######## block 1 ########
Block 1, the clock network:
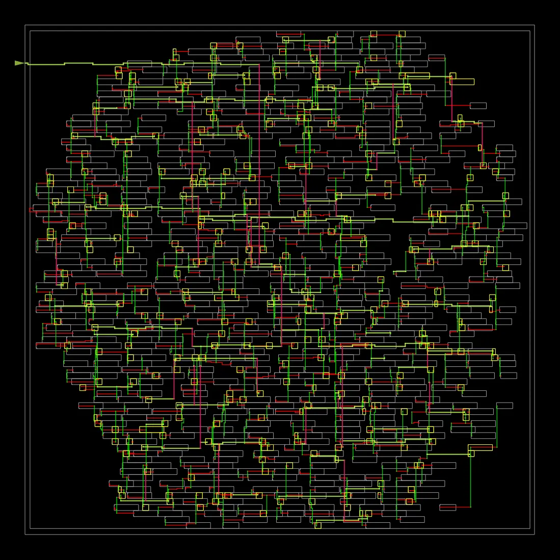

## config.mk

```make
export PLATFORM = sky130hd
export DESIGN_NAME = sodor_dmem_lb
export DESIGN_NICKNAME = d
export VERILOG_FILES = /design/src/rtl/sodor_dmem_lb.sv
export SDC_FILE = /design/constraint.sdc
export NUM_CORES = 1
export LEC_CHECK = 0
export CORE_MARGIN = 2
export CORE_UTILIZATION = 55
export CTS_BUF_LIST = sky130_fd_sc_hd__clkbuf_4
export CTS_CLUSTER_DIAMETER = 200
export DETAILED_ROUTE_END_ITERATION = 7
export PLACE_DENSITY = 0.76
export SYNTH_ARGS = -nofsm -noshare
export SYNTH_HDL_FRONTEND = slang
export SYNTH_SLANG_ARGS = --single-unit
```

## constraint.sdc

```tcl
create_clock -name clk -period 4.8 [get_ports clk]
set_input_delay 1.2 -clock clk [delete_from_list [all_inputs] [get_ports clk]]
set_output_delay 1.2 -clock clk [all_outputs]
set_load 0.02 [all_outputs]
```

## src/rtl/sodor_dmem_lb.sv

```systemverilog
// Data memory with a small load buffer and a fixed miss latency.
// Hits and stores answer in one cycle; misses answer after MISS_LAT cycles.
module sodor_dmem_lb #(
  parameter int XLEN       = 32,
  parameter int ADDR_BITS  = 4,
  parameter int MISS_LAT   = 4,
  parameter int LB_ENTRIES = 4,
  parameter int LB_EN      = 1
) (
  input  logic            clk,
  input  logic            reset,
  input  logic            req_valid,
  input  logic            req_fcn,
  input  logic [XLEN-1:0] req_addr,
  input  logic [XLEN-1:0] req_data,
  input  logic            flush,
  output logic            req_ready,
  output logic            resp_valid,
  output logic [XLEN-1:0] resp_data,
  output logic            resp_hit,
  output logic            busy
);

  localparam int RR_W  = (LB_ENTRIES > 1) ? $clog2(LB_ENTRIES) : 1;
  localparam int DEPTH = 1 << ADDR_BITS;

  typedef enum logic {IDLE, MISS} state_t;

  state_t                state;
  logic [XLEN-1:0]       mem      [DEPTH];
  logic [LB_ENTRIES-1:0] lb_valid;
  logic [ADDR_BITS-1:0]  lb_tag   [LB_ENTRIES];
  logic [XLEN-1:0]       lb_data  [LB_ENTRIES];
  logic [RR_W-1:0]       rr;
  logic [3:0]            cnt;
  logic [ADDR_BITS-1:0]  miss_idx;
  logic                  was_flushed;

  logic [ADDR_BITS-1:0]  idx;
  logic                  accept;
  logic [LB_ENTRIES-1:0] hit_vec;
  logic                  hit_any;
  logic [XLEN-1:0]       hit_data;
  logic [RR_W-1:0]       victim;
  logic                  has_invalid;
  logic                  fill_done;
  logic                  fill_en;
  logic [XLEN-1:0]       miss_rdata;
  logic                  unused_addr;

  // Upper and byte-offset address bits are deliberately ignored, so addresses alias.
  assign idx         = req_addr[ADDR_BITS+1:2];
  assign unused_addr = ^{req_addr[XLEN-1:ADDR_BITS+2], req_addr[1:0]};
  assign accept      = req_valid && (state == IDLE);
  assign miss_rdata  = mem[miss_idx];
  assign fill_done   = (state == MISS) && (cnt == 4'(MISS_LAT - 1));
  assign fill_en     = fill_done && (LB_EN != 0) && !was_flushed && !flush;

  // Victim search walks downward so the lowest-numbered invalid entry wins.
  always_comb begin
    hit_vec     = '0;
    hit_data    = '0;
    victim      = rr;
    has_invalid = 1'b0;
    for (int i = LB_ENTRIES - 1; i >= 0; i--) begin
      hit_vec[i] = lb_valid[i] && (lb_tag[i] == idx);
      if (hit_vec[i]) hit_data = hit_data | lb_data[i];
      if (!lb_valid[i]) begin
        victim      = RR_W'(i);
        has_invalid = 1'b1;
      end
    end
    hit_any = (LB_EN != 0) && (|hit_vec) && !flush;
  end

  always_ff @(posedge clk) begin
    if (!reset && accept && req_fcn) mem[idx] <= req_data;
  end

  always_ff @(posedge clk) begin
    if (reset) begin
      state       <= IDLE;
      lb_valid    <= '0;
      rr          <= '0;
      cnt         <= '0;
      miss_idx    <= '0;
      was_flushed <= 1'b0;
      req_ready   <= 1'b1;
      busy        <= 1'b0;
      resp_valid  <= 1'b0;
      resp_hit    <= 1'b0;
      resp_data   <= '0;
    end else begin
      resp_valid <= 1'b0;
      resp_hit   <= 1'b0;
      resp_data  <= '0;
      if (flush) lb_valid <= '0;
      case (state)
        IDLE: begin
          if (accept) begin
            if (req_fcn) begin
              resp_valid <= 1'b1;
              for (int i = 0; i < LB_ENTRIES; i++) begin
                if (hit_vec[i]) lb_data[i] <= req_data;
              end
            end else if (hit_any) begin
              resp_valid <= 1'b1;
              resp_hit   <= 1'b1;
              resp_data  <= hit_data;
            end else begin
              miss_idx    <= idx;
              cnt         <= 4'd1;
              was_flushed <= 1'b0;
              state       <= MISS;
              req_ready   <= 1'b0;
              busy        <= 1'b1;
            end
          end
        end
        MISS: begin
          cnt <= cnt + 4'd1;
          if (flush) was_flushed <= 1'b1;
          if (fill_done) begin
            state      <= IDLE;
            req_ready  <= 1'b1;
            busy       <= 1'b0;
            resp_valid <= 1'b1;
            resp_data  <= miss_rdata;
            // A flush anywhere in the miss window suppresses the fill.
            if (fill_en) begin
              lb_valid[victim] <= 1'b1;
              lb_tag[victim]   <= miss_idx;
              lb_data[victim]  <= miss_rdata;
              if (!has_invalid)
                rr <= (rr == RR_W'(LB_ENTRIES - 1)) ? '0 : rr + 1'b1;
            end
          end
        end
        default: state <= IDLE;
      endcase
    end
  end

endmodule

```

######## block 2 ########
[config.mk]
export PLATFORM = sky130hd
export DESIGN_NAME = affine_cu_scheduler_flat
export DESIGN_NICKNAME = d
export VERILOG_FILES = /design/src/rtl/affine_cu_scheduler_if.sv /design/src/rtl/affine_cu_scheduler.sv /design/src/flat_wrapper.sv
export SDC_FILE = /design/constraint.sdc
export NUM_CORES = 1
export LEC_CHECK = 0
export ABC_CLOCK_PERIOD_IN_PS = 6800
export CAP_MARGIN = 10
export CORE_MARGIN = 2
export CORE_UTILIZATION = 40
export DETAILED_ROUTE_END_ITERATION = 10
export DONT_BUFFER_PORTS = 1
export HOLD_SLACK_MARGIN = 0.05
export PLACE_DENSITY = 0.54
export RECOVER_POWER = 50
export SYNTH_ARGS = -nofsm -noshare
export SYNTH_HDL_FRONTEND = slang
export SYNTH_SLANG_ARGS = --single-unit
[constraint.sdc]
create_clock -name CLK -period 6.8 [get_ports CLK]
set_input_delay 1.36 -clock CLK [delete_from_list [all_inputs] [get_ports CLK]]
set_output_delay 1.36 -clock CLK [all_outputs]
set_load 0.01 [all_outputs]
[src/rtl/affine_cu_scheduler_if.sv]
// CU request / affine core handshake bundle for the affine CU scheduler.
// The scheduler takes the slave view; the CU source and core model take the master view.
interface affine_cu_scheduler_if;
    logic        CU_START;
    logic [7:0]  CU_COORD_X;
    logic [7:0]  CU_COORD_Y;
    logic [7:0]  CU_WIDTH;
    logic [7:0]  CU_HEIGHT;
    logic [15:0] CPMV_0_IN;
    logic [15:0] CPMV_1_IN;
    logic        CORE_DONE;
    logic        CORE_START;
    logic [7:0]  CORE_COORD_X;
    logic [7:0]  CORE_COORD_Y;
    logic [15:0] CORE_CPMV_0;
    logic [15:0] CORE_CPMV_1;
    logic [9:0]  SUBBLOCK_IDX;
    logic        BUSY;
    logic        CU_DONE;
    logic        ERR_FLAG;

    modport slave (
        input  CU_START, CU_COORD_X, CU_COORD_Y, CU_WIDTH, CU_HEIGHT,
        input  CPMV_0_IN, CPMV_1_IN, CORE_DONE,
        output CORE_START, CORE_COORD_X, CORE_COORD_Y,
        output CORE_CPMV_0, CORE_CPMV_1, SUBBLOCK_IDX,
        output BUSY, CU_DONE, ERR_FLAG
    );

    modport master (
        output CU_START, CU_COORD_X, CU_COORD_Y, CU_WIDTH, CU_HEIGHT,
        output CPMV_0_IN, CPMV_1_IN, CORE_DONE,
        input  CORE_START, CORE_COORD_X, CORE_COORD_Y,
        input  CORE_CPMV_0, CORE_CPMV_1, SUBBLOCK_IDX,
        input  BUSY, CU_DONE, ERR_FLAG
    );
endinterface

[src/rtl/affine_cu_scheduler.sv]
// Walks a CU in 4x4 raster order, issuing one affine core job per sub-block
// with a per-sub-block WAIT timeout and a sticky error flag.
module affine_cu_scheduler #(
    parameter int unsigned TIMEOUT_CYCLES = 255
) (
    input  logic                  CLK,
    input  logic                  RESET_ALL,
    affine_cu_scheduler_if.slave  bus
);
    typedef enum logic [2:0] {
        S_IDLE,
        S_ISSUE,
        S_WAIT,
        S_DONE,
        S_ERR
    } state_e;

    localparam logic [7:0] TMO_LAST = 8'(TIMEOUT_CYCLES - 1);

    state_e      state_q, state_d;
    logic [7:0]  x_q, x_d;
    logic [7:0]  y_q, y_d;
    logic [7:0]  w_q, w_d;
    logic [7:0]  h_q, h_d;
    logic [15:0] cpmv0_q, cpmv0_d;
    logic [15:0] cpmv1_q, cpmv1_d;
    logic [7:0]  xoff_q, xoff_d;
    logic [7:0]  yoff_q, yoff_d;
    logic [9:0]  idx_q, idx_d;
    logic [7:0]  tmo_q, tmo_d;
    logic        err_q, err_d;

    logic        legal;
    logic        row_end;
    logic        last_sb;

    function automatic logic size_ok(input logic [7:0] s);
        return (s != 8'd0) && (s[1:0] == 2'b00) && (s <= 8'd128);
    endfunction

    assign legal   = size_ok(bus.CU_WIDTH) && size_ok(bus.CU_HEIGHT);
    assign row_end = (xoff_q + 8'd4) == w_q;
    assign last_sb = row_end && ((yoff_q + 8'd4) == h_q);

    always_ff @(posedge CLK or posedge RESET_ALL) begin
        if (RESET_ALL) begin
            state_q <= S_IDLE;
            x_q     <= '0;
            y_q     <= '0;
            w_q     <= '0;
            h_q     <= '0;
            cpmv0_q <= '0;
            cpmv1_q <= '0;
            xoff_q  <= '0;
            yoff_q  <= '0;
            idx_q   <= '0;
            tmo_q   <= '0;
            err_q   <= 1'b0;
        end else begin
            state_q <= state_d;
            x_q     <= x_d;
            y_q     <= y_d;
            w_q     <= w_d;
            h_q     <= h_d;
            cpmv0_q <= cpmv0_d;
            cpmv1_q <= cpmv1_d;
            xoff_q  <= xoff_d;
            yoff_q  <= yoff_d;
            idx_q   <= idx_d;
            tmo_q   <= tmo_d;
            err_q   <= err_d;
        end
    end

    always_comb begin
        state_d = state_q;
        x_d     = x_q;
        y_d     = y_q;
        w_d     = w_q;
        h_d     = h_q;
        cpmv0_d = cpmv0_q;
        cpmv1_d = cpmv1_q;
        xoff_d  = xoff_q;
        yoff_d  = yoff_q;
        idx_d   = idx_q;
        tmo_d   = tmo_q;
        err_d   = err_q;
        unique case (state_q)
            S_IDLE: begin
                if (bus.CU_START) begin
                    if (legal) begin
                        x_d     = bus.CU_COORD_X;
                        y_d     = bus.CU_COORD_Y;
                        w_d     = bus.CU_WIDTH;
                        h_d     = bus.CU_HEIGHT;
                        cpmv0_d = bus.CPMV_0_IN;
                        cpmv1_d = bus.CPMV_1_IN;
                        xoff_d  = '0;
                        yoff_d  = '0;
                        idx_d   = '0;
                        err_d   = 1'b0;
                        state_d = S_ISSUE;
                    end else begin
                        err_d = 1'b1;
                    end
                end
            end
            S_ISSUE: begin
                tmo_d   = '0;
                state_d = S_WAIT;
            end
            S_WAIT: begin
                // A completion in the threshold cycle still counts as success.
                if (bus.CORE_DONE) begin
                    if (last_sb) begin
                        state_d = S_DONE;
                    end else begin
                        if (row_end) begin
                            xoff_d = '0;
                            yoff_d = yoff_q + 8'd4;
                        end else begin
                            xoff_d = xoff_q + 8'd4;
                        end
                        idx_d   = idx_q + 10'd1;
                        state_d = S_ISSUE;
                    end
                end else if (tmo_q == TMO_LAST) begin
                    err_d   = 1'b1;
                    state_d = S_ERR;
                end else begin
                    tmo_d = tmo_q + 8'd1;
                end
            end
            S_DONE: begin
                state_d = S_IDLE;
            end
            S_ERR: begin
                err_d   = 1'b1;
                state_d = S_IDLE;
            end
            default: begin
                state_d = S_IDLE;
            end
        endcase
    end

    assign bus.CORE_START   = (state_q == S_ISSUE);
    assign bus.CU_DONE      = (state_q == S_DONE);
    assign bus.BUSY         = (state_q != S_IDLE);
    assign bus.CORE_COORD_X = x_q + xoff_q;
    assign bus.CORE_COORD_Y = y_q + yoff_q;
    assign bus.CORE_CPMV_0  = cpmv0_q;
    assign bus.CORE_CPMV_1  = cpmv1_q;
    assign bus.SUBBLOCK_IDX = idx_q;
    assign bus.ERR_FLAG     = err_q;
endmodule

[src/flat_wrapper.sv]
// flat-port wrapper written by rule: the top's interface ports become plain ports
module affine_cu_scheduler_flat 
#(
    parameter int unsigned TIMEOUT_CYCLES = 255
)
  (CLK, RESET_ALL, bus_CU_START, bus_CU_COORD_X, bus_CU_COORD_Y, bus_CU_WIDTH, bus_CU_HEIGHT, bus_CPMV_0_IN, bus_CPMV_1_IN, bus_CORE_DONE, bus_CORE_START, bus_CORE_COORD_X, bus_CORE_COORD_Y, bus_CORE_CPMV_0, bus_CORE_CPMV_1, bus_SUBBLOCK_IDX, bus_BUSY, bus_CU_DONE, bus_ERR_FLAG);
  affine_cu_scheduler_if bus_i ();
  input  logic CLK;
  input  logic RESET_ALL;
  input wire logic [$bits(bus_i.CU_START)-1:0] bus_CU_START;
  input wire logic [$bits(bus_i.CU_COORD_X)-1:0] bus_CU_COORD_X;
  input wire logic [$bits(bus_i.CU_COORD_Y)-1:0] bus_CU_COORD_Y;
  input wire logic [$bits(bus_i.CU_WIDTH)-1:0] bus_CU_WIDTH;
  input wire logic [$bits(bus_i.CU_HEIGHT)-1:0] bus_CU_HEIGHT;
  input wire logic [$bits(bus_i.CPMV_0_IN)-1:0] bus_CPMV_0_IN;
  input wire logic [$bits(bus_i.CPMV_1_IN)-1:0] bus_CPMV_1_IN;
  input wire logic [$bits(bus_i.CORE_DONE)-1:0] bus_CORE_DONE;
  output wire logic [$bits(bus_i.CORE_START)-1:0] bus_CORE_START;
  output wire logic [$bits(bus_i.CORE_COORD_X)-1:0] bus_CORE_COORD_X;
  output wire logic [$bits(bus_i.CORE_COORD_Y)-1:0] bus_CORE_COORD_Y;
  output wire logic [$bits(bus_i.CORE_CPMV_0)-1:0] bus_CORE_CPMV_0;
  output wire logic [$bits(bus_i.CORE_CPMV_1)-1:0] bus_CORE_CPMV_1;
  output wire logic [$bits(bus_i.SUBBLOCK_IDX)-1:0] bus_SUBBLOCK_IDX;
  output wire logic [$bits(bus_i.BUSY)-1:0] bus_BUSY;
  output wire logic [$bits(bus_i.CU_DONE)-1:0] bus_CU_DONE;
  output wire logic [$bits(bus_i.ERR_FLAG)-1:0] bus_ERR_FLAG;
  assign bus_i.CU_START = bus_CU_START;
  assign bus_i.CU_COORD_X = bus_CU_COORD_X;
  assign bus_i.CU_COORD_Y = bus_CU_COORD_Y;
  assign bus_i.CU_WIDTH = bus_CU_WIDTH;
  assign bus_i.CU_HEIGHT = bus_CU_HEIGHT;
  assign bus_i.CPMV_0_IN = bus_CPMV_0_IN;
  assign bus_i.CPMV_1_IN = bus_CPMV_1_IN;
  assign bus_i.CORE_DONE = bus_CORE_DONE;
  assign bus_CORE_START = bus_i.CORE_START;
  assign bus_CORE_COORD_X = bus_i.CORE_COORD_X;
  assign bus_CORE_COORD_Y = bus_i.CORE_COORD_Y;
  assign bus_CORE_CPMV_0 = bus_i.CORE_CPMV_0;
  assign bus_CORE_CPMV_1 = bus_i.CORE_CPMV_1;
  assign bus_SUBBLOCK_IDX = bus_i.SUBBLOCK_IDX;
  assign bus_BUSY = bus_i.BUSY;
  assign bus_CU_DONE = bus_i.CU_DONE;
  assign bus_ERR_FLAG = bus_i.ERR_FLAG;
  affine_cu_scheduler #(.TIMEOUT_CYCLES(TIMEOUT_CYCLES)) u_core (.CLK(CLK), .RESET_ALL(RESET_ALL), .bus(bus_i));
endmodule
Block 1, sequential cells colored by netlist name:
Bar = 50 um. Other sequential cells in the stronger gray, the rest of the logic in the fainter gray.
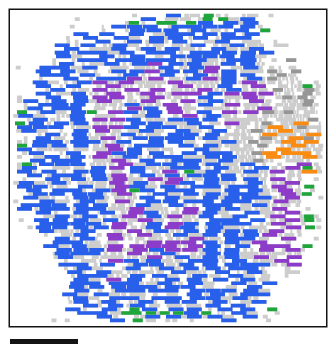
name in the netlist	color	flops
mem	blue	512
lb_tag	orange	16
lb_data	purple	128
resp_data	green	32
not colored	24

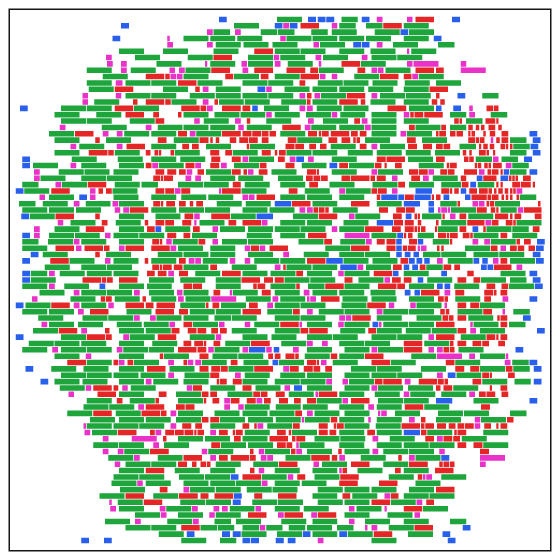
Block 1: placed cells, one color a class
class	color	cells	share of their area
other buffers and delay cells	blue	129	4.1%
flops	green	712	66%
clock drivers and dummy loads	magenta	313	7.5%
all other logic	red	658	23%

Notes on 'the clock network' of block 1 above:
number of clock sinks seen by CTS: 712
count of clock buffers in the final design: 274
cts bufs inserted: 175
Seq cells: 712

==> results.yml, block 1 <==
# yosys + openroad results
die:
  tapcell.inserted: 680
  dieWidth_um: 231
  chipHeight_um: 231
setup_path:
  largest_stage_delay_on_the_critical_path_ns: 0.87
  worst_ep_required_time_ns: 5.41
  cpLargestDelayFamily: "buffers and inverters"
  worst_path_buffer_plus_inverter_count: 4
  timing.critical_path.slowest_stage_cell: "clkdlybuf4s50_1"
  reg_to_reg_slack_setup_ns: 1.79
  cp.depth: 7
  worstRegToRegCells: 6
synth:
  yosys.stat.chipArea_um2: 28400
  cells_after_synthesis: 1456
  post_synth.cell_area_avg_um2: 19.5
  ys_top_cells_by_area: "edfxtp_1 69%, mux4_2 10%, mux2_2 4.0%"
  synth.yosys.seq_area_share: 0.734
  ys_ff: 712
  total_cells_reported_by_yosys_after_synthesis: 1456
  count_of_library_flops_with_an_enable_pin: 656
  ys_dominant_reg_cell: "edfxtp_1"
  yosys.cell_count.top_type: "edfxtp_1"
  synth_cell_type_count: 51
timing:
  relSlewSlack: 0.221
  finalClockSkew_ns: 0.0636
  post-route-worst-setup-slack_ns: 1.52
  timing.final.max_slew_violations: 0
pwr:
  intPower_mw: 9.97
  power-per-cell-area_nw_per_um2: 387
  comb_power_share: 0.039
  p_total_mw: 12.7
  power_frac_seq: 0.540
  clk-power_mw: 5.32
grt:
  grt_util_met3: 0.0650
cts:
  h-tree-depth: 4
  post_cts_resized: 0
  cts_root_buffer: "clkbuf_4"
detailed_routing:
  drt-pass1-iter-count: 5
  routedLengthMet1_um: 24600
  drt.antenna.violating_nets: 0
  top_layer_in_use: "met4"
  routed_wl_um: 62100
layout:
  layout.buffer.nonclock.area_share: 0.0401
  layout-drive-gt1-share: 0.353
  largest_register: "mem"
  mostFrequentLayoutCell: "edfxtp_1"
run_status:
  outcome: "complete, no violations"
place:
  port_buffers: 76
job:
  maxCapViolations: 0
==> block 1: worst max path at each step <==
stage	startpoint	endpoint	slack (ns)
after CTS	resp_data[14]$_SDFF_PP0_	resp_data[14]	1.48
after global placement	req_addr[4]	lb_data[0][18]$_DFFE_PP_	0.70
final	req_addr[4]	lb_data[0][18]$_DFFE_PP_	1.52
after detailed placement	req_addr[4]	lb_data[0][18]$_DFFE_PP_	0.64
after floorplan	req_valid	mem[0][0]$_DFFE_PP_	0.09
after global routing	resp_data[8]$_SDFF_PP0_	resp_data[8]	1.46
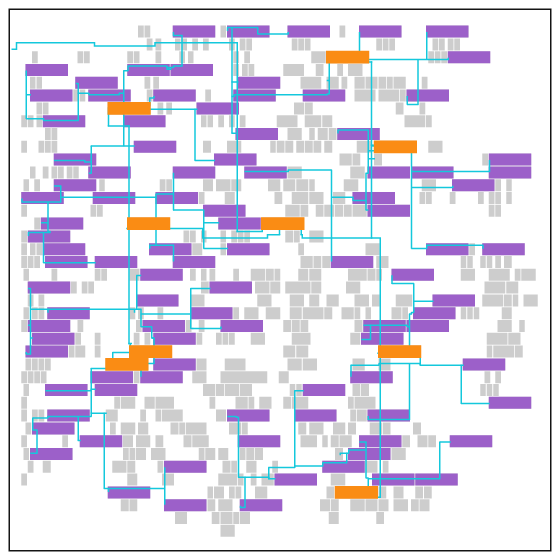
Block 2: clock distribution
[clock wires] cyan | length: 1280 um
[cells driving clock nets] orange | count: 9
[flip-flops] purple | count: 98
routed clock nets	10
flops lie	spread over the die

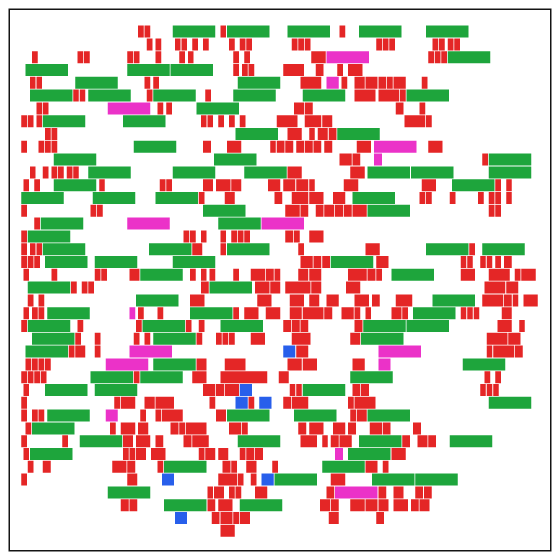
Block 2: placed cells, one color a class
class	color	cells	share of their area
all other logic	red	425	46%
flops	green	98	48%
clock drivers and dummy loads	magenta	15	5.1%
other buffers and delay cells	blue	7	1.0%

==> results.yml, block 2 <==
# yosys + openroad results
run_status:
  outcome: "complete, no violations"
setup_path:
  critical_path_peak_fanout: 71
  largest_stage_delay_on_the_critical_path_ns: 0.64
  path_class: "primary input to register"
  worst_r2r_startpoint: "u_core.state_q[2]$_DFFE_PP0P_"
  worst_path_buffer_plus_inverter_count: 1
  worstRegToRegCells: 7
synth:
  synthTopLogicFamily: "simple AND/OR/NAND/NOR gates"
  yosys.stat.chipArea_um2: 4910
  yosysWarningCount: 0
  fa_ha_area_frac: 0.0383
  ys_ff: 98
  synth.yosys.seq_area_share: 0.500
  ys_sh_simple: 0.267
  synth_cell_type_count: 52
pwr:
  comb_power_share: 0.167
  pg_comb_mw: 0.240
  netSwitchingFraction: 0.314
  intPower_mw: 0.989
  power_frac_seq: 0.514
detailed_routing:
  vias: 3744
  met2RoutedLength_um: 5220
  routedLengthMet1_um: 4880
  wl_per_cell_um: 16.3
  route.met3.wl_um: 995
  vias_per_cell: 5.41
die:
  tapcell.inserted: 147
  chipHeight_um: 115
  design.core.area_um2: 12000
  die_area_um2: 13200
layout:
  sequential_cell_total: 98
  layout.buffer.nonclock.area_share: 0.00993
  final_core_utilization: 0.440
  comb.multi_input.count: 415
  count_of_clock_buffers_in_the_final_design: 10
  num-nonclk-inverters: 10
  final_net_count: 624
  mostFrequentLayoutCell: "nand2_1"
  final_layout_top_logic_cells: "195 x nand2_1, 98 x dfrtp_1, 21 x o21ai_0"
place:
  port_buffers: 0
  placed_cells: 677
  place_congestion: 0.841
job:
  log_warnings: 27
  maxCapViolations: 0
timing:
  layout_worst_path_cycle_share: 0.530
  setup_tns_ns: 0
  rsz0062_at_grt: "false"
  worst_pin_slew_ns: 1.45
  finalClockSkew_ns: 0.00655
  timing.final.max_slew_violations: 0
  post-route-worst-setup-slack_ns: 3.19
grt:
  global_route_wire_length_before_repair_um: 18300
  grt_pass1_vias: 3614
cts:
  cts_sinks: 98
  postCtsSetupBuffers: 0
  post_cts_resized: 0
min_path:
  holdCritStartpoint: "u_core.x_q[2]$_DFFE_PP0P_"
  timing.hold.worst_path_depth: 2
[block 2: metal layers]
metal	vias up	GRT usage
met1	1764	0.234
met2	119	0.267
met3	12	0.0664
met4	0	0.0755
li1	1849	-
met5	-	0
[block 2: flip-flops by register name, indices dropped and copies added, names as in the netlist]
signal                   flops
u_core.bus.CORE_CPMV_0      16
u_core.y_q                   8
u_core.yoff_q                6
u_core.x_q                   8
u_core.bus.ERR_FLAG          1
u_core.h_q                   8
u_core.tmo_q                 8
u_core.state_q               3
u_core.xoff_q                6
u_core.bus.SUBBLOCK_IDX     10
u_core.bus.CORE_CPMV_1      16
u_core.w_q                   8

######## block 3 ########
Block 3, drive-strength map:
Bar = 50 um.
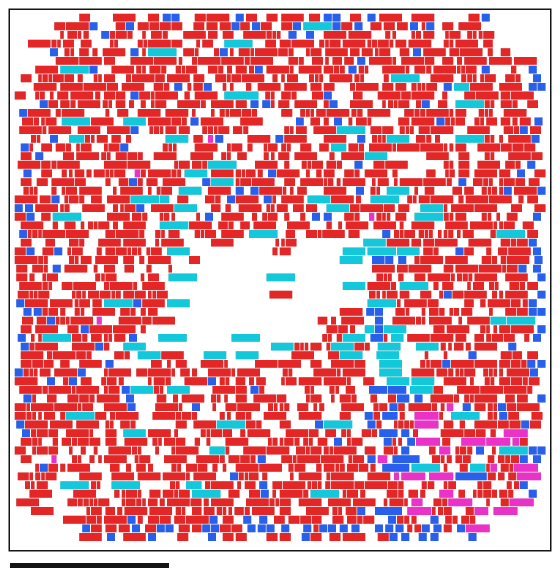

==> src/rtl/pipe_pkg.sv <==
// Shared definitions for the MIPS pipeline stage registers: bubble PC,
// stage occupancy states and the payload layouts of each stage boundary.
package pipe_pkg;

    localparam logic [31:0] PC_DEFAULT = 32'h0000_3000;

    typedef enum logic [1:0] {
        ST_EMPTY = 2'd0,
        ST_ONE   = 2'd1,
        ST_TWO   = 2'd2
    } stage_state_t;

    // F/D boundary
    localparam int FD_INSTR_W   = 32;
    localparam int FD_PAYLOAD_W = FD_INSTR_W;

    // D/E boundary
    localparam int DE_INSTR_W   = 32;
    localparam int DE_RD1_W     = 32;
    localparam int DE_RD2_W     = 32;
    localparam int DE_EXT_W     = 32;
    localparam int DE_A3_W      = 5;
    localparam int DE_PAYLOAD_W = DE_INSTR_W + DE_RD1_W + DE_RD2_W + DE_EXT_W + DE_A3_W;

    // E/M boundary
    localparam int EM_INSTR_W   = 32;
    localparam int EM_A3_W      = 5;
    localparam int EM_WD_W      = 32;
    localparam int EM_ALU_W     = 32;
    localparam int EM_RD2_W     = 32;
    localparam int EM_PAYLOAD_W = EM_INSTR_W + EM_A3_W + EM_WD_W + EM_ALU_W + EM_RD2_W;

    // M/W boundary
    localparam int MW_INSTR_W   = 32;
    localparam int MW_A3_W      = 5;
    localparam int MW_WD_W      = 32;
    localparam int MW_ALU_W     = 32;
    localparam int MW_DM_W      = 32;
    localparam int MW_PAYLOAD_W = MW_INSTR_W + MW_A3_W + MW_WD_W + MW_ALU_W + MW_DM_W;

    function automatic logic [1:0] state_occupancy(input stage_state_t s);
        return 2'(s);
    endfunction

endpackage

==> src/rtl/pipe_entry_reg.sv <==
// One PC + payload entry of a pipeline stage; clearing turns it into a bubble
// (default PC, all-zero payload) so stale data never leaks downstream.
module pipe_entry_reg #(
    parameter int              PC_W      = 32,
    parameter int              PAYLOAD_W = 128,
    parameter logic [PC_W-1:0] BUBBLE_PC = '0
) (
    input  logic                 clk,
    input  logic                 reset,
    input  logic                 load,
    input  logic                 clear,
    input  logic [PC_W-1:0]      d_pc,
    input  logic [PAYLOAD_W-1:0] d_payload,
    output logic [PC_W-1:0]      q_pc,
    output logic [PAYLOAD_W-1:0] q_payload
);
    import pipe_pkg::*;

    // Clear beats load so a kill in the same cycle as a refill wins.
    always_ff @(posedge clk) begin
        if (reset || clear) begin
            q_pc      <= BUBBLE_PC;
            q_payload <= '0;
        end else if (load) begin
            q_pc      <= d_pc;
            q_payload <= d_payload;
        end
    end

endmodule

==> src/rtl/pipe_stage_skid.sv <==
// Flow-controlled pipeline stage register with optional two-entry skid buffer,
// flush-to-bubble and a saturating stall-cycle counter.
module pipe_stage_skid #(
    parameter int              PC_W       = 32,
    parameter int              PAYLOAD_W  = 128,
    parameter logic [PC_W-1:0] PC_DEFAULT = PC_W'(32'h0000_3000),
    parameter bit              SKID_EN    = 1'b1,
    parameter int              CNT_W      = 16
) (
    input  logic                 clk,
    input  logic                 reset,
    input  logic                 flush,
    input  logic                 in_valid,
    output logic                 in_ready,
    input  logic [PC_W-1:0]      in_pc,
    input  logic [PAYLOAD_W-1:0] in_payload,
    output logic                 out_valid,
    input  logic                 out_ready,
    output logic [PC_W-1:0]      out_pc,
    output logic [PAYLOAD_W-1:0] out_payload,
    output logic [1:0]           occupancy,
    output logic [CNT_W-1:0]     stall_cnt
);
    import pipe_pkg::*;

    stage_state_t state_q, state_d;

    logic accept, consume;
    logic main_load, main_clear, main_src_skid;
    logic skid_load, skid_clear;
    logic [PC_W-1:0]      main_d_pc, skid_pc;
    logic [PAYLOAD_W-1:0] main_d_payload, skid_payload;

    assign out_valid = (state_q != ST_EMPTY);
    assign occupancy = state_occupancy(state_q);

    // With the skid buffer, in_ready depends only on state so out_ready never
    // reaches upstream combinationally.
    assign in_ready = SKID_EN ? (state_q != ST_TWO) : (!out_valid || out_ready);
    assign accept   = in_valid && in_ready;
    assign consume  = out_valid && out_ready;

    always_ff @(posedge clk) begin
        if (reset) begin
            state_q <= ST_EMPTY;
        end else begin
            state_q <= state_d;
        end
    end

    always_comb begin
        state_d       = state_q;
        main_load     = 1'b0;
        main_clear    = 1'b0;
        main_src_skid = 1'b0;
        skid_load     = 1'b0;
        skid_clear    = 1'b0;
        if (flush) begin
            state_d    = ST_EMPTY;
            main_clear = 1'b1;
            skid_clear = 1'b1;
        end else begin
            case (state_q)
                ST_EMPTY: begin
                    if (accept) begin
                        main_load = 1'b1;
                        state_d   = ST_ONE;
                    end
                end
                ST_ONE: begin
                    if (accept && consume) begin
                        main_load = 1'b1;
                    end else if (accept && SKID_EN) begin
                        skid_load = 1'b1;
                        state_d   = ST_TWO;
                    end else if (consume) begin
                        main_clear = 1'b1;
                        state_d    = ST_EMPTY;
                    end
                end
                ST_TWO: begin
                    if (consume) begin
                        main_load     = 1'b1;
                        main_src_skid = 1'b1;
                        skid_clear    = 1'b1;
                        state_d       = ST_ONE;
                    end
                end
                default: begin
                    main_clear = 1'b1;
                    skid_clear = 1'b1;
                    state_d    = ST_EMPTY;
                end
            endcase
        end
    end

    assign main_d_pc      = main_src_skid ? skid_pc      : in_pc;
    assign main_d_payload = main_src_skid ? skid_payload : in_payload;

    pipe_entry_reg #(
        .PC_W      (PC_W),
        .PAYLOAD_W (PAYLOAD_W),
        .BUBBLE_PC (PC_DEFAULT)
    ) u_main (
        .clk       (clk),
        .reset     (reset),
        .load      (main_load),
        .clear     (main_clear),
        .d_pc      (main_d_pc),
        .d_payload (main_d_payload),
        .q_pc      (out_pc),
        .q_payload (out_payload)
    );

    generate
        if (SKID_EN) begin : g_skid
            pipe_entry_reg #(
                .PC_W      (PC_W),
                .PAYLOAD_W (PAYLOAD_W),
                .BUBBLE_PC (PC_DEFAULT)
            ) u_skid (
                .clk       (clk),
                .reset     (reset),
                .load      (skid_load),
                .clear     (skid_clear),
                .d_pc      (in_pc),
                .d_payload (in_payload),
                .q_pc      (skid_pc),
                .q_payload (skid_payload)
            );
        end else begin : g_no_skid
            logic skid_ctrl_unused;
            assign skid_ctrl_unused = skid_load | skid_clear;
            assign skid_pc          = PC_DEFAULT;
            assign skid_payload     = '0;
        end
    endgenerate

    // Counts every cycle the stage presents data that downstream refuses;
    // flush leaves the count alone so stall statistics survive branches.
    always_ff @(posedge clk) begin
        if (reset) begin
            stall_cnt <= '0;
        end else if (out_valid && !out_ready && (stall_cnt != {CNT_W{1'b1}})) begin
            stall_cnt <= stall_cnt + 1'b1;
        end
    end

endmodule

==> config.mk <==
export PLATFORM = sky130hd
export DESIGN_NAME = pipe_stage_skid
export DESIGN_NICKNAME = d
export VERILOG_FILES = /design/src/rtl/pipe_pkg.sv /design/src/rtl/pipe_entry_reg.sv /design/src/rtl/pipe_stage_skid.sv
export SDC_FILE = /design/constraint.sdc
export NUM_CORES = 1
export LEC_CHECK = 0
export ABC_CLOCK_PERIOD_IN_PS = 2600
export CAP_MARGIN = 20
export CORE_UTILIZATION = 50
export DETAILED_ROUTE_END_ITERATION = 16
export PLACE_DENSITY_LB_ADDON = 0.2
export SETUP_SLACK_MARGIN = 0.4
export SLEW_MARGIN = 20
export SYNTH_ARGS = -nofsm -noshare
export SYNTH_HDL_FRONTEND = slang
export SYNTH_SLANG_ARGS = --single-unit
==> constraint.sdc <==
create_clock -name clk -period 2.6 [get_ports clk]
set_clock_uncertainty 0.15 [all_clocks]
set_input_delay 0.52 -clock clk [delete_from_list [all_inputs] [get_ports clk]]
set_output_delay 0.52 -clock clk [all_outputs]
set_load 0.1 [all_outputs]
######## block 4 ########
`src/rtl/demux_buffer.sv`:
```
// demux_buffer: distributes words from a single input bus into CHANNELS
// channel registers.
//
// Write modes:
//   - Addressed (mode = 0): the word goes to the channel named by selector.
//   - Sequential (mode = 1): the word goes to the channel named by an
//     internal pointer, which then advances and wraps.
//
// Once every channel has been written, the FSM enters FULL. In FULL, done
// pulses for one cycle and sequential writes are refused. Addressed
// overwrites are still accepted in FULL.
//
// Ports:
//   clk           - single clock, rising edge
//   reset         - synchronous active-low reset (zeros data, flags, pointer)
//   clear         - synchronous soft clear of flags/pointer; data retained
//   mode          - 0 addressed, 1 sequential
//   selector      - target channel in addressed mode
//   valid         - data_in carries a word this cycle
//   data_in       - word to distribute
//   ready         - a word offered with valid is accepted this cycle
//   data_out      - channel i at [BUS_SIZE*i +: BUS_SIZE]
//   channel_valid - bit i set once channel i is written since reset/clear
//   done          - one-cycle pulse when channel_valid becomes all ones
//   pointer       - current sequential-mode target channel
`ifndef ARQUITECTURE_BITS
`define ARQUITECTURE_BITS 32
`endif

module demux_buffer #(
    parameter int CHANNELS = 4,
    parameter int BUS_SIZE = `ARQUITECTURE_BITS,
    localparam int SEL_W   = (CHANNELS > 1) ? $clog2(CHANNELS) : 1
) (
    input  logic                         clk,
    input  logic                         reset,
    input  logic                         clear,
    input  logic                         mode,
    input  logic [SEL_W-1:0]             selector,
    input  logic                         valid,
    input  logic [BUS_SIZE-1:0]          data_in,
    output logic                         ready,
    output logic [CHANNELS*BUS_SIZE-1:0] data_out,
    output logic [CHANNELS-1:0]          channel_valid,
    output logic                         done,
    output logic [SEL_W-1:0]             pointer
);

    typedef enum logic {S_OPEN = 1'b0, S_FULL = 1'b1} state_t;

    state_t              r_state, w_state_nxt;
    logic [CHANNELS-1:0] r_chv, w_chv_nxt;
    logic [SEL_W-1:0]    r_ptr, w_ptr_nxt, w_tgt;
    logic                r_done, w_done_nxt;
    logic                w_ready, w_wr_en;

    // Sequential writes are refused once full; addressed overwrites never are.
    assign w_ready = (r_state == S_OPEN) || !mode;

    always_comb begin
        w_tgt       = mode ? r_ptr : selector;
        // Out-of-range selectors (non power-of-two CHANNELS) are silently dropped.
        w_wr_en     = valid && w_ready && !clear &&
                      (mode || (32'(selector) < CHANNELS));
        w_chv_nxt   = r_chv;
        w_ptr_nxt   = r_ptr;
        w_state_nxt = r_state;
        w_done_nxt  = 1'b0;

        if (clear) begin
            w_chv_nxt = '0;
            w_ptr_nxt = '0;
        end else if (w_wr_en) begin
            for (int i = 0; i < CHANNELS; i++)
                if (w_tgt == SEL_W'(i)) w_chv_nxt[i] = 1'b1;
            if (mode)
                w_ptr_nxt = (r_ptr == SEL_W'(CHANNELS - 1)) ? '0 : r_ptr + SEL_W'(1);
        end

        unique case (r_state)
            S_OPEN: if (!clear && (&w_chv_nxt)) begin
                w_state_nxt = S_FULL;
                w_done_nxt  = 1'b1;
            end
            S_FULL: if (clear) w_state_nxt = S_OPEN;
            default: w_state_nxt = S_OPEN;
        endcase
    end

    always_ff @(posedge clk) begin
        if (!reset) begin
            r_state <= S_OPEN;
            r_chv   <= '0;
            r_ptr   <= '0;
            r_done  <= 1'b0;
        end else begin
            r_state <= w_state_nxt;
            r_chv   <= w_chv_nxt;
            r_ptr   <= w_ptr_nxt;
            r_done  <= w_done_nxt;
        end
    end

    for (genvar g = 0; g < CHANNELS; g++) begin : g_ch
        logic [BUS_SIZE-1:0] r_word;
        always_ff @(posedge clk) begin
            if (!reset)
                r_word <= '0;
            else if (w_wr_en && (w_tgt == SEL_W'(g)))
                r_word <= data_in;
        end
        assign data_out[g*BUS_SIZE +: BUS_SIZE] = r_word;
    end

    assign ready         = w_ready;
    assign channel_valid = r_chv;
    assign done          = r_done;
    assign pointer       = r_ptr;

endmodule

```
`config.mk`:
```
export PLATFORM = sky130hd
export DESIGN_NAME = demux_buffer
export DESIGN_NICKNAME = d
export VERILOG_FILES = /design/src/rtl/demux_buffer.sv
export SDC_FILE = /design/constraint.sdc
export NUM_CORES = 1
export LEC_CHECK = 0
export ABC_AREA = 1
export ABC_CLOCK_PERIOD_IN_PS = 1300
export CORE_ASPECT_RATIO = 0.75
export CORE_MARGIN = 2
export CORE_UTILIZATION = 40
export CTS_CLUSTER_SIZE = 24
export DETAILED_ROUTE_END_ITERATION = 12
export PLACE_DENSITY = 0.8
export SLEW_MARGIN = 0
export SYNTH_ARGS = -nofsm -noshare
export SYNTH_HDL_FRONTEND = slang
export SYNTH_SLANG_ARGS = --single-unit
```
`constraint.sdc`:
```
create_clock -name clk -period 1.3 [get_ports clk]
set_clock_uncertainty 0.2 [all_clocks]
set_input_delay 0.195 -clock clk [delete_from_list [all_inputs] [get_ports clk]]
set_output_delay 0.195 -clock clk [all_outputs]
set_load 0.005 [all_outputs]
```
######## block 5 ########
**src/rtl/leaf_xbar_arbiter_pkg.sv**
```systemverilog
// Shared router definitions for the leaf crossbar arbiter: source indices,
// grant/direction encodings and the arbiter FSM state type.
package leaf_xbar_arbiter_pkg;

    localparam int unsigned NUM_SRC = 5;
    localparam int unsigned IDX_W   = 3;
    localparam int unsigned DIR_W   = 2;
    localparam int unsigned CNT_W   = 8;
    localparam int unsigned GID_W   = 4;

    localparam logic [IDX_W-1:0] SRC_GPU = 3'd0;
    localparam logic [IDX_W-1:0] SRC_SP1 = 3'd1;
    localparam logic [IDX_W-1:0] SRC_SP2 = 3'd2;
    localparam logic [IDX_W-1:0] SRC_SP3 = 3'd3;
    localparam logic [IDX_W-1:0] SRC_SP4 = 3'd4;

    localparam logic [IDX_W-1:0] GRANT_NONE = 3'b111;

    localparam logic [DIR_W-1:0] DIR_IDLE = 2'b00;
    localparam logic [DIR_W-1:0] DIR_UP   = 2'b01;
    localparam logic [DIR_W-1:0] DIR_DOWN = 2'b10;

    typedef enum logic [1:0] {
        ST_IDLE = 2'd0,
        ST_XFER = 2'd1,
        ST_GAP  = 2'd2
    } arb_state_t;

    // Round-robin successor, wrapping the last spine back to the GPU.
    function automatic logic [IDX_W-1:0] next_src(input logic [IDX_W-1:0] idx);
        return (idx >= SRC_SP4) ? SRC_GPU : IDX_W'(idx + IDX_W'(1));
    endfunction

endpackage

```
**src/rtl/leaf_xbar_arbiter_rr_pick5.sv**
```systemverilog
// Combinational round-robin pick: first set request at or after ptr,
// wrapping from the last source back to source 0.
module rr_pick5
    import leaf_xbar_arbiter_pkg::*;
(
    input  logic [NUM_SRC-1:0] req,
    input  logic [IDX_W-1:0]   ptr,
    output logic [NUM_SRC-1:0] onehot,
    output logic [IDX_W-1:0]   idx,
    output logic               any
);

    localparam logic [IDX_W:0] NSRC = (IDX_W+1)'(NUM_SRC);

    logic [IDX_W-1:0]     start;
    logic [2*NUM_SRC-1:0] dbl;
    logic [NUM_SRC-1:0]   rot;
    logic [IDX_W-1:0]     off;
    logic [IDX_W:0]       sum;

    // An out-of-range pointer is treated as source 0.
    assign start = (ptr >= IDX_W'(NUM_SRC)) ? '0 : ptr;
    assign dbl   = {req, req};
    assign rot   = dbl[start +: NUM_SRC];

    always_comb begin
        off = '0;
        any = 1'b0;
        for (int i = int'(NUM_SRC) - 1; i >= 0; i--) begin
            if (rot[i]) begin
                off = IDX_W'(i);
                any = 1'b1;
            end
        end
    end

    assign sum = {1'b0, start} + {1'b0, off};

    always_comb begin
        idx    = GRANT_NONE;
        onehot = '0;
        if (any) begin
            idx    = (sum >= NSRC) ? IDX_W'(sum - NSRC) : IDX_W'(sum);
            onehot = NUM_SRC'(1) << idx;
        end
    end

endmodule

```
**src/rtl/leaf_xbar_arbiter.sv**
```systemverilog
// Leaf crossbar arbiter: round-robin grant of one GPU and four spine sources,
// with burst limiting and a one-cycle turnaround gap between grants.
module leaf_xbar_arbiter
    import leaf_xbar_arbiter_pkg::*;
#(
    parameter int unsigned       MAX_BURST = 8,
    parameter logic [GID_W-1:0]  GROUP_ID  = 4'b1000
) (
    input  logic               clk,
    input  logic               reset,
    input  logic               arb_enable,
    input  logic [NUM_SRC-1:0] req,
    input  logic [NUM_SRC-1:0] last,
    input  logic               out_ready,
    output logic [NUM_SRC-1:0] grant,
    output logic [IDX_W-1:0]   current_grant,
    output logic [DIR_W-1:0]   direction,
    output logic               busy,
    output logic               beat,
    output logic               forced_release,
    output logic [GID_W-1:0]   grp_id
);

    arb_state_t         state_q, state_d;
    logic [IDX_W-1:0]   rr_ptr_q, rr_ptr_d;
    logic [CNT_W-1:0]   cnt_q, cnt_d;
    logic [NUM_SRC-1:0] grant_d;
    logic [IDX_W-1:0]   current_grant_d;
    logic [DIR_W-1:0]   direction_d;
    logic               busy_d;

    logic [NUM_SRC-1:0] pick_onehot;
    logic [IDX_W-1:0]   pick_idx;
    logic               pick_any;

    logic req_g, last_g, cnt_max, end_pkt;

    rr_pick5 u_pick (
        .req    (req),
        .ptr    (rr_ptr_q),
        .onehot (pick_onehot),
        .idx    (pick_idx),
        .any    (pick_any)
    );

    // grant is one-hot in XFER and zero elsewhere, so masking selects req[g]/last[g].
    assign req_g   = |(req & grant);
    assign last_g  = |(last & grant);
    assign cnt_max = (cnt_q == CNT_W'(MAX_BURST - 1));

    assign beat           = busy & req_g & out_ready;
    assign end_pkt        = beat & last_g;
    assign forced_release = beat & ~last_g & cnt_max & ~reset;
    assign grp_id         = GROUP_ID;

    always_comb begin
        state_d         = state_q;
        rr_ptr_d        = rr_ptr_q;
        cnt_d           = cnt_q;
        grant_d         = '0;
        current_grant_d = GRANT_NONE;
        direction_d     = DIR_IDLE;
        busy_d          = 1'b0;
        unique case (state_q)
            ST_IDLE: begin
                if (arb_enable && pick_any) begin
                    state_d         = ST_XFER;
                    cnt_d           = '0;
                    grant_d         = pick_onehot;
                    current_grant_d = pick_idx;
                    direction_d     = (pick_idx == SRC_GPU) ? DIR_UP : DIR_DOWN;
                    busy_d          = 1'b1;
                end
            end
            ST_XFER: begin
                // End-of-packet outranks the burst limit; a dropped request aborts.
                if (!req_g || end_pkt || (beat && cnt_max)) begin
                    state_d  = ST_GAP;
                    rr_ptr_d = next_src(current_grant);
                end else begin
                    if (beat) begin
                        cnt_d = CNT_W'(cnt_q + CNT_W'(1));
                    end
                    grant_d         = grant;
                    current_grant_d = current_grant;
                    direction_d     = direction;
                    busy_d          = 1'b1;
                end
            end
            ST_GAP: begin
                state_d = ST_IDLE;
            end
            default: begin
                state_d = ST_IDLE;
            end
        endcase
    end

    always_ff @(posedge clk) begin
        if (reset) begin
            state_q       <= ST_IDLE;
            rr_ptr_q      <= SRC_GPU;
            cnt_q         <= '0;
            grant         <= '0;
            current_grant <= GRANT_NONE;
            direction     <= DIR_IDLE;
            busy          <= 1'b0;
        end else begin
            state_q       <= state_d;
            rr_ptr_q      <= rr_ptr_d;
            cnt_q         <= cnt_d;
            grant         <= grant_d;
            current_grant <= current_grant_d;
            direction     <= direction_d;
            busy          <= busy_d;
        end
    end

endmodule
```
**config.mk**
```make
export PLATFORM = sky130hd
export DESIGN_NAME = leaf_xbar_arbiter
export DESIGN_NICKNAME = d
export VERILOG_FILES = /design/src/rtl/leaf_xbar_arbiter_pkg.sv /design/src/rtl/leaf_xbar_arbiter_rr_pick5.sv /design/src/rtl/leaf_xbar_arbiter.sv
export SDC_FILE = /design/constraint.sdc
export NUM_CORES = 1
export LEC_CHECK = 0
export CAP_MARGIN = 40
export CELL_PAD_IN_SITES_DETAIL_PLACEMENT = 1
export CELL_PAD_IN_SITES_GLOBAL_PLACEMENT = 1
export CORE_ASPECT_RATIO = 1.5
export CORE_MARGIN = 4
export CORE_UTILIZATION = 40
export DETAILED_ROUTE_END_ITERATION = 10
export PLACE_DENSITY = 0.82
export SYNTH_ARGS = -nofsm -noshare
export SYNTH_HDL_FRONTEND = slang
export SYNTH_HIERARCHICAL = 1
export SYNTH_SLANG_ARGS = --single-unit
```
**constraint.sdc**
```tcl
create_clock -name clk -period 4.7 [get_ports clk]
set_input_delay 0.47 -clock clk [delete_from_list [all_inputs] [get_ports clk]]
set_output_delay 0.47 -clock clk [all_outputs]
set_load 0.01 [all_outputs]
```
Block 5, clock distribution:
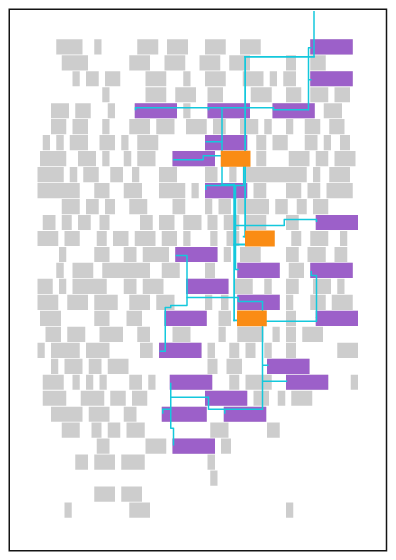
[flip-flops] purple | count: 24
[cells driving clock nets] orange | count: 3
[clock wires] cyan | length: 308 um
routed clock nets	4

==> results.yml, block 5 <==
# yosys + openroad results
run_status:
  outcome: "complete, no violations"
cts:
  clkSlewWorstSetupHoldPaths_ns: 0.09
  cts_sinks: 24
  numCtsBuffers: 3
  post_cts_hold_buffer_count: 0
synth:
  total_cells_reported_by_yosys_after_synthesis: 222
  ys_sh_simple: 0.302
  common_cells: "24 x dfxtp_1, 20 x nand2_1, 15 x nor2_1"
  ys_dominant_reg_cell: "dfxtp_1"
  post_synth.cell_area_avg_um2: 8.47
  yosys.stat.chipArea_um2: 1880
  synth_top_area_share: 0.256
pwr:
  intPower_mw: 0.388
  comb_power_share: 0.248
timing:
  min_period_ns: 4.28
  worst_pin_slew_ns: 0.581
  final_hold_viol_count: 0
  setup_viol: 0
  setup_tns_ns: 0
min_path:
  holdCritPathClass: "register to register"
  timing.hold.worst_path_depth: 1
setup_path:
  path_cells: "clkdlybuf4s50_1 > mux2_1 > o211ai_1 > o311a_2 > and2b_1 > nand2b_1 > fa_1 > ha_1 > nand2b_1 > a21o_1 > a2111oi_0 > buf_4 > nand3_1 > and3_1 > nand2_2 > nor3b_1 > a22o_1"
  r2r-end: "grant[1]$_SDFFE_PP0P_"
  path_class: "primary input to register"
  critical_path_peak_fanout: 8
  timing.critical_path.slowest_stage_cell: "clkdlybuf4s50_1"
die:
  die_area_um2: 5880
  chipHeight_um: 92.0
layout:
  final_net_count: 275
  non_clock_buffer_count: 36
  mostFrequentLayoutCell: "clkdlybuf4s50_1"
  layout-drive-gt1-share: 0.171
  antenna_diode_count: 0
  fin_cells: 316
  syn_to_final_growth_pct: 22.1
  layout.buffer.nonclock.area_share: 0.146
  final_layout_top_logic_cells: "26 x clkdlybuf4s50_1, 23 x dfxtp_1, 20 x nand2_1"
grt:
  grt.met1_usage: 0.201
  antenna_violations_before_repair: 0
  globalRouteOverflowTotal: 0
detailed_routing:
  drt-pass1-iter-count: 4
  top_layer_in_use: "met4"
  drt.antenna.violating_nets: 0
place:
  dp_slack_ns: 0.111
## block 5: per-stage QoR
| step | util | instance area [um^2] | hold WS (ns) |
|---|---|---|---|
| 2_1_floorplan | - | 1890 | 0.441 |
| 3_3_place_gp | 0.488 | 2210 | 0.480 |
| 3_5_place_dp | 0.489 | 2220 | 0.475 |
| 4_1_cts | 0.505 | 2290 | 0.494 |
| 5_1_grt | 0.505 | 2290 | 0.523 |
| 6_report | 0.505 | 2290 | 0.486 |
## block 5: timing repair
item,CTS,global route
endpoints found under the setup margin,0,3
gates resized,0,1
setup buffers,0,0
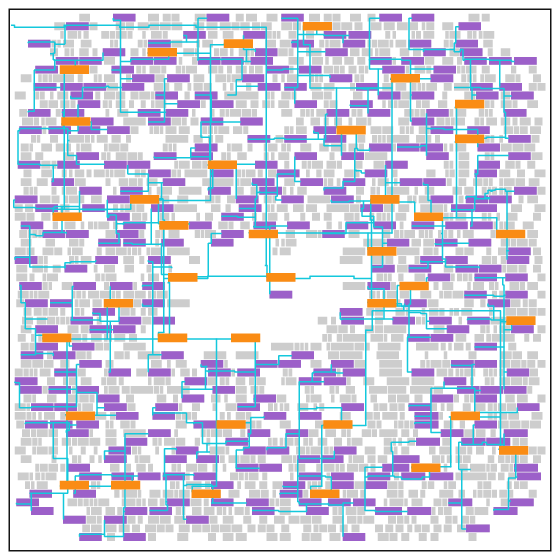
Block 3: clock distribution
[cells driving clock nets] orange | count: 37
[flip-flops] purple | count: 338
[clock wires] cyan | length: 4060 um
routed clock nets	38

About 'drive-strength map' of block 3:
size	color	cells
drive 1 or less	red	1539
drive 2	magenta	29
drive 3 to 4	blue	213
drive 6 and up	cyan	87

==> results.yml, block 3 <==
# yosys + openroad results
run_status:
  outcome: "complete, no violations"
die:
  chipHeight_um: 170
  top_level_ports: 345
setup_path:
  worst_r2r_startpoint: "stall_cnt[0]$_SDFFE_PP0P_"
  worstRegToRegCells: 5
  critPathCaptureType: "output pin"
  critical_path_peak_fanout: 13
  path_class: "register to output pin"
  critical_path.startpoint: "occupancy[1]$_SDFFE_PP0P_"
grt:
  grt_start_max_net_pins: 83
  globalRouteOverflowTotal: 0
  grt_pass1_vias: 11600
  global_route_wire_length_before_repair_um: 61500
synth:
  count_of_library_flops_with_an_enable_pin: 0
  synthTopLogicFamily: "AND-OR/OR-AND gates"
  synth_xor_xnor_area_share: 0.000623
  ys_dominant_reg_cell: "dfxtp_1"
  largest_area_cell: "dfxtp_1"
timing:
  relSlewSlack: 0.592
  layout_worst_path_cycle_share: 0.822
  max_freq_mhz: 468
  hold_slack_ns: 0.303
  setup_tns_ns: 0
  worst_pin_slew_ns: 0.607
  post-route-worst-setup-slack_ns: 0.463
detailed_routing:
  routed_wl_um: 39300
layout:
  count_of_clock_buffers_in_the_final_design: 53
  final_net_count: 2008
  finalInstanceArea_um2: 18900
  comb.multi_input.count: 1057
  dominant_cells: "flip-flops and latches"
  seqAreaFraction: 0.360
  antenna_diode_count: 6
cts:
  cts_sinks: 338
  cts_tree: "built"
  h-tree-depth: 2
  cts_root_buffer: "clkbuf_16"
min_path:
  hold_end: "g_skid.u_skid.q_payload[102]$_SDFFE_PP0P_"
pwr:
  leakagePower_nw: 6.34
place:
  place_congestion: 0.795
  dp_hpwl_um: 25200
-- block 3: worst max-delay path, stage by stage (launching register included) --
cell     delay (ns)
dfxtp_4        0.39
or2_2          0.33
buf_4          0.24
-- block 3: report_power, final --
part	internal (mW)	switching, mW	total, mW
Combinational	0.596	1.21	1.81
Sequential	5.27	0.0622	5.34
Clock	2.93	2.09	5.02
-- block 3: kinds of logic after synthesis --
logic type,count (synthesis)
muxes,161
xor gates and xnor gates,1
and+or+nand+nor,381
DFF,338
buffers and inverters,169
AOI/OAI and AO/OA,513
adders and majority gates,1
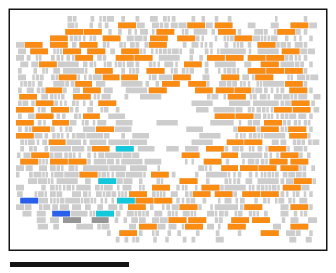
Block 4: sequential cells colored by netlist name
Bar = 50 um. Other sequential cells in the stronger gray, the rest of the logic in the fainter gray.
name in the netlist	color	flops
channel_valid	cyan	4
pointer	blue	2
g_ch.r_word	orange	128
not colored	2

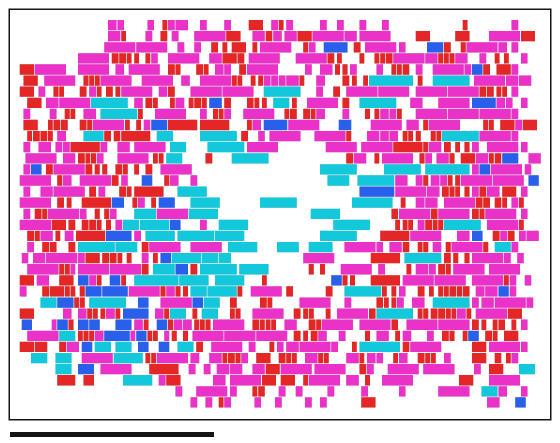
Block 4: drive-strength map
Bar = 50 um.
size	color	cells
drive 2	magenta	351
drive 6 and up	cyan	74
drive 3 to 4	blue	45
drive 1 or less	red	380

==> results.yml, block 4 <==
# yosys + openroad results
setup_path:
  worst_path_buffer_plus_inverter_count: 4
  cpLargestDelayFamily: "buffers and inverters"
  worst_r2r_startpoint: "r_state$_SDFF_PN0_"
  critPathCaptureType: "register"
  startpoint_class: "register"
  worstRegToRegCells: 9
  timing.critical_path.slowest_stage_cell: "dfxtp_2"
timing:
  timing.final.max_slew_violations: 0
  final_hold_viol_count: 0
  setup_viol: 138
  setup_tns_ns: -31.64
  min_period_ns: 1.61
  relSlewSlack: 0.736
  post-route-worst-setup-slack_ns: -0.311
grt:
  grt_pass1_vias: 4737
  antenna_violations_before_repair: 0
  top_usage_layer: "met2"
  groute.usage.overall: 0.240
  globalRouteOverflowTotal: 0
synth:
  yosysWarningCount: 0
  post_synth.cell_area_avg_um2: 7.98
  synth_top_area_share: 0.551
  yosys.stat.chipArea_um2: 4940
  synth_nets: 659
  ys_ff: 136
  ys_sh_simple: 0.192
  ys_top_cells_by_area: "dfxtp_1 55%, nor2_1 15%, o21ai_0 12%"
  fa_ha_area_frac: 0.00253
  total_cells_reported_by_yosys_after_synthesis: 619
pwr:
  leakagePower_nw: 3.61
  power-per-cell-area_nw_per_um2: 1260
  switching_power_mw: 2.48
  clock_power_share: 0.464
  pg_comb_mw: 1.06
  vdd_ir_drop_max_uv: 849
die:
  design.core.area_um2: 12200
  dieWidth_um: 132
  fp-row-count: 35
  fp_util: 0.406
  top_level_ports: 175
  chipHeight_um: 100
detailed_routing:
  routed_wl_um: 17600
  drc_errors: 0
  drt_iter0_drc: 399
  met2RoutedLength_um: 8010
  vias: 5042
layout:
  antenna_diode_count: 0
  final_core_utilization: 0.664
  fin_cells: 1016
min_path:
  holdCritPathClass: "primary input to register"
cts:
  post_cts_resized: 745
  clk_lat_worst_skew_ns: 0.41
place:
  dpl-instance-area_um2: 6950
run_status:
  outcome: "finished, violations left"
  violations: "negative setup slack"
==> block 4: area by class of cell <==
type	instances	area [um^2]
tap	166	208
clock buffer	21	450
sequential	136	2880
multi-input combinational	397	2170
timing repair buffer	236	2000
inverter	47	216
fill	1028	4090
clock inverter	11	125
timing repair inverter	2	36.3
==> block 4: synthesized netlist by cell type (all sizes together) <==
master	instances
a21boi	1
a21oi	35
buf	17
clkbuf	22
clkinv	1
dfxtp	136
ha	1
inv	46
nand2	29
nand3	4
nor2	198
o21ai	129
==> block 4: registers in the layout, summed over array words and instances (netlist names) <==
signal,flops
channel_valid,4
g_ch.r_word,128
done,1
r_state,1
pointer,2

######## block 6 ########
Block 6, sequential cells colored by netlist name:
Bar = 20 um. Other sequential cells in the stronger gray, the rest of the logic in the fainter gray.
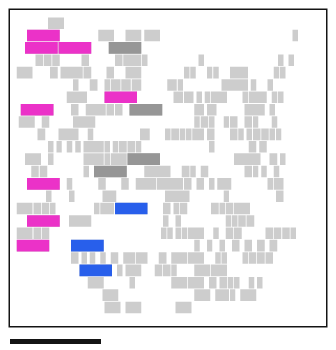

$ cat src/rtl/rr_arbiter8.sv
// Purpose : eight-way round-robin arbiter with a registered one-hot grant and binary grant index.
// Latency : the grant is visible after the edge that samples the request; there is one dead IDLE cycle between grants.
// Backpres: the owner holds the grant until done, its request drops, or (with ARB_TIMEOUT_EN) MAX_HOLD cycles pass.
module rr_arbiter8 #(
  parameter int MAX_HOLD = 16
) (
  input  logic       clk,
  input  logic       rst,
  input  logic [7:0] req,
  input  logic       done,
  output logic [7:0] gnt,
  output logic [2:0] gnt_id,
  output logic       gnt_valid,
  output logic       timeout
);

  typedef enum logic {IDLE = 1'b0, GRANT = 1'b1} state_t;

  state_t     state_q;
  state_t     state_d;
  logic [2:0] ptr;
  logic       pick_vld;
  logic [2:0] pick_id;
  logic       release_user;
  logic       release_any;

  // Catch an out-of-range hold limit when the design is elaborated.
  if (MAX_HOLD < 1 || MAX_HOLD > 255) begin : g_bad_max_hold
    $error("rr_arbiter8: MAX_HOLD must be in 1..255");
  end

  // Rotated priority search: first set request at ptr, ptr+1, ... modulo 8.
  always_comb begin
    logic [2:0] idx;
    pick_vld = 1'b0;
    pick_id  = ptr;
    idx      = ptr;
    // Walk from the farthest offset down so the closest match is written last.
    for (int i = 7; i >= 0; i--) begin
      idx = ptr + 3'(i);
      if (req[idx]) begin
        pick_vld = 1'b1;
        pick_id  = idx;
      end
    end
  end

  // Owner-driven release: explicit done or withdrawal of the owner's request.
  assign release_user = done | ~req[gnt_id];

`ifdef ARB_TIMEOUT_EN
  logic [7:0] hold_cnt;
  logic       hold_hit;

  assign hold_hit    = (hold_cnt == 8'(MAX_HOLD - 1));
  assign release_any = release_user | hold_hit;

  // Hold counter cleared on every new grant; timeout only when the limit alone forced release.
  always_ff @(posedge clk) begin
    if (rst) begin
      hold_cnt <= 8'd0;
      timeout  <= 1'b0;
    end else begin
      timeout <= (state_q == GRANT) & hold_hit & ~release_user;
      if (state_q == IDLE) begin
        if (pick_vld) hold_cnt <= 8'd0;
      end else if (!release_any) begin
        hold_cnt <= hold_cnt + 8'd1;
      end
    end
  end
`else
  assign release_any = release_user;
  assign timeout     = 1'b0;
`endif

  // State register plus registered grant, index and fairness pointer.
  always_ff @(posedge clk) begin
    if (rst) begin
      state_q <= IDLE;
      ptr     <= 3'd0;
      gnt     <= 8'h00;
      gnt_id  <= 3'd0;
    end else begin
      state_q <= state_d;
      if (state_q == IDLE) begin
        if (pick_vld) begin
          gnt    <= 8'b1 << pick_id;
          gnt_id <= pick_id;
          ptr    <= pick_id + 3'd1;
        end
      end else if (release_any) begin
        gnt <= 8'h00;
      end
    end
  end

  // Next-state: leave IDLE on any request, leave GRANT on any release cause.
  always_comb begin
    state_d = state_q;
    case (state_q)
      IDLE:    if (pick_vld)    state_d = GRANT;
      GRANT:   if (release_any) state_d = IDLE;
      default: state_d = IDLE;
    endcase
  end

  // Outputs derived from state: a grant is held exactly while in GRANT.
  always_comb begin
    gnt_valid = (state_q == GRANT);
  end

endmodule

$ cat config.mk
export PLATFORM = sky130hd
export DESIGN_NAME = rr_arbiter8
export DESIGN_NICKNAME = d
export VERILOG_FILES = /design/src/rtl/rr_arbiter8.sv
export SDC_FILE = /design/constraint.sdc
export NUM_CORES = 1
export LEC_CHECK = 0
export ABC_AREA = 1
export CAP_MARGIN = 40
export CELL_PAD_IN_SITES_DETAIL_PLACEMENT = 0
export CELL_PAD_IN_SITES_GLOBAL_PLACEMENT = 2
export CORE_MARGIN = 1
export CORE_UTILIZATION = 31
export DETAILED_ROUTE_END_ITERATION = 8
export PLACE_DENSITY_LB_ADDON = 0.15
export SYNTH_ARGS = -nofsm -noshare
export SYNTH_HDL_FRONTEND = slang
export SYNTH_SLANG_ARGS = --single-unit
$ cat constraint.sdc
create_clock -name clk -period 7.28 [get_ports clk]
set_clock_uncertainty 0.05 [all_clocks]
set_input_delay 2.184 -clock clk [delete_from_list [all_inputs] [get_ports clk]]
set_output_delay 2.184 -clock clk [all_outputs]
set_load 0.02 [all_outputs]
######## block 7 ########
--- config.mk ---
export PLATFORM = sky130hd
export DESIGN_NAME = bcd_seq_conv_flat
export DESIGN_NICKNAME = d
export VERILOG_FILES = /design/src/rtl/bcd_seq_conv_if.sv /design/src/rtl/bcd_seq_conv.sv /design/src/flat_wrapper.sv
export SDC_FILE = /design/constraint.sdc
export NUM_CORES = 1
export LEC_CHECK = 0
export ABC_AREA = 0
export CORE_MARGIN = 3
export CORE_UTILIZATION = 50
export CTS_BUF_LIST = sky130_fd_sc_hd__clkbuf_4 sky130_fd_sc_hd__clkbuf_8
export CTS_CLUSTER_DIAMETER = 120
export DETAILED_ROUTE_END_ITERATION = 7
export HOLD_SLACK_MARGIN = 0.06
export PLACE_DENSITY = 0.8
export SETUP_SLACK_MARGIN = 0.5
export SLEW_MARGIN = 5
export SYNTH_ARGS = -nofsm -noshare
export SYNTH_HDL_FRONTEND = slang
export SYNTH_SLANG_ARGS = --single-unit
--- constraint.sdc ---
create_clock -name i_clk -period 1.6 [get_ports i_clk]
set_clock_uncertainty 0.1 [all_clocks]
set_input_delay 0.16 -clock i_clk [delete_from_list [all_inputs] [get_ports i_clk]]
set_output_delay 0.16 -clock i_clk [all_outputs]
set_load 0.02 [all_outputs]
--- src/rtl/bcd_seq_conv_if.sv ---
// Handshake bundle for the sequential binary-to-BCD converter: binary operand in,
// packed BCD result out, plus the conversion-in-progress flag.
interface bcd_seq_conv_if #(
   parameter int WIDTH  = 8,
   parameter int DIGITS = 3
);
   logic                  i_valid;
   logic                  o_ready;
   logic [WIDTH-1:0]      i_bin;
   logic                  o_valid;
   logic                  i_ready;
   logic [4*DIGITS-1:0]   o_bcd;
   logic                  o_busy;

   modport master (
      output i_valid, i_bin, i_ready,
      input  o_ready, o_valid, o_bcd, o_busy
   );

   modport slave (
      input  i_valid, i_bin, i_ready,
      output o_ready, o_valid, o_bcd, o_busy
   );
endinterface

--- src/rtl/bcd_seq_conv.sv ---
// Sequential binary-to-BCD converter: one shift-and-add-3 step per clock,
// valid/ready on both the binary operand and the packed BCD result.
module bcd_seq_conv #(
   parameter int WIDTH  = 8,
   parameter int DIGITS = 3
) (
   input  logic           i_clk,
   input  logic           i_rst_n,
   bcd_seq_conv_if.slave  bus
);

   localparam int BW = 4 * DIGITS;
   localparam int SW = BW + WIDTH;
   localparam int CW = $clog2(WIDTH + 1);

   typedef enum logic [1:0] {
      IDLE  = 2'd0,
      SHIFT = 2'd1,
      DONE  = 2'd2
   } state_t;

   function automatic longint unsigned pow10_f(input int n);
      longint unsigned p;
      p = 64'd1;
      for (int i = 0; i < n; i++) begin
         p = p * 64'd10;
      end
      return p;
   endfunction

   // Correct every digit that would overflow past 9 once doubled; no carry between digits.
   function automatic logic [BW-1:0] add3_f(input logic [BW-1:0] b);
      logic [BW-1:0] r;
      r = b;
      for (int d = 0; d < DIGITS; d++) begin
         if (b[4*d +: 4] >= 4'd5) begin
            r[4*d +: 4] = b[4*d +: 4] + 4'd3;
         end else begin
            r[4*d +: 4] = b[4*d +: 4];
         end
      end
      return r;
   endfunction

   generate
      if (pow10_f(DIGITS) <= ((64'd1 << WIDTH) - 64'd1)) begin : g_digits_check
         $error("bcd_seq_conv: DIGITS too small to hold 2**WIDTH-1");
      end
   endgenerate

   state_t          state_r, state_s;
   logic [SW-1:0]   shreg_r, shreg_s;
   logic [CW-1:0]   cnt_r, cnt_s;
   logic [BW-1:0]   bcd_r, bcd_s;
   logic [BW-1:0]   bcd_corr_s;
   logic            o_ready_r, o_valid_r, o_busy_r;
   logic            o_valid_s;

   // Next-state, working register and result capture.
   always_comb begin
      state_s    = state_r;
      shreg_s    = shreg_r;
      cnt_s      = cnt_r;
      bcd_s      = bcd_r;
      o_valid_s  = 1'b0;
      bcd_corr_s = add3_f(shreg_r[SW-1 -: BW]);
      case (state_r)
         IDLE: begin
            if (bus.i_valid) begin
               shreg_s = {{BW{1'b0}}, bus.i_bin};
               cnt_s   = CW'(WIDTH);
               state_s = SHIFT;
            end else begin
               state_s = IDLE;
            end
         end
         SHIFT: begin
            shreg_s = SW'({bcd_corr_s, shreg_r[WIDTH-1:0]} << 1'b1);
            cnt_s   = cnt_r - CW'(1);
            if (cnt_r == CW'(1)) begin
               state_s = DONE;
            end else begin
               state_s = SHIFT;
            end
         end
         DONE: begin
            // First DONE cycle latches the result into the output register.
            if (!o_valid_r) begin
               bcd_s = shreg_r[SW-1 -: BW];
            end else begin
               bcd_s = bcd_r;
            end
            o_valid_s = !(o_valid_r && bus.i_ready);
            if (o_valid_r && bus.i_ready) begin
               state_s = IDLE;
            end else begin
               state_s = DONE;
            end
         end
         default: begin
            state_s = IDLE;
         end
      endcase
   end

   // State, datapath and registered handshake outputs.
   always_ff @(posedge i_clk or negedge i_rst_n) begin
      if (!i_rst_n) begin
         state_r   <= IDLE;
         shreg_r   <= '0;
         cnt_r     <= '0;
         bcd_r     <= '0;
         o_ready_r <= 1'b1;
         o_valid_r <= 1'b0;
         o_busy_r  <= 1'b0;
      end else begin
         state_r   <= state_s;
         shreg_r   <= shreg_s;
         cnt_r     <= cnt_s;
         bcd_r     <= bcd_s;
         o_ready_r <= (state_s == IDLE);
         o_valid_r <= o_valid_s;
         o_busy_r  <= (state_s == SHIFT);
      end
   end

   assign bus.o_ready = o_ready_r;
   assign bus.o_valid = o_valid_r;
   assign bus.o_busy  = o_busy_r;
   assign bus.o_bcd   = bcd_r;

endmodule

--- src/flat_wrapper.sv ---
// flat-port wrapper written by rule: the top's interface ports become plain ports
module bcd_seq_conv_flat 
#(
   parameter int WIDTH  = 8,
   parameter int DIGITS = 3
)
  (i_clk, i_rst_n, bus_i_valid, bus_i_bin, bus_i_ready, bus_o_ready, bus_o_valid, bus_o_bcd, bus_o_busy);
  bcd_seq_conv_if #(.WIDTH(WIDTH), .DIGITS(DIGITS)) bus_i ();
  input  logic i_clk;
  input  logic i_rst_n;
  input wire logic [$bits(bus_i.i_valid)-1:0] bus_i_valid;
  input wire logic [$bits(bus_i.i_bin)-1:0] bus_i_bin;
  input wire logic [$bits(bus_i.i_ready)-1:0] bus_i_ready;
  output wire logic [$bits(bus_i.o_ready)-1:0] bus_o_ready;
  output wire logic [$bits(bus_i.o_valid)-1:0] bus_o_valid;
  output wire logic [$bits(bus_i.o_bcd)-1:0] bus_o_bcd;
  output wire logic [$bits(bus_i.o_busy)-1:0] bus_o_busy;
  assign bus_i.i_valid = bus_i_valid;
  assign bus_i.i_bin = bus_i_bin;
  assign bus_i.i_ready = bus_i_ready;
  assign bus_o_ready = bus_i.o_ready;
  assign bus_o_valid = bus_i.o_valid;
  assign bus_o_bcd = bus_i.o_bcd;
  assign bus_o_busy = bus_i.o_busy;
  bcd_seq_conv #(.WIDTH(WIDTH), .DIGITS(DIGITS)) u_core (.i_clk(i_clk), .i_rst_n(i_rst_n), .bus(bus_i));
endmodule
######## block 8 ########
### config.mk
export PLATFORM = sky130hd
export DESIGN_NAME = pipe_hazard_unit
export DESIGN_NICKNAME = d
export VERILOG_FILES = /design/src/rtl/pipe_hazard_unit.sv
export SDC_FILE = /design/constraint.sdc
export NUM_CORES = 1
export LEC_CHECK = 0
export CAP_MARGIN = 25
export CORE_UTILIZATION = 52
export CTS_CLUSTER_SIZE = 20
export DETAILED_ROUTE_END_ITERATION = 6
export PLACE_DENSITY = 0.8
export SKIP_CTS_REPAIR_TIMING = 1
export SLEW_MARGIN = 30
export SYNTH_ARGS = -nofsm -noshare
export SYNTH_HDL_FRONTEND = slang
export SYNTH_SLANG_ARGS = --single-unit
### constraint.sdc
create_clock -name i_clk -period 5.58 [get_ports i_clk]
set_input_delay 0.558 -clock i_clk [delete_from_list [all_inputs] [get_ports i_clk]]
set_output_delay 0.558 -clock i_clk [all_outputs]
set_load 0.1 [all_outputs]
### src/rtl/pipe_hazard_unit.sv
// Hazard and forwarding controller beside ID: a shift-register scoreboard of in-flight
// destinations drives stall, ID-stage bypass selects and registered EX bypass selects.
module pipe_hazard_unit #(
   parameter int NSTAGE   = 3,
   parameter int RA_W     = 5,
   parameter int ALU_LAT  = 1,
   parameter int LOAD_LAT = 2,
   parameter int CNT_W    = 16,
   localparam int FW      = $clog2(NSTAGE + 1)
) (
   input  logic             i_clk,
   input  logic             i_rst,
   input  logic             i_id_valid,
   input  logic [RA_W-1:0]  i_id_rs,
   input  logic [RA_W-1:0]  i_id_rt,
   input  logic             i_id_rs_used,
   input  logic             i_id_rt_used,
   input  logic             i_id_branch,
   input  logic             i_id_wr_en,
   input  logic [RA_W-1:0]  i_id_wr_addr,
   input  logic             i_id_is_load,
   input  logic             i_id_flush,
   output logic             o_stall,
   output logic [FW-1:0]    o_id_fwd_a,
   output logic [FW-1:0]    o_id_fwd_b,
   output logic [FW-1:0]    o_ex_fwd_a,
   output logic [FW-1:0]    o_ex_fwd_b,
   output logic [CNT_W-1:0] o_stall_cnt
);

   // Scoreboard slot k holds the producer currently in post-ID stage k (1=EX).
   logic            r_v    [1:NSTAGE];
   logic [RA_W-1:0] r_addr [1:NSTAGE];
   logic [FW-1:0]   r_lat  [1:NSTAGE];
   logic [FW-1:0]   r_ex_fwd_a;
   logic [FW-1:0]   r_ex_fwd_b;
   logic [CNT_W-1:0] r_stall_cnt;

   logic [RA_W-1:0] w_src  [2];
   logic            w_used [2];
   int              w_k    [2];
   int              w_lat  [2];
   logic            w_haz  [2];
   logic [FW-1:0]   w_idf  [2];
   logic [FW-1:0]   w_exf  [2];
   logic            w_stall;
   logic            w_ins;
   logic            w_ex_kill;

   always_comb begin
      w_src[0]  = i_id_rs;
      w_src[1]  = i_id_rt;
      w_used[0] = i_id_rs_used;
      w_used[1] = i_id_rt_used;
      for (int i = 0; i < 2; i++) begin
         w_k[i]   = 0;
         w_lat[i] = 0;
         w_haz[i] = 1'b0;
         w_idf[i] = '0;
         w_exf[i] = '0;
         // Scan oldest to youngest so the youngest match is the one left standing.
         for (int k = NSTAGE; k >= 1; k--) begin
            if (w_used[i] && (w_src[i] != '0) && r_v[k] && (r_addr[k] == w_src[i])) begin
               w_k[i]   = k;
               w_lat[i] = int'(r_lat[k]);
            end
         end
         if (w_k[i] != 0) begin
            w_haz[i] = i_id_branch ? (w_k[i] <= w_lat[i]) : (w_k[i] + 1 <= w_lat[i]);
            if (w_k[i] > w_lat[i])
               w_idf[i] = FW'(w_k[i]);
            if ((w_k[i] + 1 > w_lat[i]) && (w_k[i] + 1 <= NSTAGE))
               w_exf[i] = FW'(w_k[i] + 1);
         end
      end
   end

   assign w_stall   = i_id_valid & ~i_id_flush & (w_haz[0] | w_haz[1]);
   assign w_ins     = i_id_valid & i_id_wr_en & (i_id_wr_addr != '0) & ~w_stall & ~i_id_flush;
   assign w_ex_kill = w_stall | i_id_flush | ~i_id_valid;

   always_ff @(posedge i_clk) begin
      if (i_rst) begin
         for (int k = 1; k <= NSTAGE; k++) begin
            r_v[k]    <= 1'b0;
            r_addr[k] <= '0;
            r_lat[k]  <= '0;
         end
         r_ex_fwd_a  <= '0;
         r_ex_fwd_b  <= '0;
         r_stall_cnt <= '0;
      end else begin
         for (int k = NSTAGE; k >= 2; k--) begin
            r_v[k]    <= r_v[k-1];
            r_addr[k] <= r_addr[k-1];
            r_lat[k]  <= r_lat[k-1];
         end
         r_v[1]    <= w_ins;
         r_addr[1] <= i_id_wr_addr;
         r_lat[1]  <= i_id_is_load ? FW'(LOAD_LAT) : FW'(ALU_LAT);
         r_ex_fwd_a <= w_ex_kill ? '0 : w_exf[0];
         r_ex_fwd_b <= w_ex_kill ? '0 : w_exf[1];
         if (w_stall && (r_stall_cnt != '1))
            r_stall_cnt <= r_stall_cnt + 1'b1;
      end
   end

   assign o_stall     = w_stall;
   assign o_id_fwd_a  = w_idf[0];
   assign o_id_fwd_b  = w_idf[1];
   assign o_ex_fwd_a  = r_ex_fwd_a;
   assign o_ex_fwd_b  = r_ex_fwd_b;
   assign o_stall_cnt = r_stall_cnt;

endmodule
######## block 9 ########
**config.mk**
```make
export PLATFORM = sky130hd
export DESIGN_NAME = uart_tx_serializer
export DESIGN_NICKNAME = d
export VERILOG_FILES = /design/src/rtl/uart_pkg.sv /design/src/rtl/uart_bit_timer.sv /design/src/rtl/uart_tx_serializer.sv
export SDC_FILE = /design/constraint.sdc
export NUM_CORES = 1
export LEC_CHECK = 0
export CAP_MARGIN = 20
export CORE_ASPECT_RATIO = 1.4
export CORE_MARGIN = 2
export CORE_UTILIZATION = 49
export CTS_CLUSTER_DIAMETER = 100
export CTS_CLUSTER_SIZE = 25
export DETAILED_ROUTE_END_ITERATION = 7
export GPL_TIMING_DRIVEN = 1
export PLACE_DENSITY = 0.79
export SYNTH_ARGS = -nofsm -noshare
export SYNTH_HDL_FRONTEND = slang
export SYNTH_SLANG_ARGS = --single-unit
```
**constraint.sdc**
```tcl
create_clock -name clk_i -period 2 [get_ports clk_i]
set_input_delay 0.2 -clock clk_i [delete_from_list [all_inputs] [get_ports clk_i]]
set_output_delay 0.2 -clock clk_i [all_outputs]
set_load 0.01 [all_outputs]
```
**src/rtl/uart_pkg.sv**
```systemverilog
// Shared types and the parity helper for the UART transmit path.
package uart_pkg;

   typedef enum logic [1:0] {
      PAR_NONE,
      PAR_EVEN,
      PAR_ODD
   } parity_e;

   typedef enum logic [2:0] {
      IDLE,
      START,
      DATA,
      PARITY,
      STOP
   } tx_state_e;

   localparam int unsigned MAX_DATA_W = 9;

   // Callers zero-extend narrower words; the extra zeros do not change the XOR.
   function automatic logic par_calc(input logic [MAX_DATA_W-1:0] data, input parity_e mode);
      logic w_even;
      w_even = ^data;
      return (mode == PAR_ODD) ? ~w_even : w_even;
   endfunction

endpackage

```
**src/rtl/uart_bit_timer.sv**
```systemverilog
// Bit-period timer: pulses bit_end_o in the last cycle of every CLKS_PER_BIT-cycle period.
module uart_bit_timer #(
   parameter int unsigned CLKS_PER_BIT = 16
) (
   input  logic clk_i,
   input  logic reset_ni,
   input  logic run_i,
   output logic bit_end_o
);

   localparam int unsigned CNT_W = $clog2(CLKS_PER_BIT) + 1;
   localparam logic [CNT_W-1:0] LAST_CNT = CNT_W'(CLKS_PER_BIT - 1);

   logic [CNT_W-1:0] r_cnt;
   logic             w_last;

   assign w_last    = (r_cnt == LAST_CNT);
   assign bit_end_o = run_i && w_last;

   always_ff @(posedge clk_i or negedge reset_ni) begin
      if (!reset_ni) begin
         r_cnt <= '0;
      end else if (!run_i || w_last) begin
         r_cnt <= '0;
      end else begin
         r_cnt <= r_cnt + 1'b1;
      end
   end

endmodule

```
**src/rtl/uart_tx_serializer.sv**
```systemverilog
// UART transmit serializer: accepts one word over valid/ready and emits a framed character
// (start, data, optional parity, stop) on an idle-high registered line.
module uart_tx_serializer
   import uart_pkg::*;
#(
   parameter int unsigned DATA_W       = 8,
   parameter int unsigned CLKS_PER_BIT = 16,
   parameter parity_e     PARITY       = PAR_NONE,
   parameter int unsigned STOP_BITS    = 1,
   parameter bit          LSB_FIRST    = 1'b1
) (
   input  logic              clk_i,
   input  logic              reset_ni,
   input  logic [DATA_W-1:0] data_i,
   input  logic              valid_i,
   output logic              ready_o,
   output logic              serial_out_o,
   output logic              busy_o,
   output logic              done_o
);

   if (DATA_W < 5 || DATA_W > MAX_DATA_W) begin : g_bad_data_w
      $error("uart_tx_serializer: DATA_W must be in 5..9");
   end
   if (CLKS_PER_BIT < 1) begin : g_bad_clks
      $error("uart_tx_serializer: CLKS_PER_BIT must be >= 1");
   end
   if (STOP_BITS != 1 && STOP_BITS != 2) begin : g_bad_stop
      $error("uart_tx_serializer: STOP_BITS must be 1 or 2");
   end
   if (PARITY != PAR_NONE && PARITY != PAR_EVEN && PARITY != PAR_ODD) begin : g_bad_par
      $error("uart_tx_serializer: PARITY must be PAR_NONE, PAR_EVEN or PAR_ODD");
   end

   localparam logic [3:0] LAST_DATA = 4'(DATA_W - 1);
   localparam logic [3:0] LAST_STOP = 4'(STOP_BITS - 1);

   tx_state_e             r_state, w_state_nxt;
   logic [DATA_W-1:0]     r_shift, w_shift_nxt;
   logic                  r_par, w_par_nxt;
   logic [3:0]            r_bit_cnt, w_bit_cnt_nxt;
   logic                  r_tx, w_tx_nxt;
   logic                  r_done, w_done_nxt;
   logic [DATA_W-1:0]     w_data_ord;
   logic [MAX_DATA_W-1:0] w_data_ext;
   logic                  w_bit_end;

   assign w_data_ext = MAX_DATA_W'(data_i);

   // Pre-reversing for MSB-first keeps the shifter a plain right shift in both modes.
   always_comb begin
      w_data_ord = data_i;
      if (!LSB_FIRST) begin
         for (int i = 0; i < int'(DATA_W); i++) begin
            w_data_ord[i] = data_i[int'(DATA_W) - 1 - i];
         end
      end
   end

   uart_bit_timer #(
      .CLKS_PER_BIT (CLKS_PER_BIT)
   ) u_bit_timer (
      .clk_i     (clk_i),
      .reset_ni  (reset_ni),
      .run_i     (r_state != IDLE),
      .bit_end_o (w_bit_end)
   );

   always_comb begin
      w_state_nxt   = r_state;
      w_shift_nxt   = r_shift;
      w_par_nxt     = r_par;
      w_bit_cnt_nxt = r_bit_cnt;
      w_tx_nxt      = r_tx;
      w_done_nxt    = 1'b0;
      unique case (r_state)
         IDLE: begin
            w_tx_nxt = 1'b1;
            if (valid_i) begin
               w_state_nxt   = START;
               w_shift_nxt   = w_data_ord;
               w_par_nxt     = (PARITY != PAR_NONE) ? par_calc(w_data_ext, PARITY) : 1'b0;
               w_bit_cnt_nxt = '0;
               w_tx_nxt      = 1'b0;
            end
         end
         START: begin
            if (w_bit_end) begin
               w_state_nxt   = DATA;
               w_bit_cnt_nxt = '0;
               w_tx_nxt      = r_shift[0];
            end
         end
         DATA: begin
            if (w_bit_end) begin
               if (r_bit_cnt == LAST_DATA) begin
                  w_bit_cnt_nxt = '0;
                  if (PARITY != PAR_NONE) begin
                     w_state_nxt = uart_pkg::PARITY;
                     w_tx_nxt    = r_par;
                  end else begin
                     w_state_nxt = STOP;
                     w_tx_nxt    = 1'b1;
                  end
               end else begin
                  w_shift_nxt   = r_shift >> 1;
                  w_tx_nxt      = r_shift[1];
                  w_bit_cnt_nxt = r_bit_cnt + 4'd1;
               end
            end
         end
         uart_pkg::PARITY: begin
            if (w_bit_end) begin
               w_state_nxt   = STOP;
               w_bit_cnt_nxt = '0;
               w_tx_nxt      = 1'b1;
            end
         end
         STOP: begin
            w_tx_nxt = 1'b1;
            if (w_bit_end) begin
               if (r_bit_cnt == LAST_STOP) begin
                  w_state_nxt   = IDLE;
                  w_bit_cnt_nxt = '0;
                  w_done_nxt    = 1'b1;
               end else begin
                  w_bit_cnt_nxt = r_bit_cnt + 4'd1;
               end
            end
         end
         default: begin
            w_state_nxt   = IDLE;
            w_bit_cnt_nxt = '0;
            w_tx_nxt      = 1'b1;
         end
      endcase
   end

   always_ff @(posedge clk_i or negedge reset_ni) begin
      if (!reset_ni) begin
         r_state   <= IDLE;
         r_shift   <= '0;
         r_par     <= 1'b0;
         r_bit_cnt <= '0;
         r_tx      <= 1'b1;
         r_done    <= 1'b0;
      end else begin
         r_state   <= w_state_nxt;
         r_shift   <= w_shift_nxt;
         r_par     <= w_par_nxt;
         r_bit_cnt <= w_bit_cnt_nxt;
         r_tx      <= w_tx_nxt;
         r_done    <= w_done_nxt;
      end
   end

   assign ready_o      = (r_state == IDLE);
   assign busy_o       = (r_state != IDLE);
   assign serial_out_o = r_tx;
   assign done_o       = r_done;

endmodule

```
######## block 10 ########
===== src/rtl/serial_or_nibble.sv =====
// Bit-serial 4-bit bitwise-logic engine with valid/ready on both sides (OR by default).
// Define LOGIC_OP_SEL_EN to add the 2-bit `op` port: 00=OR, 01=AND, 10=XOR, 11=NOR.
module serial_or_nibble (
    input  logic       clk,
    input  logic       rst,
    input  logic       in_valid,
    output logic       in_ready,
    input  logic [3:0] a,
    input  logic [3:0] b,
    output logic       out_valid,
    input  logic       out_ready,
    output logic [3:0] y,
    output logic       busy
`ifdef LOGIC_OP_SEL_EN
    ,
    input  logic [1:0] op
`endif
);

    typedef enum logic [1:0] {IDLE, SHIFT, DONE} state_t;

    state_t     state_q, state_d;
    logic [3:0] a_sh_q, a_sh_d;
    logic [3:0] b_sh_q, b_sh_d;
    logic [3:0] y_sh_q, y_sh_d;
    logic [3:0] y_q, y_d;
    logic [1:0] cnt_q, cnt_d;
    logic [1:0] op_sel;

`ifdef LOGIC_OP_SEL_EN
    logic [1:0] op_q, op_d;
    assign op_sel = op_q;
`else
    assign op_sel = 2'b00;
`endif

    function automatic logic bit_fn(input logic [1:0] f, input logic x, input logic z);
        case (f)
            2'b00:   bit_fn = x | z;
            2'b01:   bit_fn = x & z;
            2'b10:   bit_fn = x ^ z;
            default: bit_fn = ~(x | z);
        endcase
    endfunction

    always_comb begin
        state_d = state_q;
        a_sh_d  = a_sh_q;
        b_sh_d  = b_sh_q;
        y_sh_d  = y_sh_q;
        y_d     = y_q;
        cnt_d   = cnt_q;
`ifdef LOGIC_OP_SEL_EN
        op_d    = op_q;
`endif
        case (state_q)
            IDLE: begin
                if (in_valid) begin
                    a_sh_d  = a;
                    b_sh_d  = b;
                    y_sh_d  = 4'h0;
                    cnt_d   = 2'd0;
`ifdef LOGIC_OP_SEL_EN
                    op_d    = op;
`endif
                    state_d = SHIFT;
                end
            end
            SHIFT: begin
                // LSB-first: each result bit enters at the MSB and walks down to bit 0.
                y_sh_d = {bit_fn(op_sel, a_sh_q[0], b_sh_q[0]), y_sh_q[3:1]};
                a_sh_d = {1'b0, a_sh_q[3:1]};
                b_sh_d = {1'b0, b_sh_q[3:1]};
                cnt_d  = cnt_q + 2'd1;
                if (cnt_q == 2'd3) begin
                    y_d     = y_sh_d;
                    state_d = DONE;
                end
            end
            DONE: begin
                if (out_ready) state_d = IDLE;
            end
            default: state_d = IDLE;
        endcase
    end

    always_ff @(posedge clk) begin
        if (rst) begin
            state_q <= IDLE;
            a_sh_q  <= 4'h0;
            b_sh_q  <= 4'h0;
            y_sh_q  <= 4'h0;
            y_q     <= 4'h0;
            cnt_q   <= 2'd0;
`ifdef LOGIC_OP_SEL_EN
            op_q    <= 2'b00;
`endif
        end else begin
            state_q <= state_d;
            a_sh_q  <= a_sh_d;
            b_sh_q  <= b_sh_d;
            y_sh_q  <= y_sh_d;
            y_q     <= y_d;
            cnt_q   <= cnt_d;
`ifdef LOGIC_OP_SEL_EN
            op_q    <= op_d;
`endif
        end
    end

    assign in_ready  = (state_q == IDLE);
    assign busy      = (state_q == SHIFT);
    assign out_valid = (state_q == DONE);
    assign y         = y_q;

endmodule

===== config.mk =====
export PLATFORM = sky130hd
export DESIGN_NAME = serial_or_nibble
export DESIGN_NICKNAME = d
export VERILOG_FILES = /design/src/rtl/serial_or_nibble.sv
export SDC_FILE = /design/constraint.sdc
export NUM_CORES = 1
export LEC_CHECK = 0
export CAP_MARGIN = 0
export CORE_UTILIZATION = 51
export CTS_CLUSTER_SIZE = 25
export DETAILED_ROUTE_END_ITERATION = 8
export PLACE_DENSITY_LB_ADDON = 0.2
export RECOVER_POWER = 100
export SETUP_SLACK_MARGIN = 0.4
export SYNTH_ARGS = -nofsm -noshare
export SYNTH_HDL_FRONTEND = slang
export SYNTH_SLANG_ARGS = --single-unit
export TNS_END_PERCENT = 5

===== constraint.sdc =====
create_clock -name clk -period 3.35 [get_ports clk]
set_input_delay 0.67 -clock clk [delete_from_list [all_inputs] [get_ports clk]]
set_output_delay 0.67 -clock clk [all_outputs]
set_load 0.05 [all_outputs]

Block 10, clock distribution:
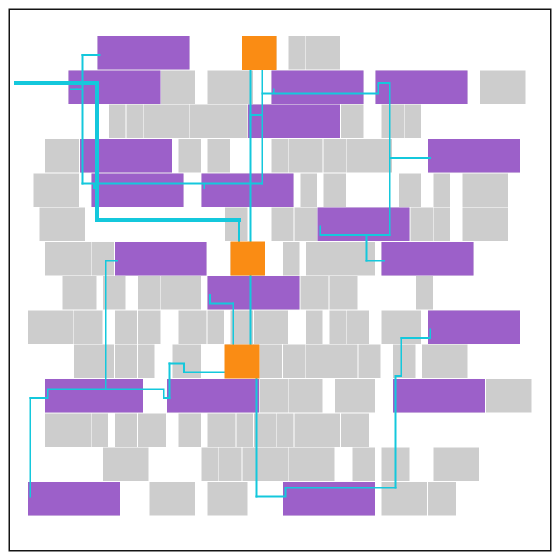
[flip-flops] purple | count: 19
[clock wires] cyan | length: 220 um
[cells driving clock nets] orange | count: 3
routed clock nets	4

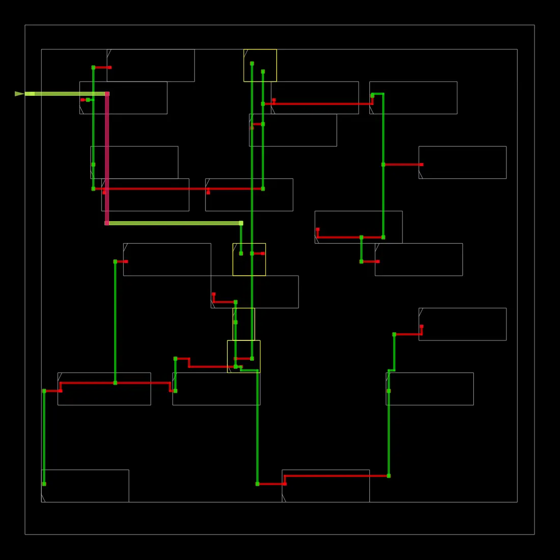
Block 10: the clock network
count of clock buffers in the final design: 3
Seq cells: 19

==> results.yml, block 10 <==
# yosys + openroad results
die:
  top_level_ports: 19
  fp_util: 0.558
detailed_routing:
  drt.antenna.violating_nets: 0
  route.met3.wl_um: 85
  drt_iter0_drc: 18
  vias: 740
  routedLengthMet1_um: 745
synth:
  ys_sh_simple: 0.249
  ys_top_cells_by_area: "dfxtp_1 45%, a21oi_1 7.6%, nor3_1 4.7%"
  yosysWarningCount: 0
  synthMuxAreaShare: 0.0235
  synth_cell_type_count: 29
timing:
  max_freq_mhz: 357
  final_hold_viol_count: 0
  min_period_ns: 2.80
  hold_slack_ns: 0.458
  post-route-worst-setup-slack_ns: 0.548
job:
  maxCapViolations: 0
pwr:
  power-per-cell-area_nw_per_um2: 409
  comb_power_share: 0.143
  clock_power_share: 0.271
  power_frac_seq: 0.586
cts:
  cts_tree: "built"
  cts_sinks: 19
min_path:
  hold_end: "y[1]$_SDFFE_PP0P_"
layout:
  clock_cell_area_share: 0.0266
setup_path:
  r2r-end: "a_sh_q[1]$_SDFFE_PP0P_"
run_status:
  outcome: "complete, no violations"
grt:
  grt_util_met3: 0.0298
-- block 10: state kept, by name, indices dropped and copies added, names as in the netlist --
signal / count
a_sh_q: 4
b_sh_q: 4
cnt_q: 2
state_q: 2
y: 4
y_sh_q: 3
-- block 10: worst max-delay path by stage --
stage | to | slack (ns)
3_3_place_gp | busy | 0.89
2_1_floorplan | in_ready | 1.52
3_5_place_dp | busy | 0.80
4_1_cts | busy | 0.46
5_1_grt | busy | 0.47
6_report | busy | 0.55
-- block 10: worst register-to-register path: stages (launching register included) --
cell	delay (ns)
dfxtp_1	0.60
nand2b_2	0.28
inv_2	0.11
a2111oi_2	0.34
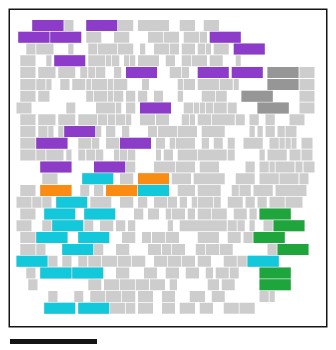
Block 8: sequential cells colored by netlist name
Bar = 20 um. Other sequential cells in the stronger gray, the rest of the logic in the fainter gray.
name in the netlist	color	flops
r_v	orange	3
r_addr	cyan	15
r_lat	green	6
o_stall_cnt	purple	16

==> results.yml, block 8 <==
# yosys + openroad results
job:
  log_warnings: 36
layout:
  dominant_cells: "logic gates"
  comb.multi_input.count: 225
  comb_area_um2: 1670
  num-nonclk-inverters: 8
  ff_latch_area_um2: 881
detailed_routing:
  top_layer_in_use: "met4"
  vias_per_cell: 5.56
die:
  tapcell.inserted: 67
  chipHeight_um: 72.9
  fp-row-count: 25
  fp_util: 0.547
  top_level_ports: 49
setup_path:
  path_class: "primary input to output pin"
  critical_path.startpoint: "i_id_rt[1]"
  cp.depth: 15
  worstRegToRegCells: 13
  r2r-end: "o_ex_fwd_b[1]$_SDFF_PP0_"
  worstPathArrival_ns: 4.54
  path_cells: "clkdlybuf4s50_1 > or4_1 > o21ai_2 > nor4_1 > and2_0 > o21ai_0 > inv_1 > ha_1 > ha_1 > o21bai_4 > a2111oi_2 > a221oi_2 > and2_4 > nor2_1 > buf_12"
  largest_stage_delay_on_the_critical_path_ns: 0.58
  critical_path_peak_fanout: 15
  critPathCaptureType: "output pin"
  worst_ep_required_time_ns: 5.02
timing:
  rsz0062_at_grt: "false"
  layout_worst_path_cycle_share: 0.914
  setup_viol: 0
  final_hold_viol_count: 0
  relSlewSlack: 0.353
  max_freq_mhz: 196
grt:
  groute.layer.met2.usage: 0.357
  grt_pass1_vias: 2049
pwr:
  p_total_mw: 0.636
  comb_power_share: 0.093
synth:
  synthTopLogicFamily: "simple AND/OR/NAND/NOR gates"
  ys_ff: 44
  yosysWarningCount: 0
  yosys.stat.chipArea_um2: 2620
  common_cells: "44 x dfxtp_1, 35 x nor2b_1, 21 x nor2_1"
  total_cells_reported_by_yosys_after_synthesis: 285
  synth_cell_type_count: 51
  post_synthesis_share_of_cell_area_spent_on_and_or_and_or_and_gates: 0.112
run_status:
  outcome: "complete, no violations"
cts:
  cts_sinks: 44
  clk_lat_worst_skew_ns: 0.30
  numCtsBuffers: 5
place:
  placed_cells: 394
[block 8: registers in the layout, indices dropped and copies added, names as in the netlist]
register,cells
o_ex_fwd_a,2
r_lat,6
r_addr,15
r_v,3
o_stall_cnt,16
o_ex_fwd_b,2
[block 8: power by group through the flow]
stage | registers (mW) | clock network [mW] | logic [mW]
after global placement | 0.335 | 0 | 0.0578
after global routing | 0.328 | 0.267 | 0.0640
after CTS | 0.327 | 0.255 | 0.0592
after detailed placement | 0.335 | 0 | 0.0591
after floorplan | 0.332 | 0 | 0.0312
final | 0.328 | 0.249 | 0.0594
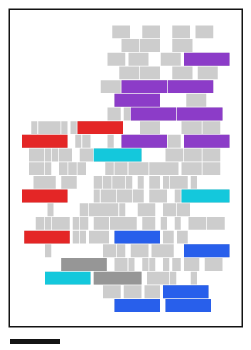
Block 9: sequential cells colored by netlist name
Bar = 10 um. Other sequential cells in the stronger gray, the rest of the logic in the fainter gray.
name in the netlist	color	flops
r_bit_cnt	red	4
r_shift	purple	8
r_state	cyan	3
u_bit_timer.r_cnt	blue	5
not colored	2

==> results.yml, block 9 <==
# yosys + openroad results
place:
  port_buffers: 14
  dp_hpwl_um: 1610
  dp_slack_ns: 0.0332
layout:
  dominant_cells: "logic gates"
  ff_latch_area_um2: 554
  final_net_count: 146
cts:
  postCtsSetupBuffers: 0
synth:
  total_cells_reported_by_yosys_after_synthesis: 113
  ys_top_cells_by_area: "dfrtp_1 43%, mux2_2 14%, nor2_1 4.6%"
  fa_ha_area_frac: 0.0413
  yosysWarningCount: 0
  share_of_flip_flops_with_an_asynchronous_set_or_reset: 1.00
setup_path:
  critPathCaptureType: "register"
grt:
  grt.met1_usage: 0.195
  grt_util_met3: 0.0347
pwr:
  power-per-cell-area_nw_per_um2: 1130
  top_power_group: "sequential cells"
  switching_power_mw: 0.541
  power_frac_seq: 0.482
run_status:
  outcome: "complete, no violations"
detailed_routing:
  drt.antenna.violating_nets: 0
[block 9: layout by cell type (no fill, tap or decap), types with 2 or more instances in the layout]
cell type	netlist	routed
clkdlybuf4s50_1	0	14
dfrtp_1	21	19
o21ai_2	2	2
o21ai_1	2	2
nand2_1	7	7
buf_4	1	4
and3_1	2	2
dfrtp_2	0	2
o21ai_0	2	2
nor2_1	15	15
nor3_2	2	2
mux2_2	15	14
clkbuf_4	0	3
ha_1	4	4
nor3_1	3	3
nand3_1	4	4
mux2i_1	4	4
inv_1	7	7
xnor2_1	2	2
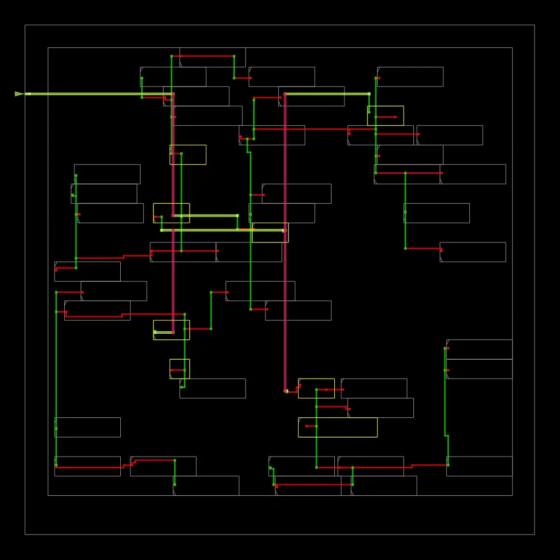
Block 7: the clock network
Seq cells: 41
cts bufs inserted: 5
number of clock sinks seen by CTS: 41
count of clock buffers in the final design: 6
total clock network power: 0.874 mW

==> results.yml, block 7 <==
# yosys + openroad results
cts:
  clkSlewWorstSetupHoldPaths_ns: 0.08
  h-tree-depth: 2
  max_root_sink_buffers: 2
  cts_tree: "built"
synth:
  ys_top_cells_by_area: "dfrtp_1 47%, mux2_4 7.1%, ha_1 4.7%"
  common_cells: "40 x dfrtp_1, 14 x inv_1, 11 x nand2_1"
  total_cells_reported_by_yosys_after_synthesis: 180
  count_of_library_flops_with_an_enable_pin: 0
  post_synthesis_share_of_cell_area_spent_on_and_or_and_or_and_gates: 0.207
  synth.yosys.seq_area_share: 0.484
  largest_area_cell: "dfrtp_1"
  synth_top_area_share: 0.471
  ys_dominant_reg_cell: "dfrtp_1"
  fa_ha_area_frac: 0.0471
  yosys.cell_count.top_type: "dfrtp_1"
  synthMuxAreaShare: 0.0860
  synth_cell_type_count: 42
timing:
  layout_worst_path_cycle_share: 0.918
  hold_slack_ns: 0.220
  timing.final.max_slew_violations: 0
  max_freq_mhz: 681
  worst_pin_slew_ns: 0.412
  min_period_ns: 1.47
  setup_viol: 0
  final_hold_viol_count: 0
  rsz0062_at_grt: "true"
pwr:
  vdd_ir_drop_max_uv: 1160
  p_total_mw: 6.75
  power_frac_seq: 0.280
  top_power_group: "combinational cells"
  power-per-cell-area_nw_per_um2: 2120
  clock_power_share: 0.129
  intPower_mw: 4.15
  netSwitchingFraction: 0.385
  comb_power_share: 0.591
layout:
  fin_cells: 304
  final_core_utilization: 0.785
  layout-drive-gt1-share: 0.528
  largest_reg_flops: 20
  mostFrequentLayoutCell: "dfrtp_1"
  syn_to_final_growth_pct: 50.0
setup_path:
  startpoint_class: "register"
  critical_path.startpoint: "u_core.shreg_r[13]$_DFFE_PN0P_"
  worstPathArrival_ns: 1.54
place:
  dp_slack_ns: 0.0909
detailed_routing:
  drt_iter0_drc: 117
  wl_per_cell_um: 17.8
  routed_wl_um: 5410
  drc_errors: 0
  route.met3.wl_um: 167
  top_layer_in_use: "met4"
  drt-pass1-iter-count: 4
die:
  dieWidth_um: 71.2
  design.core.area_um2: 4060
grt:
  grt_pass1_vias: 1707
  globalRouteOverflowTotal: 0
run_status:
  outcome: "complete, no violations"
block 7: worst max-delay path, delay by kind of cell, from the launching register on:
kind / cells / cell delay [ns]
AOI/OAI and AO/OA: 2 / 0.37
adders and majority gates: 1 / 0.15
buffers and inverters: 1 / 0.12
DFF: 1 / 0.41
and+or+nand+nor: 1 / 0.19
block 7: layout make-up:
cell class | instances | area (um^2)
clock inverter | 2 | 37.5
multi-input combinational | 118 | 1180
inverter | 14 | 55.1
timing repair buffer | 73 | 737
fill | 210 | 873
tap | 50 | 62.6
sequential | 41 | 1030
clock buffer | 6 | 82.6
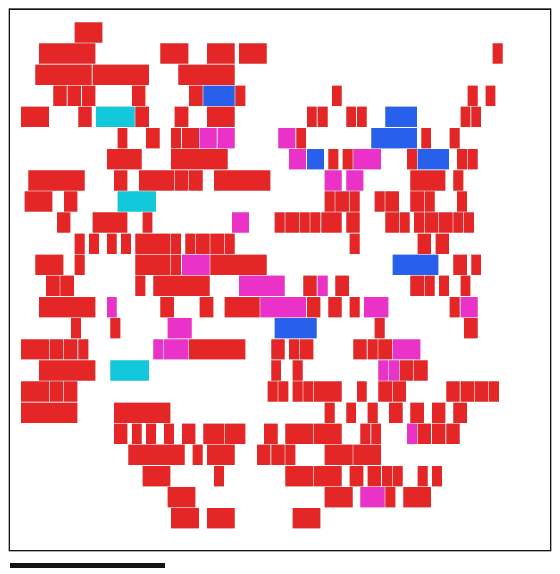
Block 6: drive-strength map
Bar = 20 um.
size	color	cells
drive 2	magenta	23
drive 1 or less	red	199
drive 3 to 4	blue	7
drive 6 and up	cyan	3

Notes on 'sequential cells colored by netlist name' of block 6 above:
name in the netlist	color	flops
gnt_id	blue	3
gnt	magenta	8
not colored	4

==> results.yml, block 6 <==
# yosys + openroad results
synth:
  count_of_library_flops_with_an_enable_pin: 0
  yosys.cell_count.top_type: "nand2_1"
  ys_top_cells_by_area: "dfxtp_1 21%, nand2_1 15%, nand3_1 13%"
  synth_nets: 232
  largest_area_cell: "dfxtp_1"
place:
  place_congestion: 0.859
layout:
  num-nonclk-inverters: 27
  final_net_count: 251
  fillCellCount: 469
  non_clock_buffer_count: 22
  ff_latch_area_um2: 300
setup_path:
  path_cells: "clkdlybuf4s50_1 > inv_1 > nand2_1 > o21ai_2 > nand2_1 > nand3_1 > nand2_1 > a21oi_1 > o21ai_0 > a21oi_1 > nand2_1 > nand2_1 > nand2_1 > nand2_1 > nand2_1 > ha_1 > ha_1 > o21ai_0 > a21oi_1"
  worstRegToRegCells: 18
  startpoint_class: "primary input"
  worst_path_most_repeated_cell: "nand2_1"
cts:
  post_cts_hold_buffer_count: 0
  max_root_sink_buffers: 2
  clkSlewWorstSetupHoldPaths_ns: 0.06
  cts_sinks: 15
  numCtsBuffers: 3
pwr:
  netSwitchingFraction: 0.562
  leakagePower_nw: 0.773
  switching_power_mw: 0.522
  clock_power_share: 0.072
detailed_routing:
  drt_iter0_drc: 93
  routed_wl_um: 3610
die:
  chipHeight_um: 69.5
timing:
  final_hold_viol_count: 0
  setup_viol: 0
grt:
  grt_start_max_net_pins: 16
  groute.usage.overall: 0.157
  groute.layer.met2.usage: 0.291
run_status:
  outcome: "complete, no violations"
block 6: logic make-up after synthesis:
family / count (synthesis) / synth area share
flops: 15 / 0.212
fa+ha+maj: 7 / 0.0619
xor+xnor: 2 / 0.0230
simple gates: 113 / 0.395
compound gates: 38 / 0.154
mux: 3 / 0.0248
other cells: 1 / 0.00265
buf+inv: 35 / 0.127
block 6: registers in the layout, summed over array words and instances, names as in the netlist:
signal     flops
gnt            8
gnt_id         3
gnt_valid      1
ptr            3

######## block 11 ########
Block 11, sequential cells colored by netlist name:
Bar = 20 um. Other sequential cells in the stronger gray, the rest of the logic in the fainter gray.
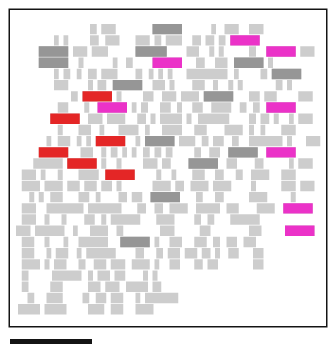

`src/rtl/multi_operand_accumulator.sv`:
```
// Two-stage pipelined sum of N_OPS masked unsigned operands, optionally folded
// into a saturating running accumulator; valid/ready handshakes on both sides.
module multi_operand_accumulator #(
  parameter int N_OPS = 4,
  parameter int IN_W  = 4,
  parameter int OUT_W = 8
) (
  input  logic                    clk,
  input  logic                    reset,
  input  logic                    in_valid,
  output logic                    in_ready,
  input  logic [N_OPS*IN_W-1:0]   operands,
  input  logic [N_OPS-1:0]        op_mask,
  input  logic                    acc_mode,
  input  logic                    acc_clear,
  output logic                    out_valid,
  input  logic                    out_ready,
  output logic [OUT_W-1:0]        sum,
  output logic                    overflow
);

  generate
    if (N_OPS < 2 || N_OPS > 16) begin : g_bad_n_ops
      $error("multi_operand_accumulator: N_OPS must lie in 2..16");
    end
    if (OUT_W < IN_W + $clog2(N_OPS)) begin : g_bad_out_w
      $error("multi_operand_accumulator: OUT_W cannot hold the full operand sum");
    end
  endgenerate

  // Exact zero-extended sum of the operands whose mask bit is set.
  function automatic logic [OUT_W-1:0] masked_sum(
    input logic [N_OPS*IN_W-1:0] ops,
    input logic [N_OPS-1:0]      mask
  );
    logic [OUT_W-1:0] total_v;
    total_v = '0;
    for (int k = 0; k < N_OPS; k++) begin
      total_v = total_v + (mask[k] ? OUT_W'(ops[k*IN_W +: IN_W]) : '0);
    end
    return total_v;
  endfunction

  logic             s1_valid_r;
  logic [OUT_W-1:0] s1_sum_r;
  logic             s1_mode_r;
  logic             s1_clear_r;

  logic             out_valid_r;
  logic [OUT_W-1:0] sum_r;
  logic             overflow_r;
  logic [OUT_W-1:0] acc_r;

  logic             stage1_adv_s;
  logic             stage2_adv_s;
  logic [OUT_W-1:0] base_s;
  logic [OUT_W:0]   total_s;
  logic [OUT_W-1:0] result_s;
  logic [OUT_W-1:0] acc_next_s;
  logic             ovf_s;

  // Each stage moves only when the slot ahead of it is free or draining.
  assign stage2_adv_s = !out_valid_r || out_ready;
  assign stage1_adv_s = !s1_valid_r || stage2_adv_s;
  assign in_ready     = stage1_adv_s && !reset;

  assign out_valid = out_valid_r;
  assign sum       = sum_r;
  assign overflow  = overflow_r;

  // Stage 1: capture the masked operand sum together with mode and clear.
  always_ff @(posedge clk) begin
    if (reset) begin
      s1_valid_r <= 1'b0;
      s1_sum_r   <= '0;
      s1_mode_r  <= 1'b0;
      s1_clear_r <= 1'b0;
    end else if (stage1_adv_s) begin
      s1_valid_r <= in_valid;
      if (in_valid) begin
        s1_sum_r   <= masked_sum(operands, op_mask);
        s1_mode_r  <= acc_mode;
        s1_clear_r <= acc_clear;
      end
    end
  end

  // Stage 2 result: plain pass-through or saturating accumulate; one spare
  // carry bit detects saturation.
  always_comb begin
    base_s     = '0;
    total_s    = '0;
    result_s   = s1_sum_r;
    ovf_s      = 1'b0;
    acc_next_s = acc_r;
    base_s     = s1_clear_r ? '0 : acc_r;
    total_s    = {1'b0, base_s} + {1'b0, s1_sum_r};
    if (s1_mode_r) begin
      if (total_s[OUT_W]) begin
        result_s   = '1;
        ovf_s      = 1'b1;
        acc_next_s = '1;
      end else begin
        result_s   = total_s[OUT_W-1:0];
        ovf_s      = 1'b0;
        acc_next_s = total_s[OUT_W-1:0];
      end
    end else begin
      result_s   = s1_sum_r;
      ovf_s      = 1'b0;
      acc_next_s = s1_clear_r ? '0 : acc_r;
    end
  end

  // Stage 2 registers: results and accumulator change only when a beat loads.
  always_ff @(posedge clk) begin
    if (reset) begin
      out_valid_r <= 1'b0;
      sum_r       <= '0;
      overflow_r  <= 1'b0;
      acc_r       <= '0;
    end else if (stage2_adv_s) begin
      out_valid_r <= s1_valid_r;
      if (s1_valid_r) begin
        sum_r      <= result_s;
        overflow_r <= ovf_s;
        acc_r      <= acc_next_s;
      end
    end
  end

endmodule

```
`config.mk`:
```
export PLATFORM = sky130hd
export DESIGN_NAME = multi_operand_accumulator
export DESIGN_NICKNAME = d
export VERILOG_FILES = /design/src/rtl/multi_operand_accumulator.sv
export SDC_FILE = /design/constraint.sdc
export NUM_CORES = 1
export LEC_CHECK = 0
export CELL_PAD_IN_SITES_DETAIL_PLACEMENT = 1
export CELL_PAD_IN_SITES_GLOBAL_PLACEMENT = 1
export CORE_UTILIZATION = 35
export DETAILED_ROUTE_END_ITERATION = 10
export GPL_TIMING_DRIVEN = 0
export PLACE_DENSITY = 0.81
export SLEW_MARGIN = 20
export SYNTH_ARGS = -nofsm -noshare
export SYNTH_HDL_FRONTEND = slang
export SYNTH_SLANG_ARGS = --single-unit
```
`constraint.sdc`:
```
create_clock -name clk -period 2.66 [get_ports clk]
set_input_delay 0.532 -clock clk [delete_from_list [all_inputs] [get_ports clk]]
set_output_delay 0.532 -clock clk [all_outputs]
set_load 0.02 [all_outputs]
```
######## block 12 ########
`src/rtl/imm_ext_pkg.sv`:
```
// Shared types and default widths for the immediate-extension pipeline.
package imm_ext_pkg;

    localparam int IMM_IN_W  = 16;
    localparam int IMM_OUT_W = 32;

    typedef enum logic [1:0] {
        SIGN   = 2'd0,
        ZERO   = 2'd1,
        UPPER  = 2'd2,
        BRANCH = 2'd3
    } ext_mode_t;

    typedef enum logic [1:0] {
        EMPTY = 2'd0,
        ONE   = 2'd1,
        FULL  = 2'd2
    } ext_state_t;

endpackage

```
`src/rtl/imm_ext_core.sv`:
```
// Combinational immediate extender: sign, zero, upper (LUI) and branch-offset modes.
module imm_ext_core
    import imm_ext_pkg::*;
#(
    parameter int IN_W     = IMM_IN_W,
    parameter int OUT_W    = IMM_OUT_W,
    parameter int BR_SHIFT = 2
) (
    input  logic [IN_W-1:0]  in_imm,
    input  logic [1:0]       in_mode,
    output logic [OUT_W-1:0] result
);

    localparam int PAD_W = OUT_W - IN_W;

    logic [OUT_W-1:0] sext;

    assign sext = {{PAD_W{in_imm[IN_W-1]}}, in_imm};

    always_comb begin
        result = sext;
        case (ext_mode_t'(in_mode))
            SIGN:    result = sext;
            ZERO:    result = {{PAD_W{1'b0}}, in_imm};
            UPPER:   result = {in_imm, {PAD_W{1'b0}}};
            // Bits shifted past OUT_W-1 are simply dropped.
            BRANCH:  result = sext << BR_SHIFT;
            default: result = sext;
        endcase
    end

endmodule

```
`src/rtl/imm_extend_pipe.sv`:
```
// Registered immediate extender with valid/ready handshake and 2-entry skid buffer.
// Define IMM_EXTEND_STATS_EN to add the ext_count transfer counter port.
module imm_extend_pipe
    import imm_ext_pkg::*;
#(
    parameter int IN_W     = IMM_IN_W,
    parameter int OUT_W    = IMM_OUT_W,
    parameter int BR_SHIFT = 2
) (
    input  logic             clk,
    input  logic             reset,
    input  logic             in_valid,
    output logic             in_ready,
    input  logic [IN_W-1:0]  in_imm,
    input  logic [1:0]       in_mode,
    output logic             out_valid,
    input  logic             out_ready,
    output logic [OUT_W-1:0] out_data
`ifdef IMM_EXTEND_STATS_EN
    ,
    output logic [31:0]      ext_count
`endif
);

    ext_state_t       state, state_n;
    logic [OUT_W-1:0] ext_res;
    logic [OUT_W-1:0] skid_q;
    logic             in_fire, out_fire;
    logic             load_main, load_skid, skid_to_main;

    assign in_fire  = in_valid && in_ready;
    assign out_fire = out_valid && out_ready;

    imm_ext_core #(
        .IN_W     (IN_W),
        .OUT_W    (OUT_W),
        .BR_SHIFT (BR_SHIFT)
    ) u_core (
        .in_imm  (in_imm),
        .in_mode (in_mode),
        .result  (ext_res)
    );

    always_comb begin
        state_n      = state;
        load_main    = 1'b0;
        load_skid    = 1'b0;
        skid_to_main = 1'b0;
        case (state)
            EMPTY: begin
                if (in_fire) begin
                    load_main = 1'b1;
                    state_n   = ONE;
                end
            end
            ONE: begin
                if (in_fire && out_fire) begin
                    load_main = 1'b1;
                end else if (in_fire) begin
                    load_skid = 1'b1;
                    state_n   = FULL;
                end else if (out_fire) begin
                    state_n = EMPTY;
                end
            end
            FULL: begin
                // in_ready is low here, so only the drain side can move.
                if (out_fire) begin
                    skid_to_main = 1'b1;
                    state_n      = ONE;
                end
            end
            default: state_n = EMPTY;
        endcase
    end

    // Handshake flags are derived from the next state so they stay registered.
    always_ff @(posedge clk or posedge reset) begin
        if (reset) begin
            state     <= EMPTY;
            in_ready  <= 1'b1;
            out_valid <= 1'b0;
        end else begin
            state     <= state_n;
            in_ready  <= (state_n != FULL);
            out_valid <= (state_n != EMPTY);
        end
    end

    always_ff @(posedge clk or posedge reset) begin
        if (reset) begin
            out_data <= '0;
            skid_q   <= '0;
        end else begin
            if (load_main)
                out_data <= ext_res;
            else if (skid_to_main)
                out_data <= skid_q;
            if (load_skid)
                skid_q <= ext_res;
        end
    end

`ifdef IMM_EXTEND_STATS_EN
    always_ff @(posedge clk or posedge reset) begin
        if (reset)
            ext_count <= '0;
        else if (out_fire)
            ext_count <= ext_count + 32'd1;
    end
`endif

endmodule

```
`config.mk`:
```
export PLATFORM = sky130hd
export DESIGN_NAME = imm_extend_pipe
export DESIGN_NICKNAME = d
export VERILOG_FILES = /design/src/rtl/imm_ext_pkg.sv /design/src/rtl/imm_ext_core.sv /design/src/rtl/imm_extend_pipe.sv
export SDC_FILE = /design/constraint.sdc
export NUM_CORES = 1
export LEC_CHECK = 0
export CELL_PAD_IN_SITES_DETAIL_PLACEMENT = 1
export CELL_PAD_IN_SITES_GLOBAL_PLACEMENT = 2
export CORE_UTILIZATION = 35
export CTS_CLUSTER_DIAMETER = 60
export DETAILED_ROUTE_END_ITERATION = 10
export GPL_TIMING_DRIVEN = 0
export PLACE_DENSITY_LB_ADDON = 0.1
export SLEW_MARGIN = 10
export SYNTH_ARGS = -nofsm -noshare
export SYNTH_HDL_FRONTEND = slang
export SYNTH_HIERARCHICAL = 1
export SYNTH_SLANG_ARGS = --single-unit
export TNS_END_PERCENT = 5
```
`constraint.sdc`:
```
create_clock -name clk -period 2.6 [get_ports clk]
set_input_delay 0.78 -clock clk [delete_from_list [all_inputs] [get_ports clk]]
set_output_delay 0.78 -clock clk [all_outputs]
set_load 0.02 [all_outputs]
```
Block 12, drive-strength map:
Bar = 20 um.
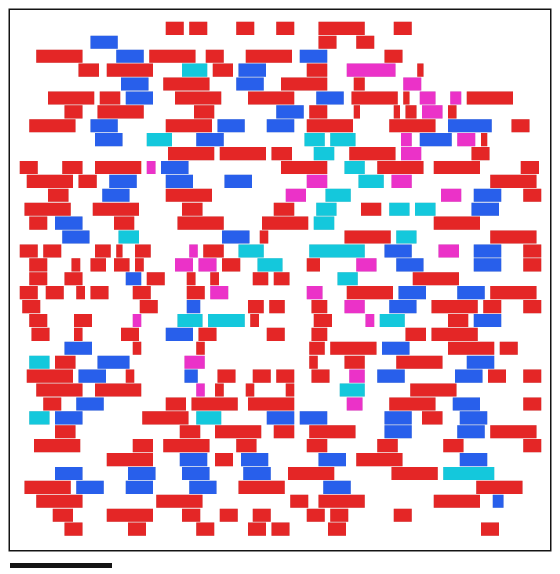
size	color	cells
drive 3 to 4	blue	67
drive 2	magenta	27
drive 6 and up	cyan	26
drive 1 or less	red	199

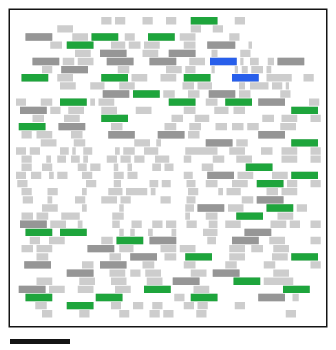
Block 12: sequential cells colored by netlist name
Bar = 20 um. Other sequential cells in the stronger gray, the rest of the logic in the fainter gray.
name in the netlist	color	flops
state	blue	2
out_data	green	32
not colored	34

==> results.yml, block 12 <==
# yosys + openroad results
run_status:
  outcome: "complete, no violations"
layout:
  ff_latch_area_um2: 1700
  area.share.combinational: 0.395
  mostFrequentLayoutCell: "dfrtp_1"
  syn_to_final_growth_pct: 24.5
  num-nonclk-inverters: 2
  fin_cells: 455
synth:
  share_of_flip_flops_with_an_asynchronous_set_or_reset: 1.00
  yosys.cell_count.top_type: "dfrtp_1"
  synth_cell_type_count: 33
  fa_ha_area_frac: 0
  total_cells_reported_by_yosys_after_synthesis: 250
cts:
  max_root_sink_buffers: 2
  cts_sinks: 68
  cts_root_buffer: "clkbuf_8"
  post_cts_resized: 0
detailed_routing:
  wl_per_cell_um: 18.7
setup_path:
  reg_to_reg_slack_setup_ns: 1.00
  worst_ep_required_time_ns: 1.82
  critical_path_peak_fanout: 3
  critPathCapture: "in_ready"
  path_class: "register to output pin"
  worstRegToRegCells: 4
  worst_r2r_startpoint: "state[0]$_DFF_PP0_"
  cpLargestDelayFamily: "buffers and inverters"
pwr:
  vdd_ir_drop_max_uv: 379
  power-per-cell-area_nw_per_um2: 1120
min_path:
  holdCritPathClass: "register to register"
die:
  dieWidth_um: 106
timing:
  min_period_ns: 2.26
  post-route-worst-setup-slack_ns: 0.338
  relSlewSlack: 0.750
grt:
  grt.met1_usage: 0.226
  grt_start_max_net_pins: 61
place:
  dpl-instance-area_um2: 4490
job:
  log_warnings: 26
block 12: where the power goes:
part	internal, mW	switching (mW)
Clock	0.459	0.426
Sequential	1.55	0.288
Combinational	1.54	0.979
Total	3.55	1.69
block 12: registers in the layout, indices dropped and copies added, names as in the netlist:
register,count
in_ready,1
skid_q,32
out_data,32
state,2
out_valid,1
block 12: kinds of logic after synthesis:
group,count (synthesis)
compound gates,33
buf+inv,20
flops,68
mux,112
simple gates,17
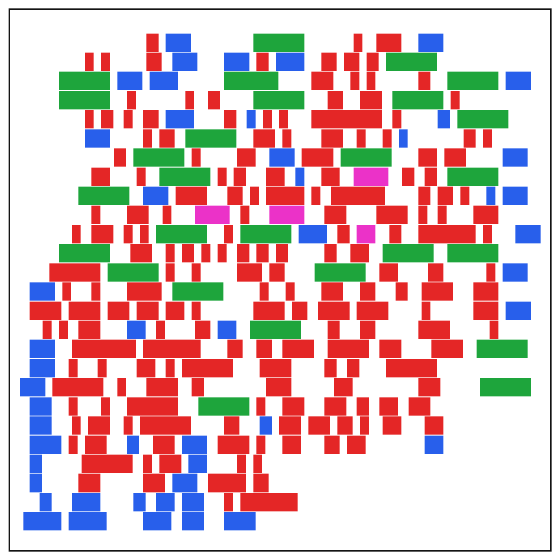
Block 11: placed cells, one color a class
class	color	cells	share of their area
clock drivers and dummy loads	magenta	4	2.0%
flops	green	27	22%
other buffers and delay cells	blue	50	18%
all other logic	red	191	58%

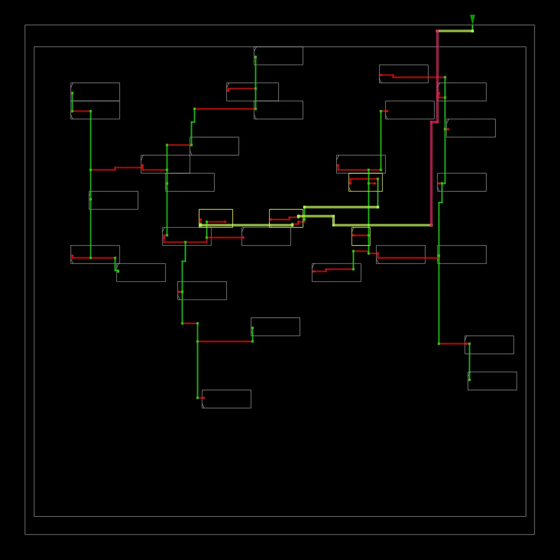
Block 11: the clock network
clk latency of the worst-skew pair: 0.28 ns
cts bufs inserted: 3
count of clock buffers in the final design: 3
Seq cells: 27
number of clock sinks seen by CTS: 27

## Picture notes: 'sequential cells colored by netlist name' of block 11
name in the netlist	color	flops
s1_sum_r	red	6
sum	magenta	8

==> results.yml, block 11 <==
# yosys + openroad results
run_status:
  outcome: "finished, violations left"
  violations: "negative setup slack"
setup_path:
  critPathCapture: "s1_sum_r[4]$_SDFFE_PP0P_"
  worst_ep_required_time_ns: 2.88
  worst_r2r_startpoint: "s1_clear_r$_SDFFE_PP0P_"
  reg_to_reg_slack_setup_ns: 0.12
  worstRegToRegCells: 10
  r2r-end: "sum[3]$_SDFFE_PP0P_"
  critPathCaptureType: "register"
die:
  fp_util: 0.373
  top_level_ports: 37
  tapcell.inserted: 70
  dieWidth_um: 76.7
  die_area_um2: 5890
grt:
  grt_util_met3: 0.0310
  grt_start_max_net_pins: 17
  global_route_wire_length_before_repair_um: 8640
  top_usage_layer: "met2"
  grt.met1_usage: 0.220
  grt_pass1_vias: 1813
  globalRouteOverflowTotal: 0
pwr:
  leakagePower_nw: 1.07
  power-per-cell-area_nw_per_um2: 437
  p_total_mw: 1.12
  pg_comb_mw: 0.406
  p_seq_mw: 0.466
timing:
  setup_tns_ns: -0.00112
  max_freq_mhz: 376
  layout_worst_path_cycle_share: 1.00
  post-route-worst-setup-slack_ns: -0.00112
  setup_viol: 1
  timing.final.max_slew_violations: 0
  rsz0062_at_grt: "true"
  worst_pin_slew_ns: 0.746
cts:
  post_cts_resized: 55
  cts_tree: "built"
  post_cts_hold_buffer_count: 0
detailed_routing:
  top_layer_in_use: "met4"
  routedLengthMet1_um: 2270
  drt.antenna.violating_nets: 0
  drt-pass1-iter-count: 4
  drt_iter0_drc: 75
place:
  dpl-instance-area_um2: 2400
  dp_slack_ns: -0.753
synth:
  synth_nets: 274
  netlist_area_um2: 1950
  common_cells: "34 x nand2_1, 27 x dfxtp_1, 21 x nor2_1"
  total_cells_reported_by_yosys_after_synthesis: 228
  largest_area_cell: "dfxtp_1"
  fa_ha_area_frac: 0.163
  synth_top_area_share: 0.277
layout:
  seqAreaFraction: 0.212
  final_core_utilization: 0.488
  layout-drive-gt1-share: 0.235
  comb.multi_input.count: 178
  non_clock_buffer_count: 50
  fillCellCount: 642
job:
  log_warnings: 29
min_path:
  timing.hold.worst_path_depth: 2
block 11: sequential cells by signal, indices dropped and copies added (netlist names):
signal      flops
overflow        1
acc_r           8
s1_clear_r      1
s1_sum_r        6
s1_mode_r       1
out_valid       1
sum             8
s1_valid_r      1
block 11: critical path, stage by stage:
cell     delay [ns]
buf_8          0.10
and2_4         0.13
fa_1           0.53
inv_1          0.05
fa_1           0.54
inv_1          0.06
ha_1           0.26
a21o_1         0.19
a21oi_2        0.14
xnor2_1        0.13
nand2_1        0.08
a21oi_2        0.15


==> screenshots <==
Drive-strength map.
panel A
Bar = 20 um.
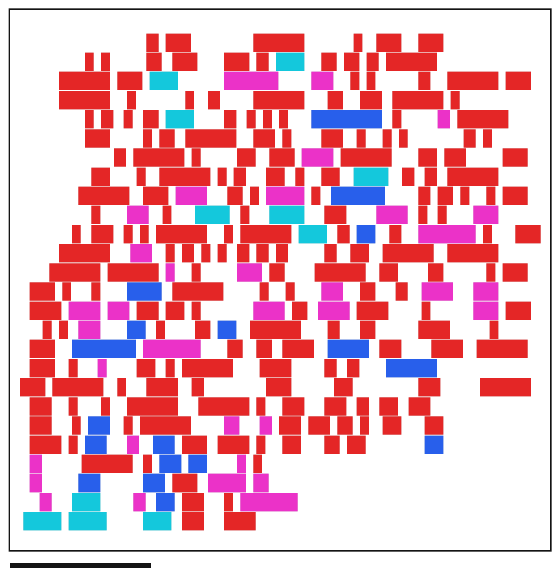
panel B
Bar = 20 um.
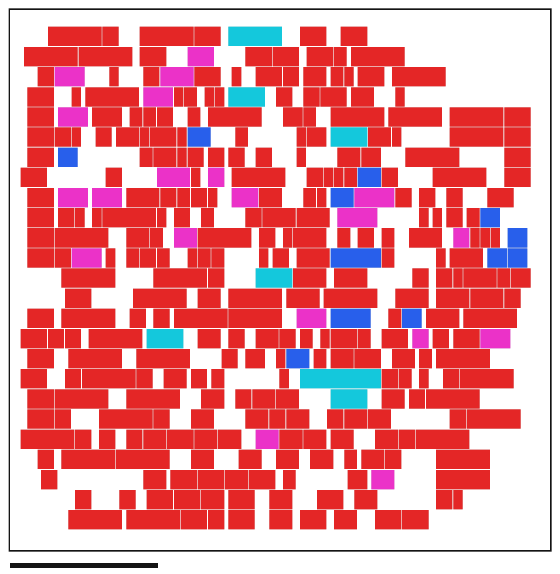
panel C
Bar = 10 um.
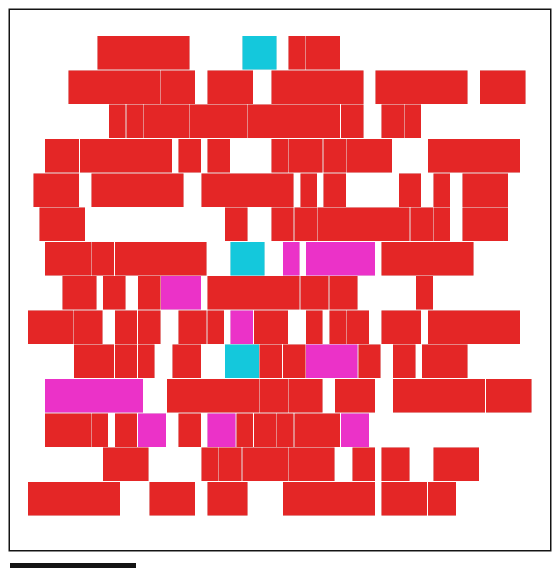
panel D
Bar = 20 um.
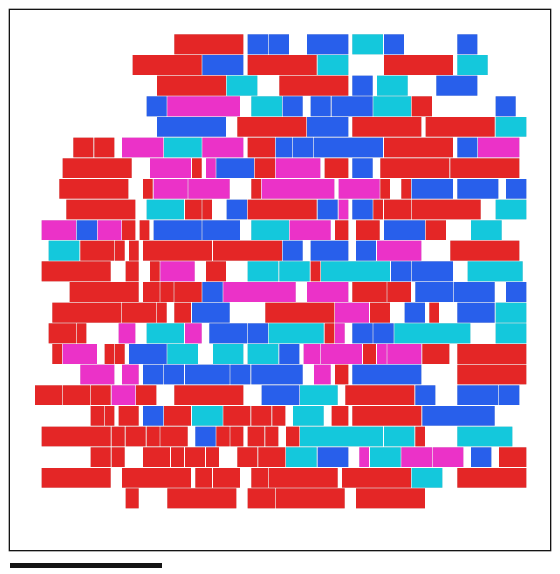
panel E
Bar = 20 um.
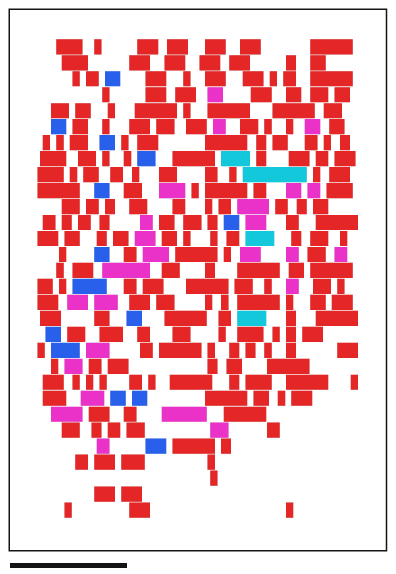
panel F
Bar = 10 um.
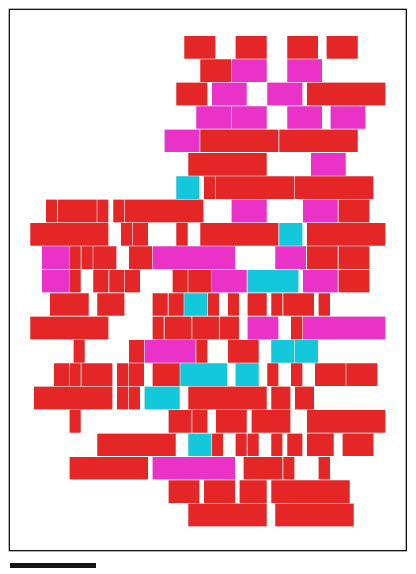
Block 9 is panel F.
Block 5 is panel E.
Block 8 is panel B.
Block 10 is panel C.
Block 7 is panel D.
Block 11 is panel A.
The one with the fewest cells is panel C.


## Gallery

The clock network.
image #1
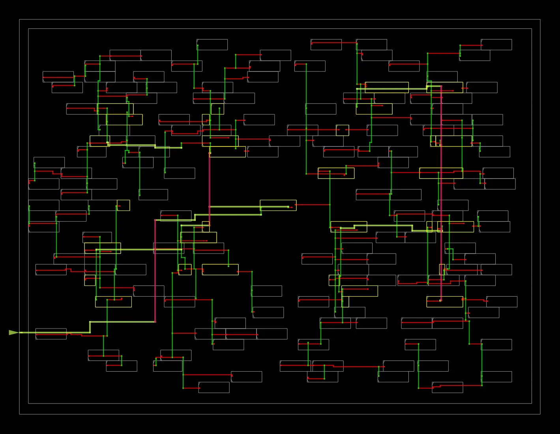
image #2
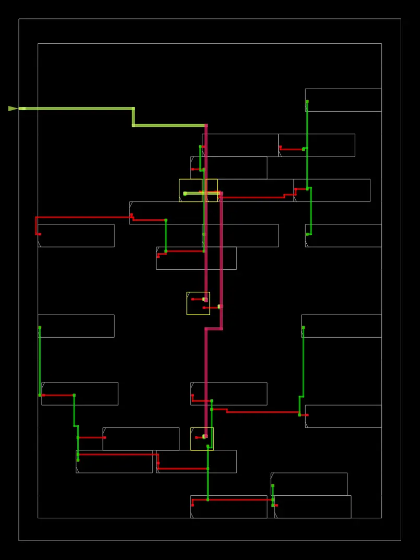
image #3
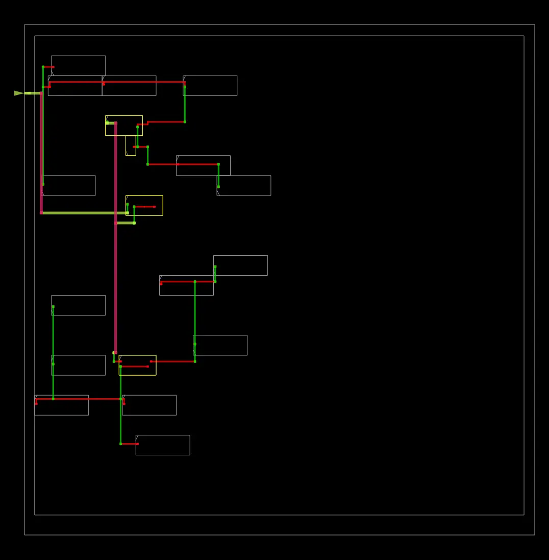
image #4
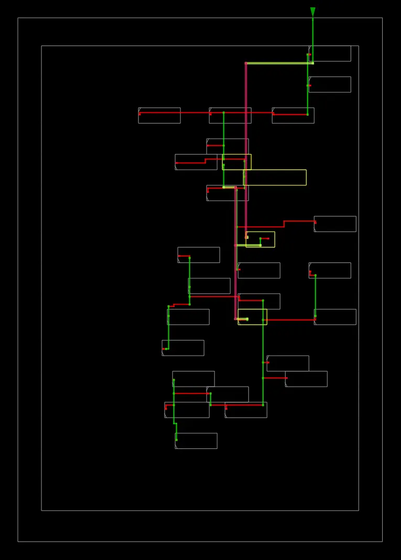
image #5
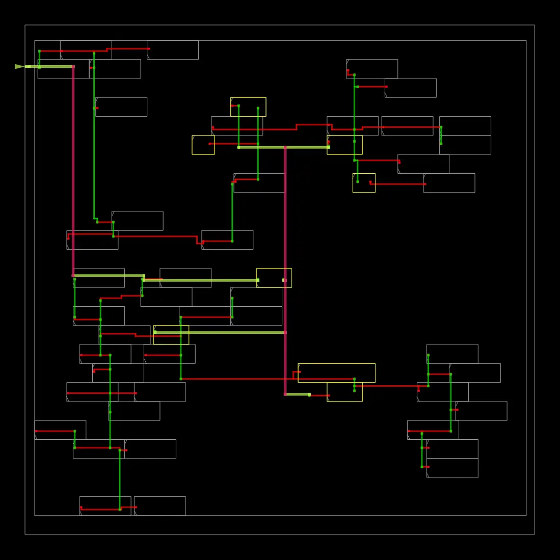
image #6
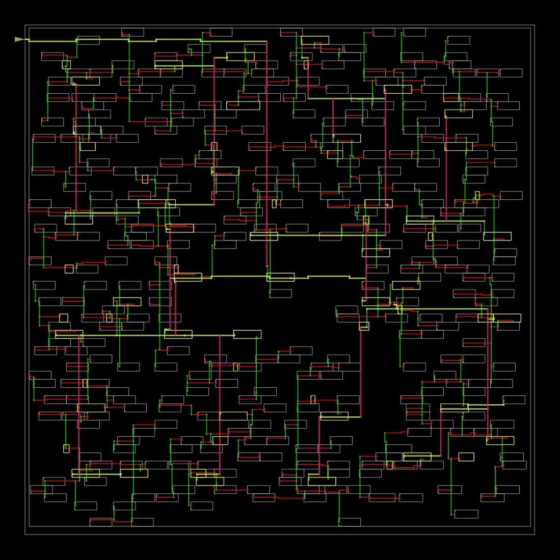
image #3: block 6
image #5: block 8
image #6: block 3
image #4: block 5
image #1: block 4
image #2: block 9
Of these, fewest sequential cells: image #3
Of these, most sequential cells: image #6

Power and IR drop assume default switching activity.
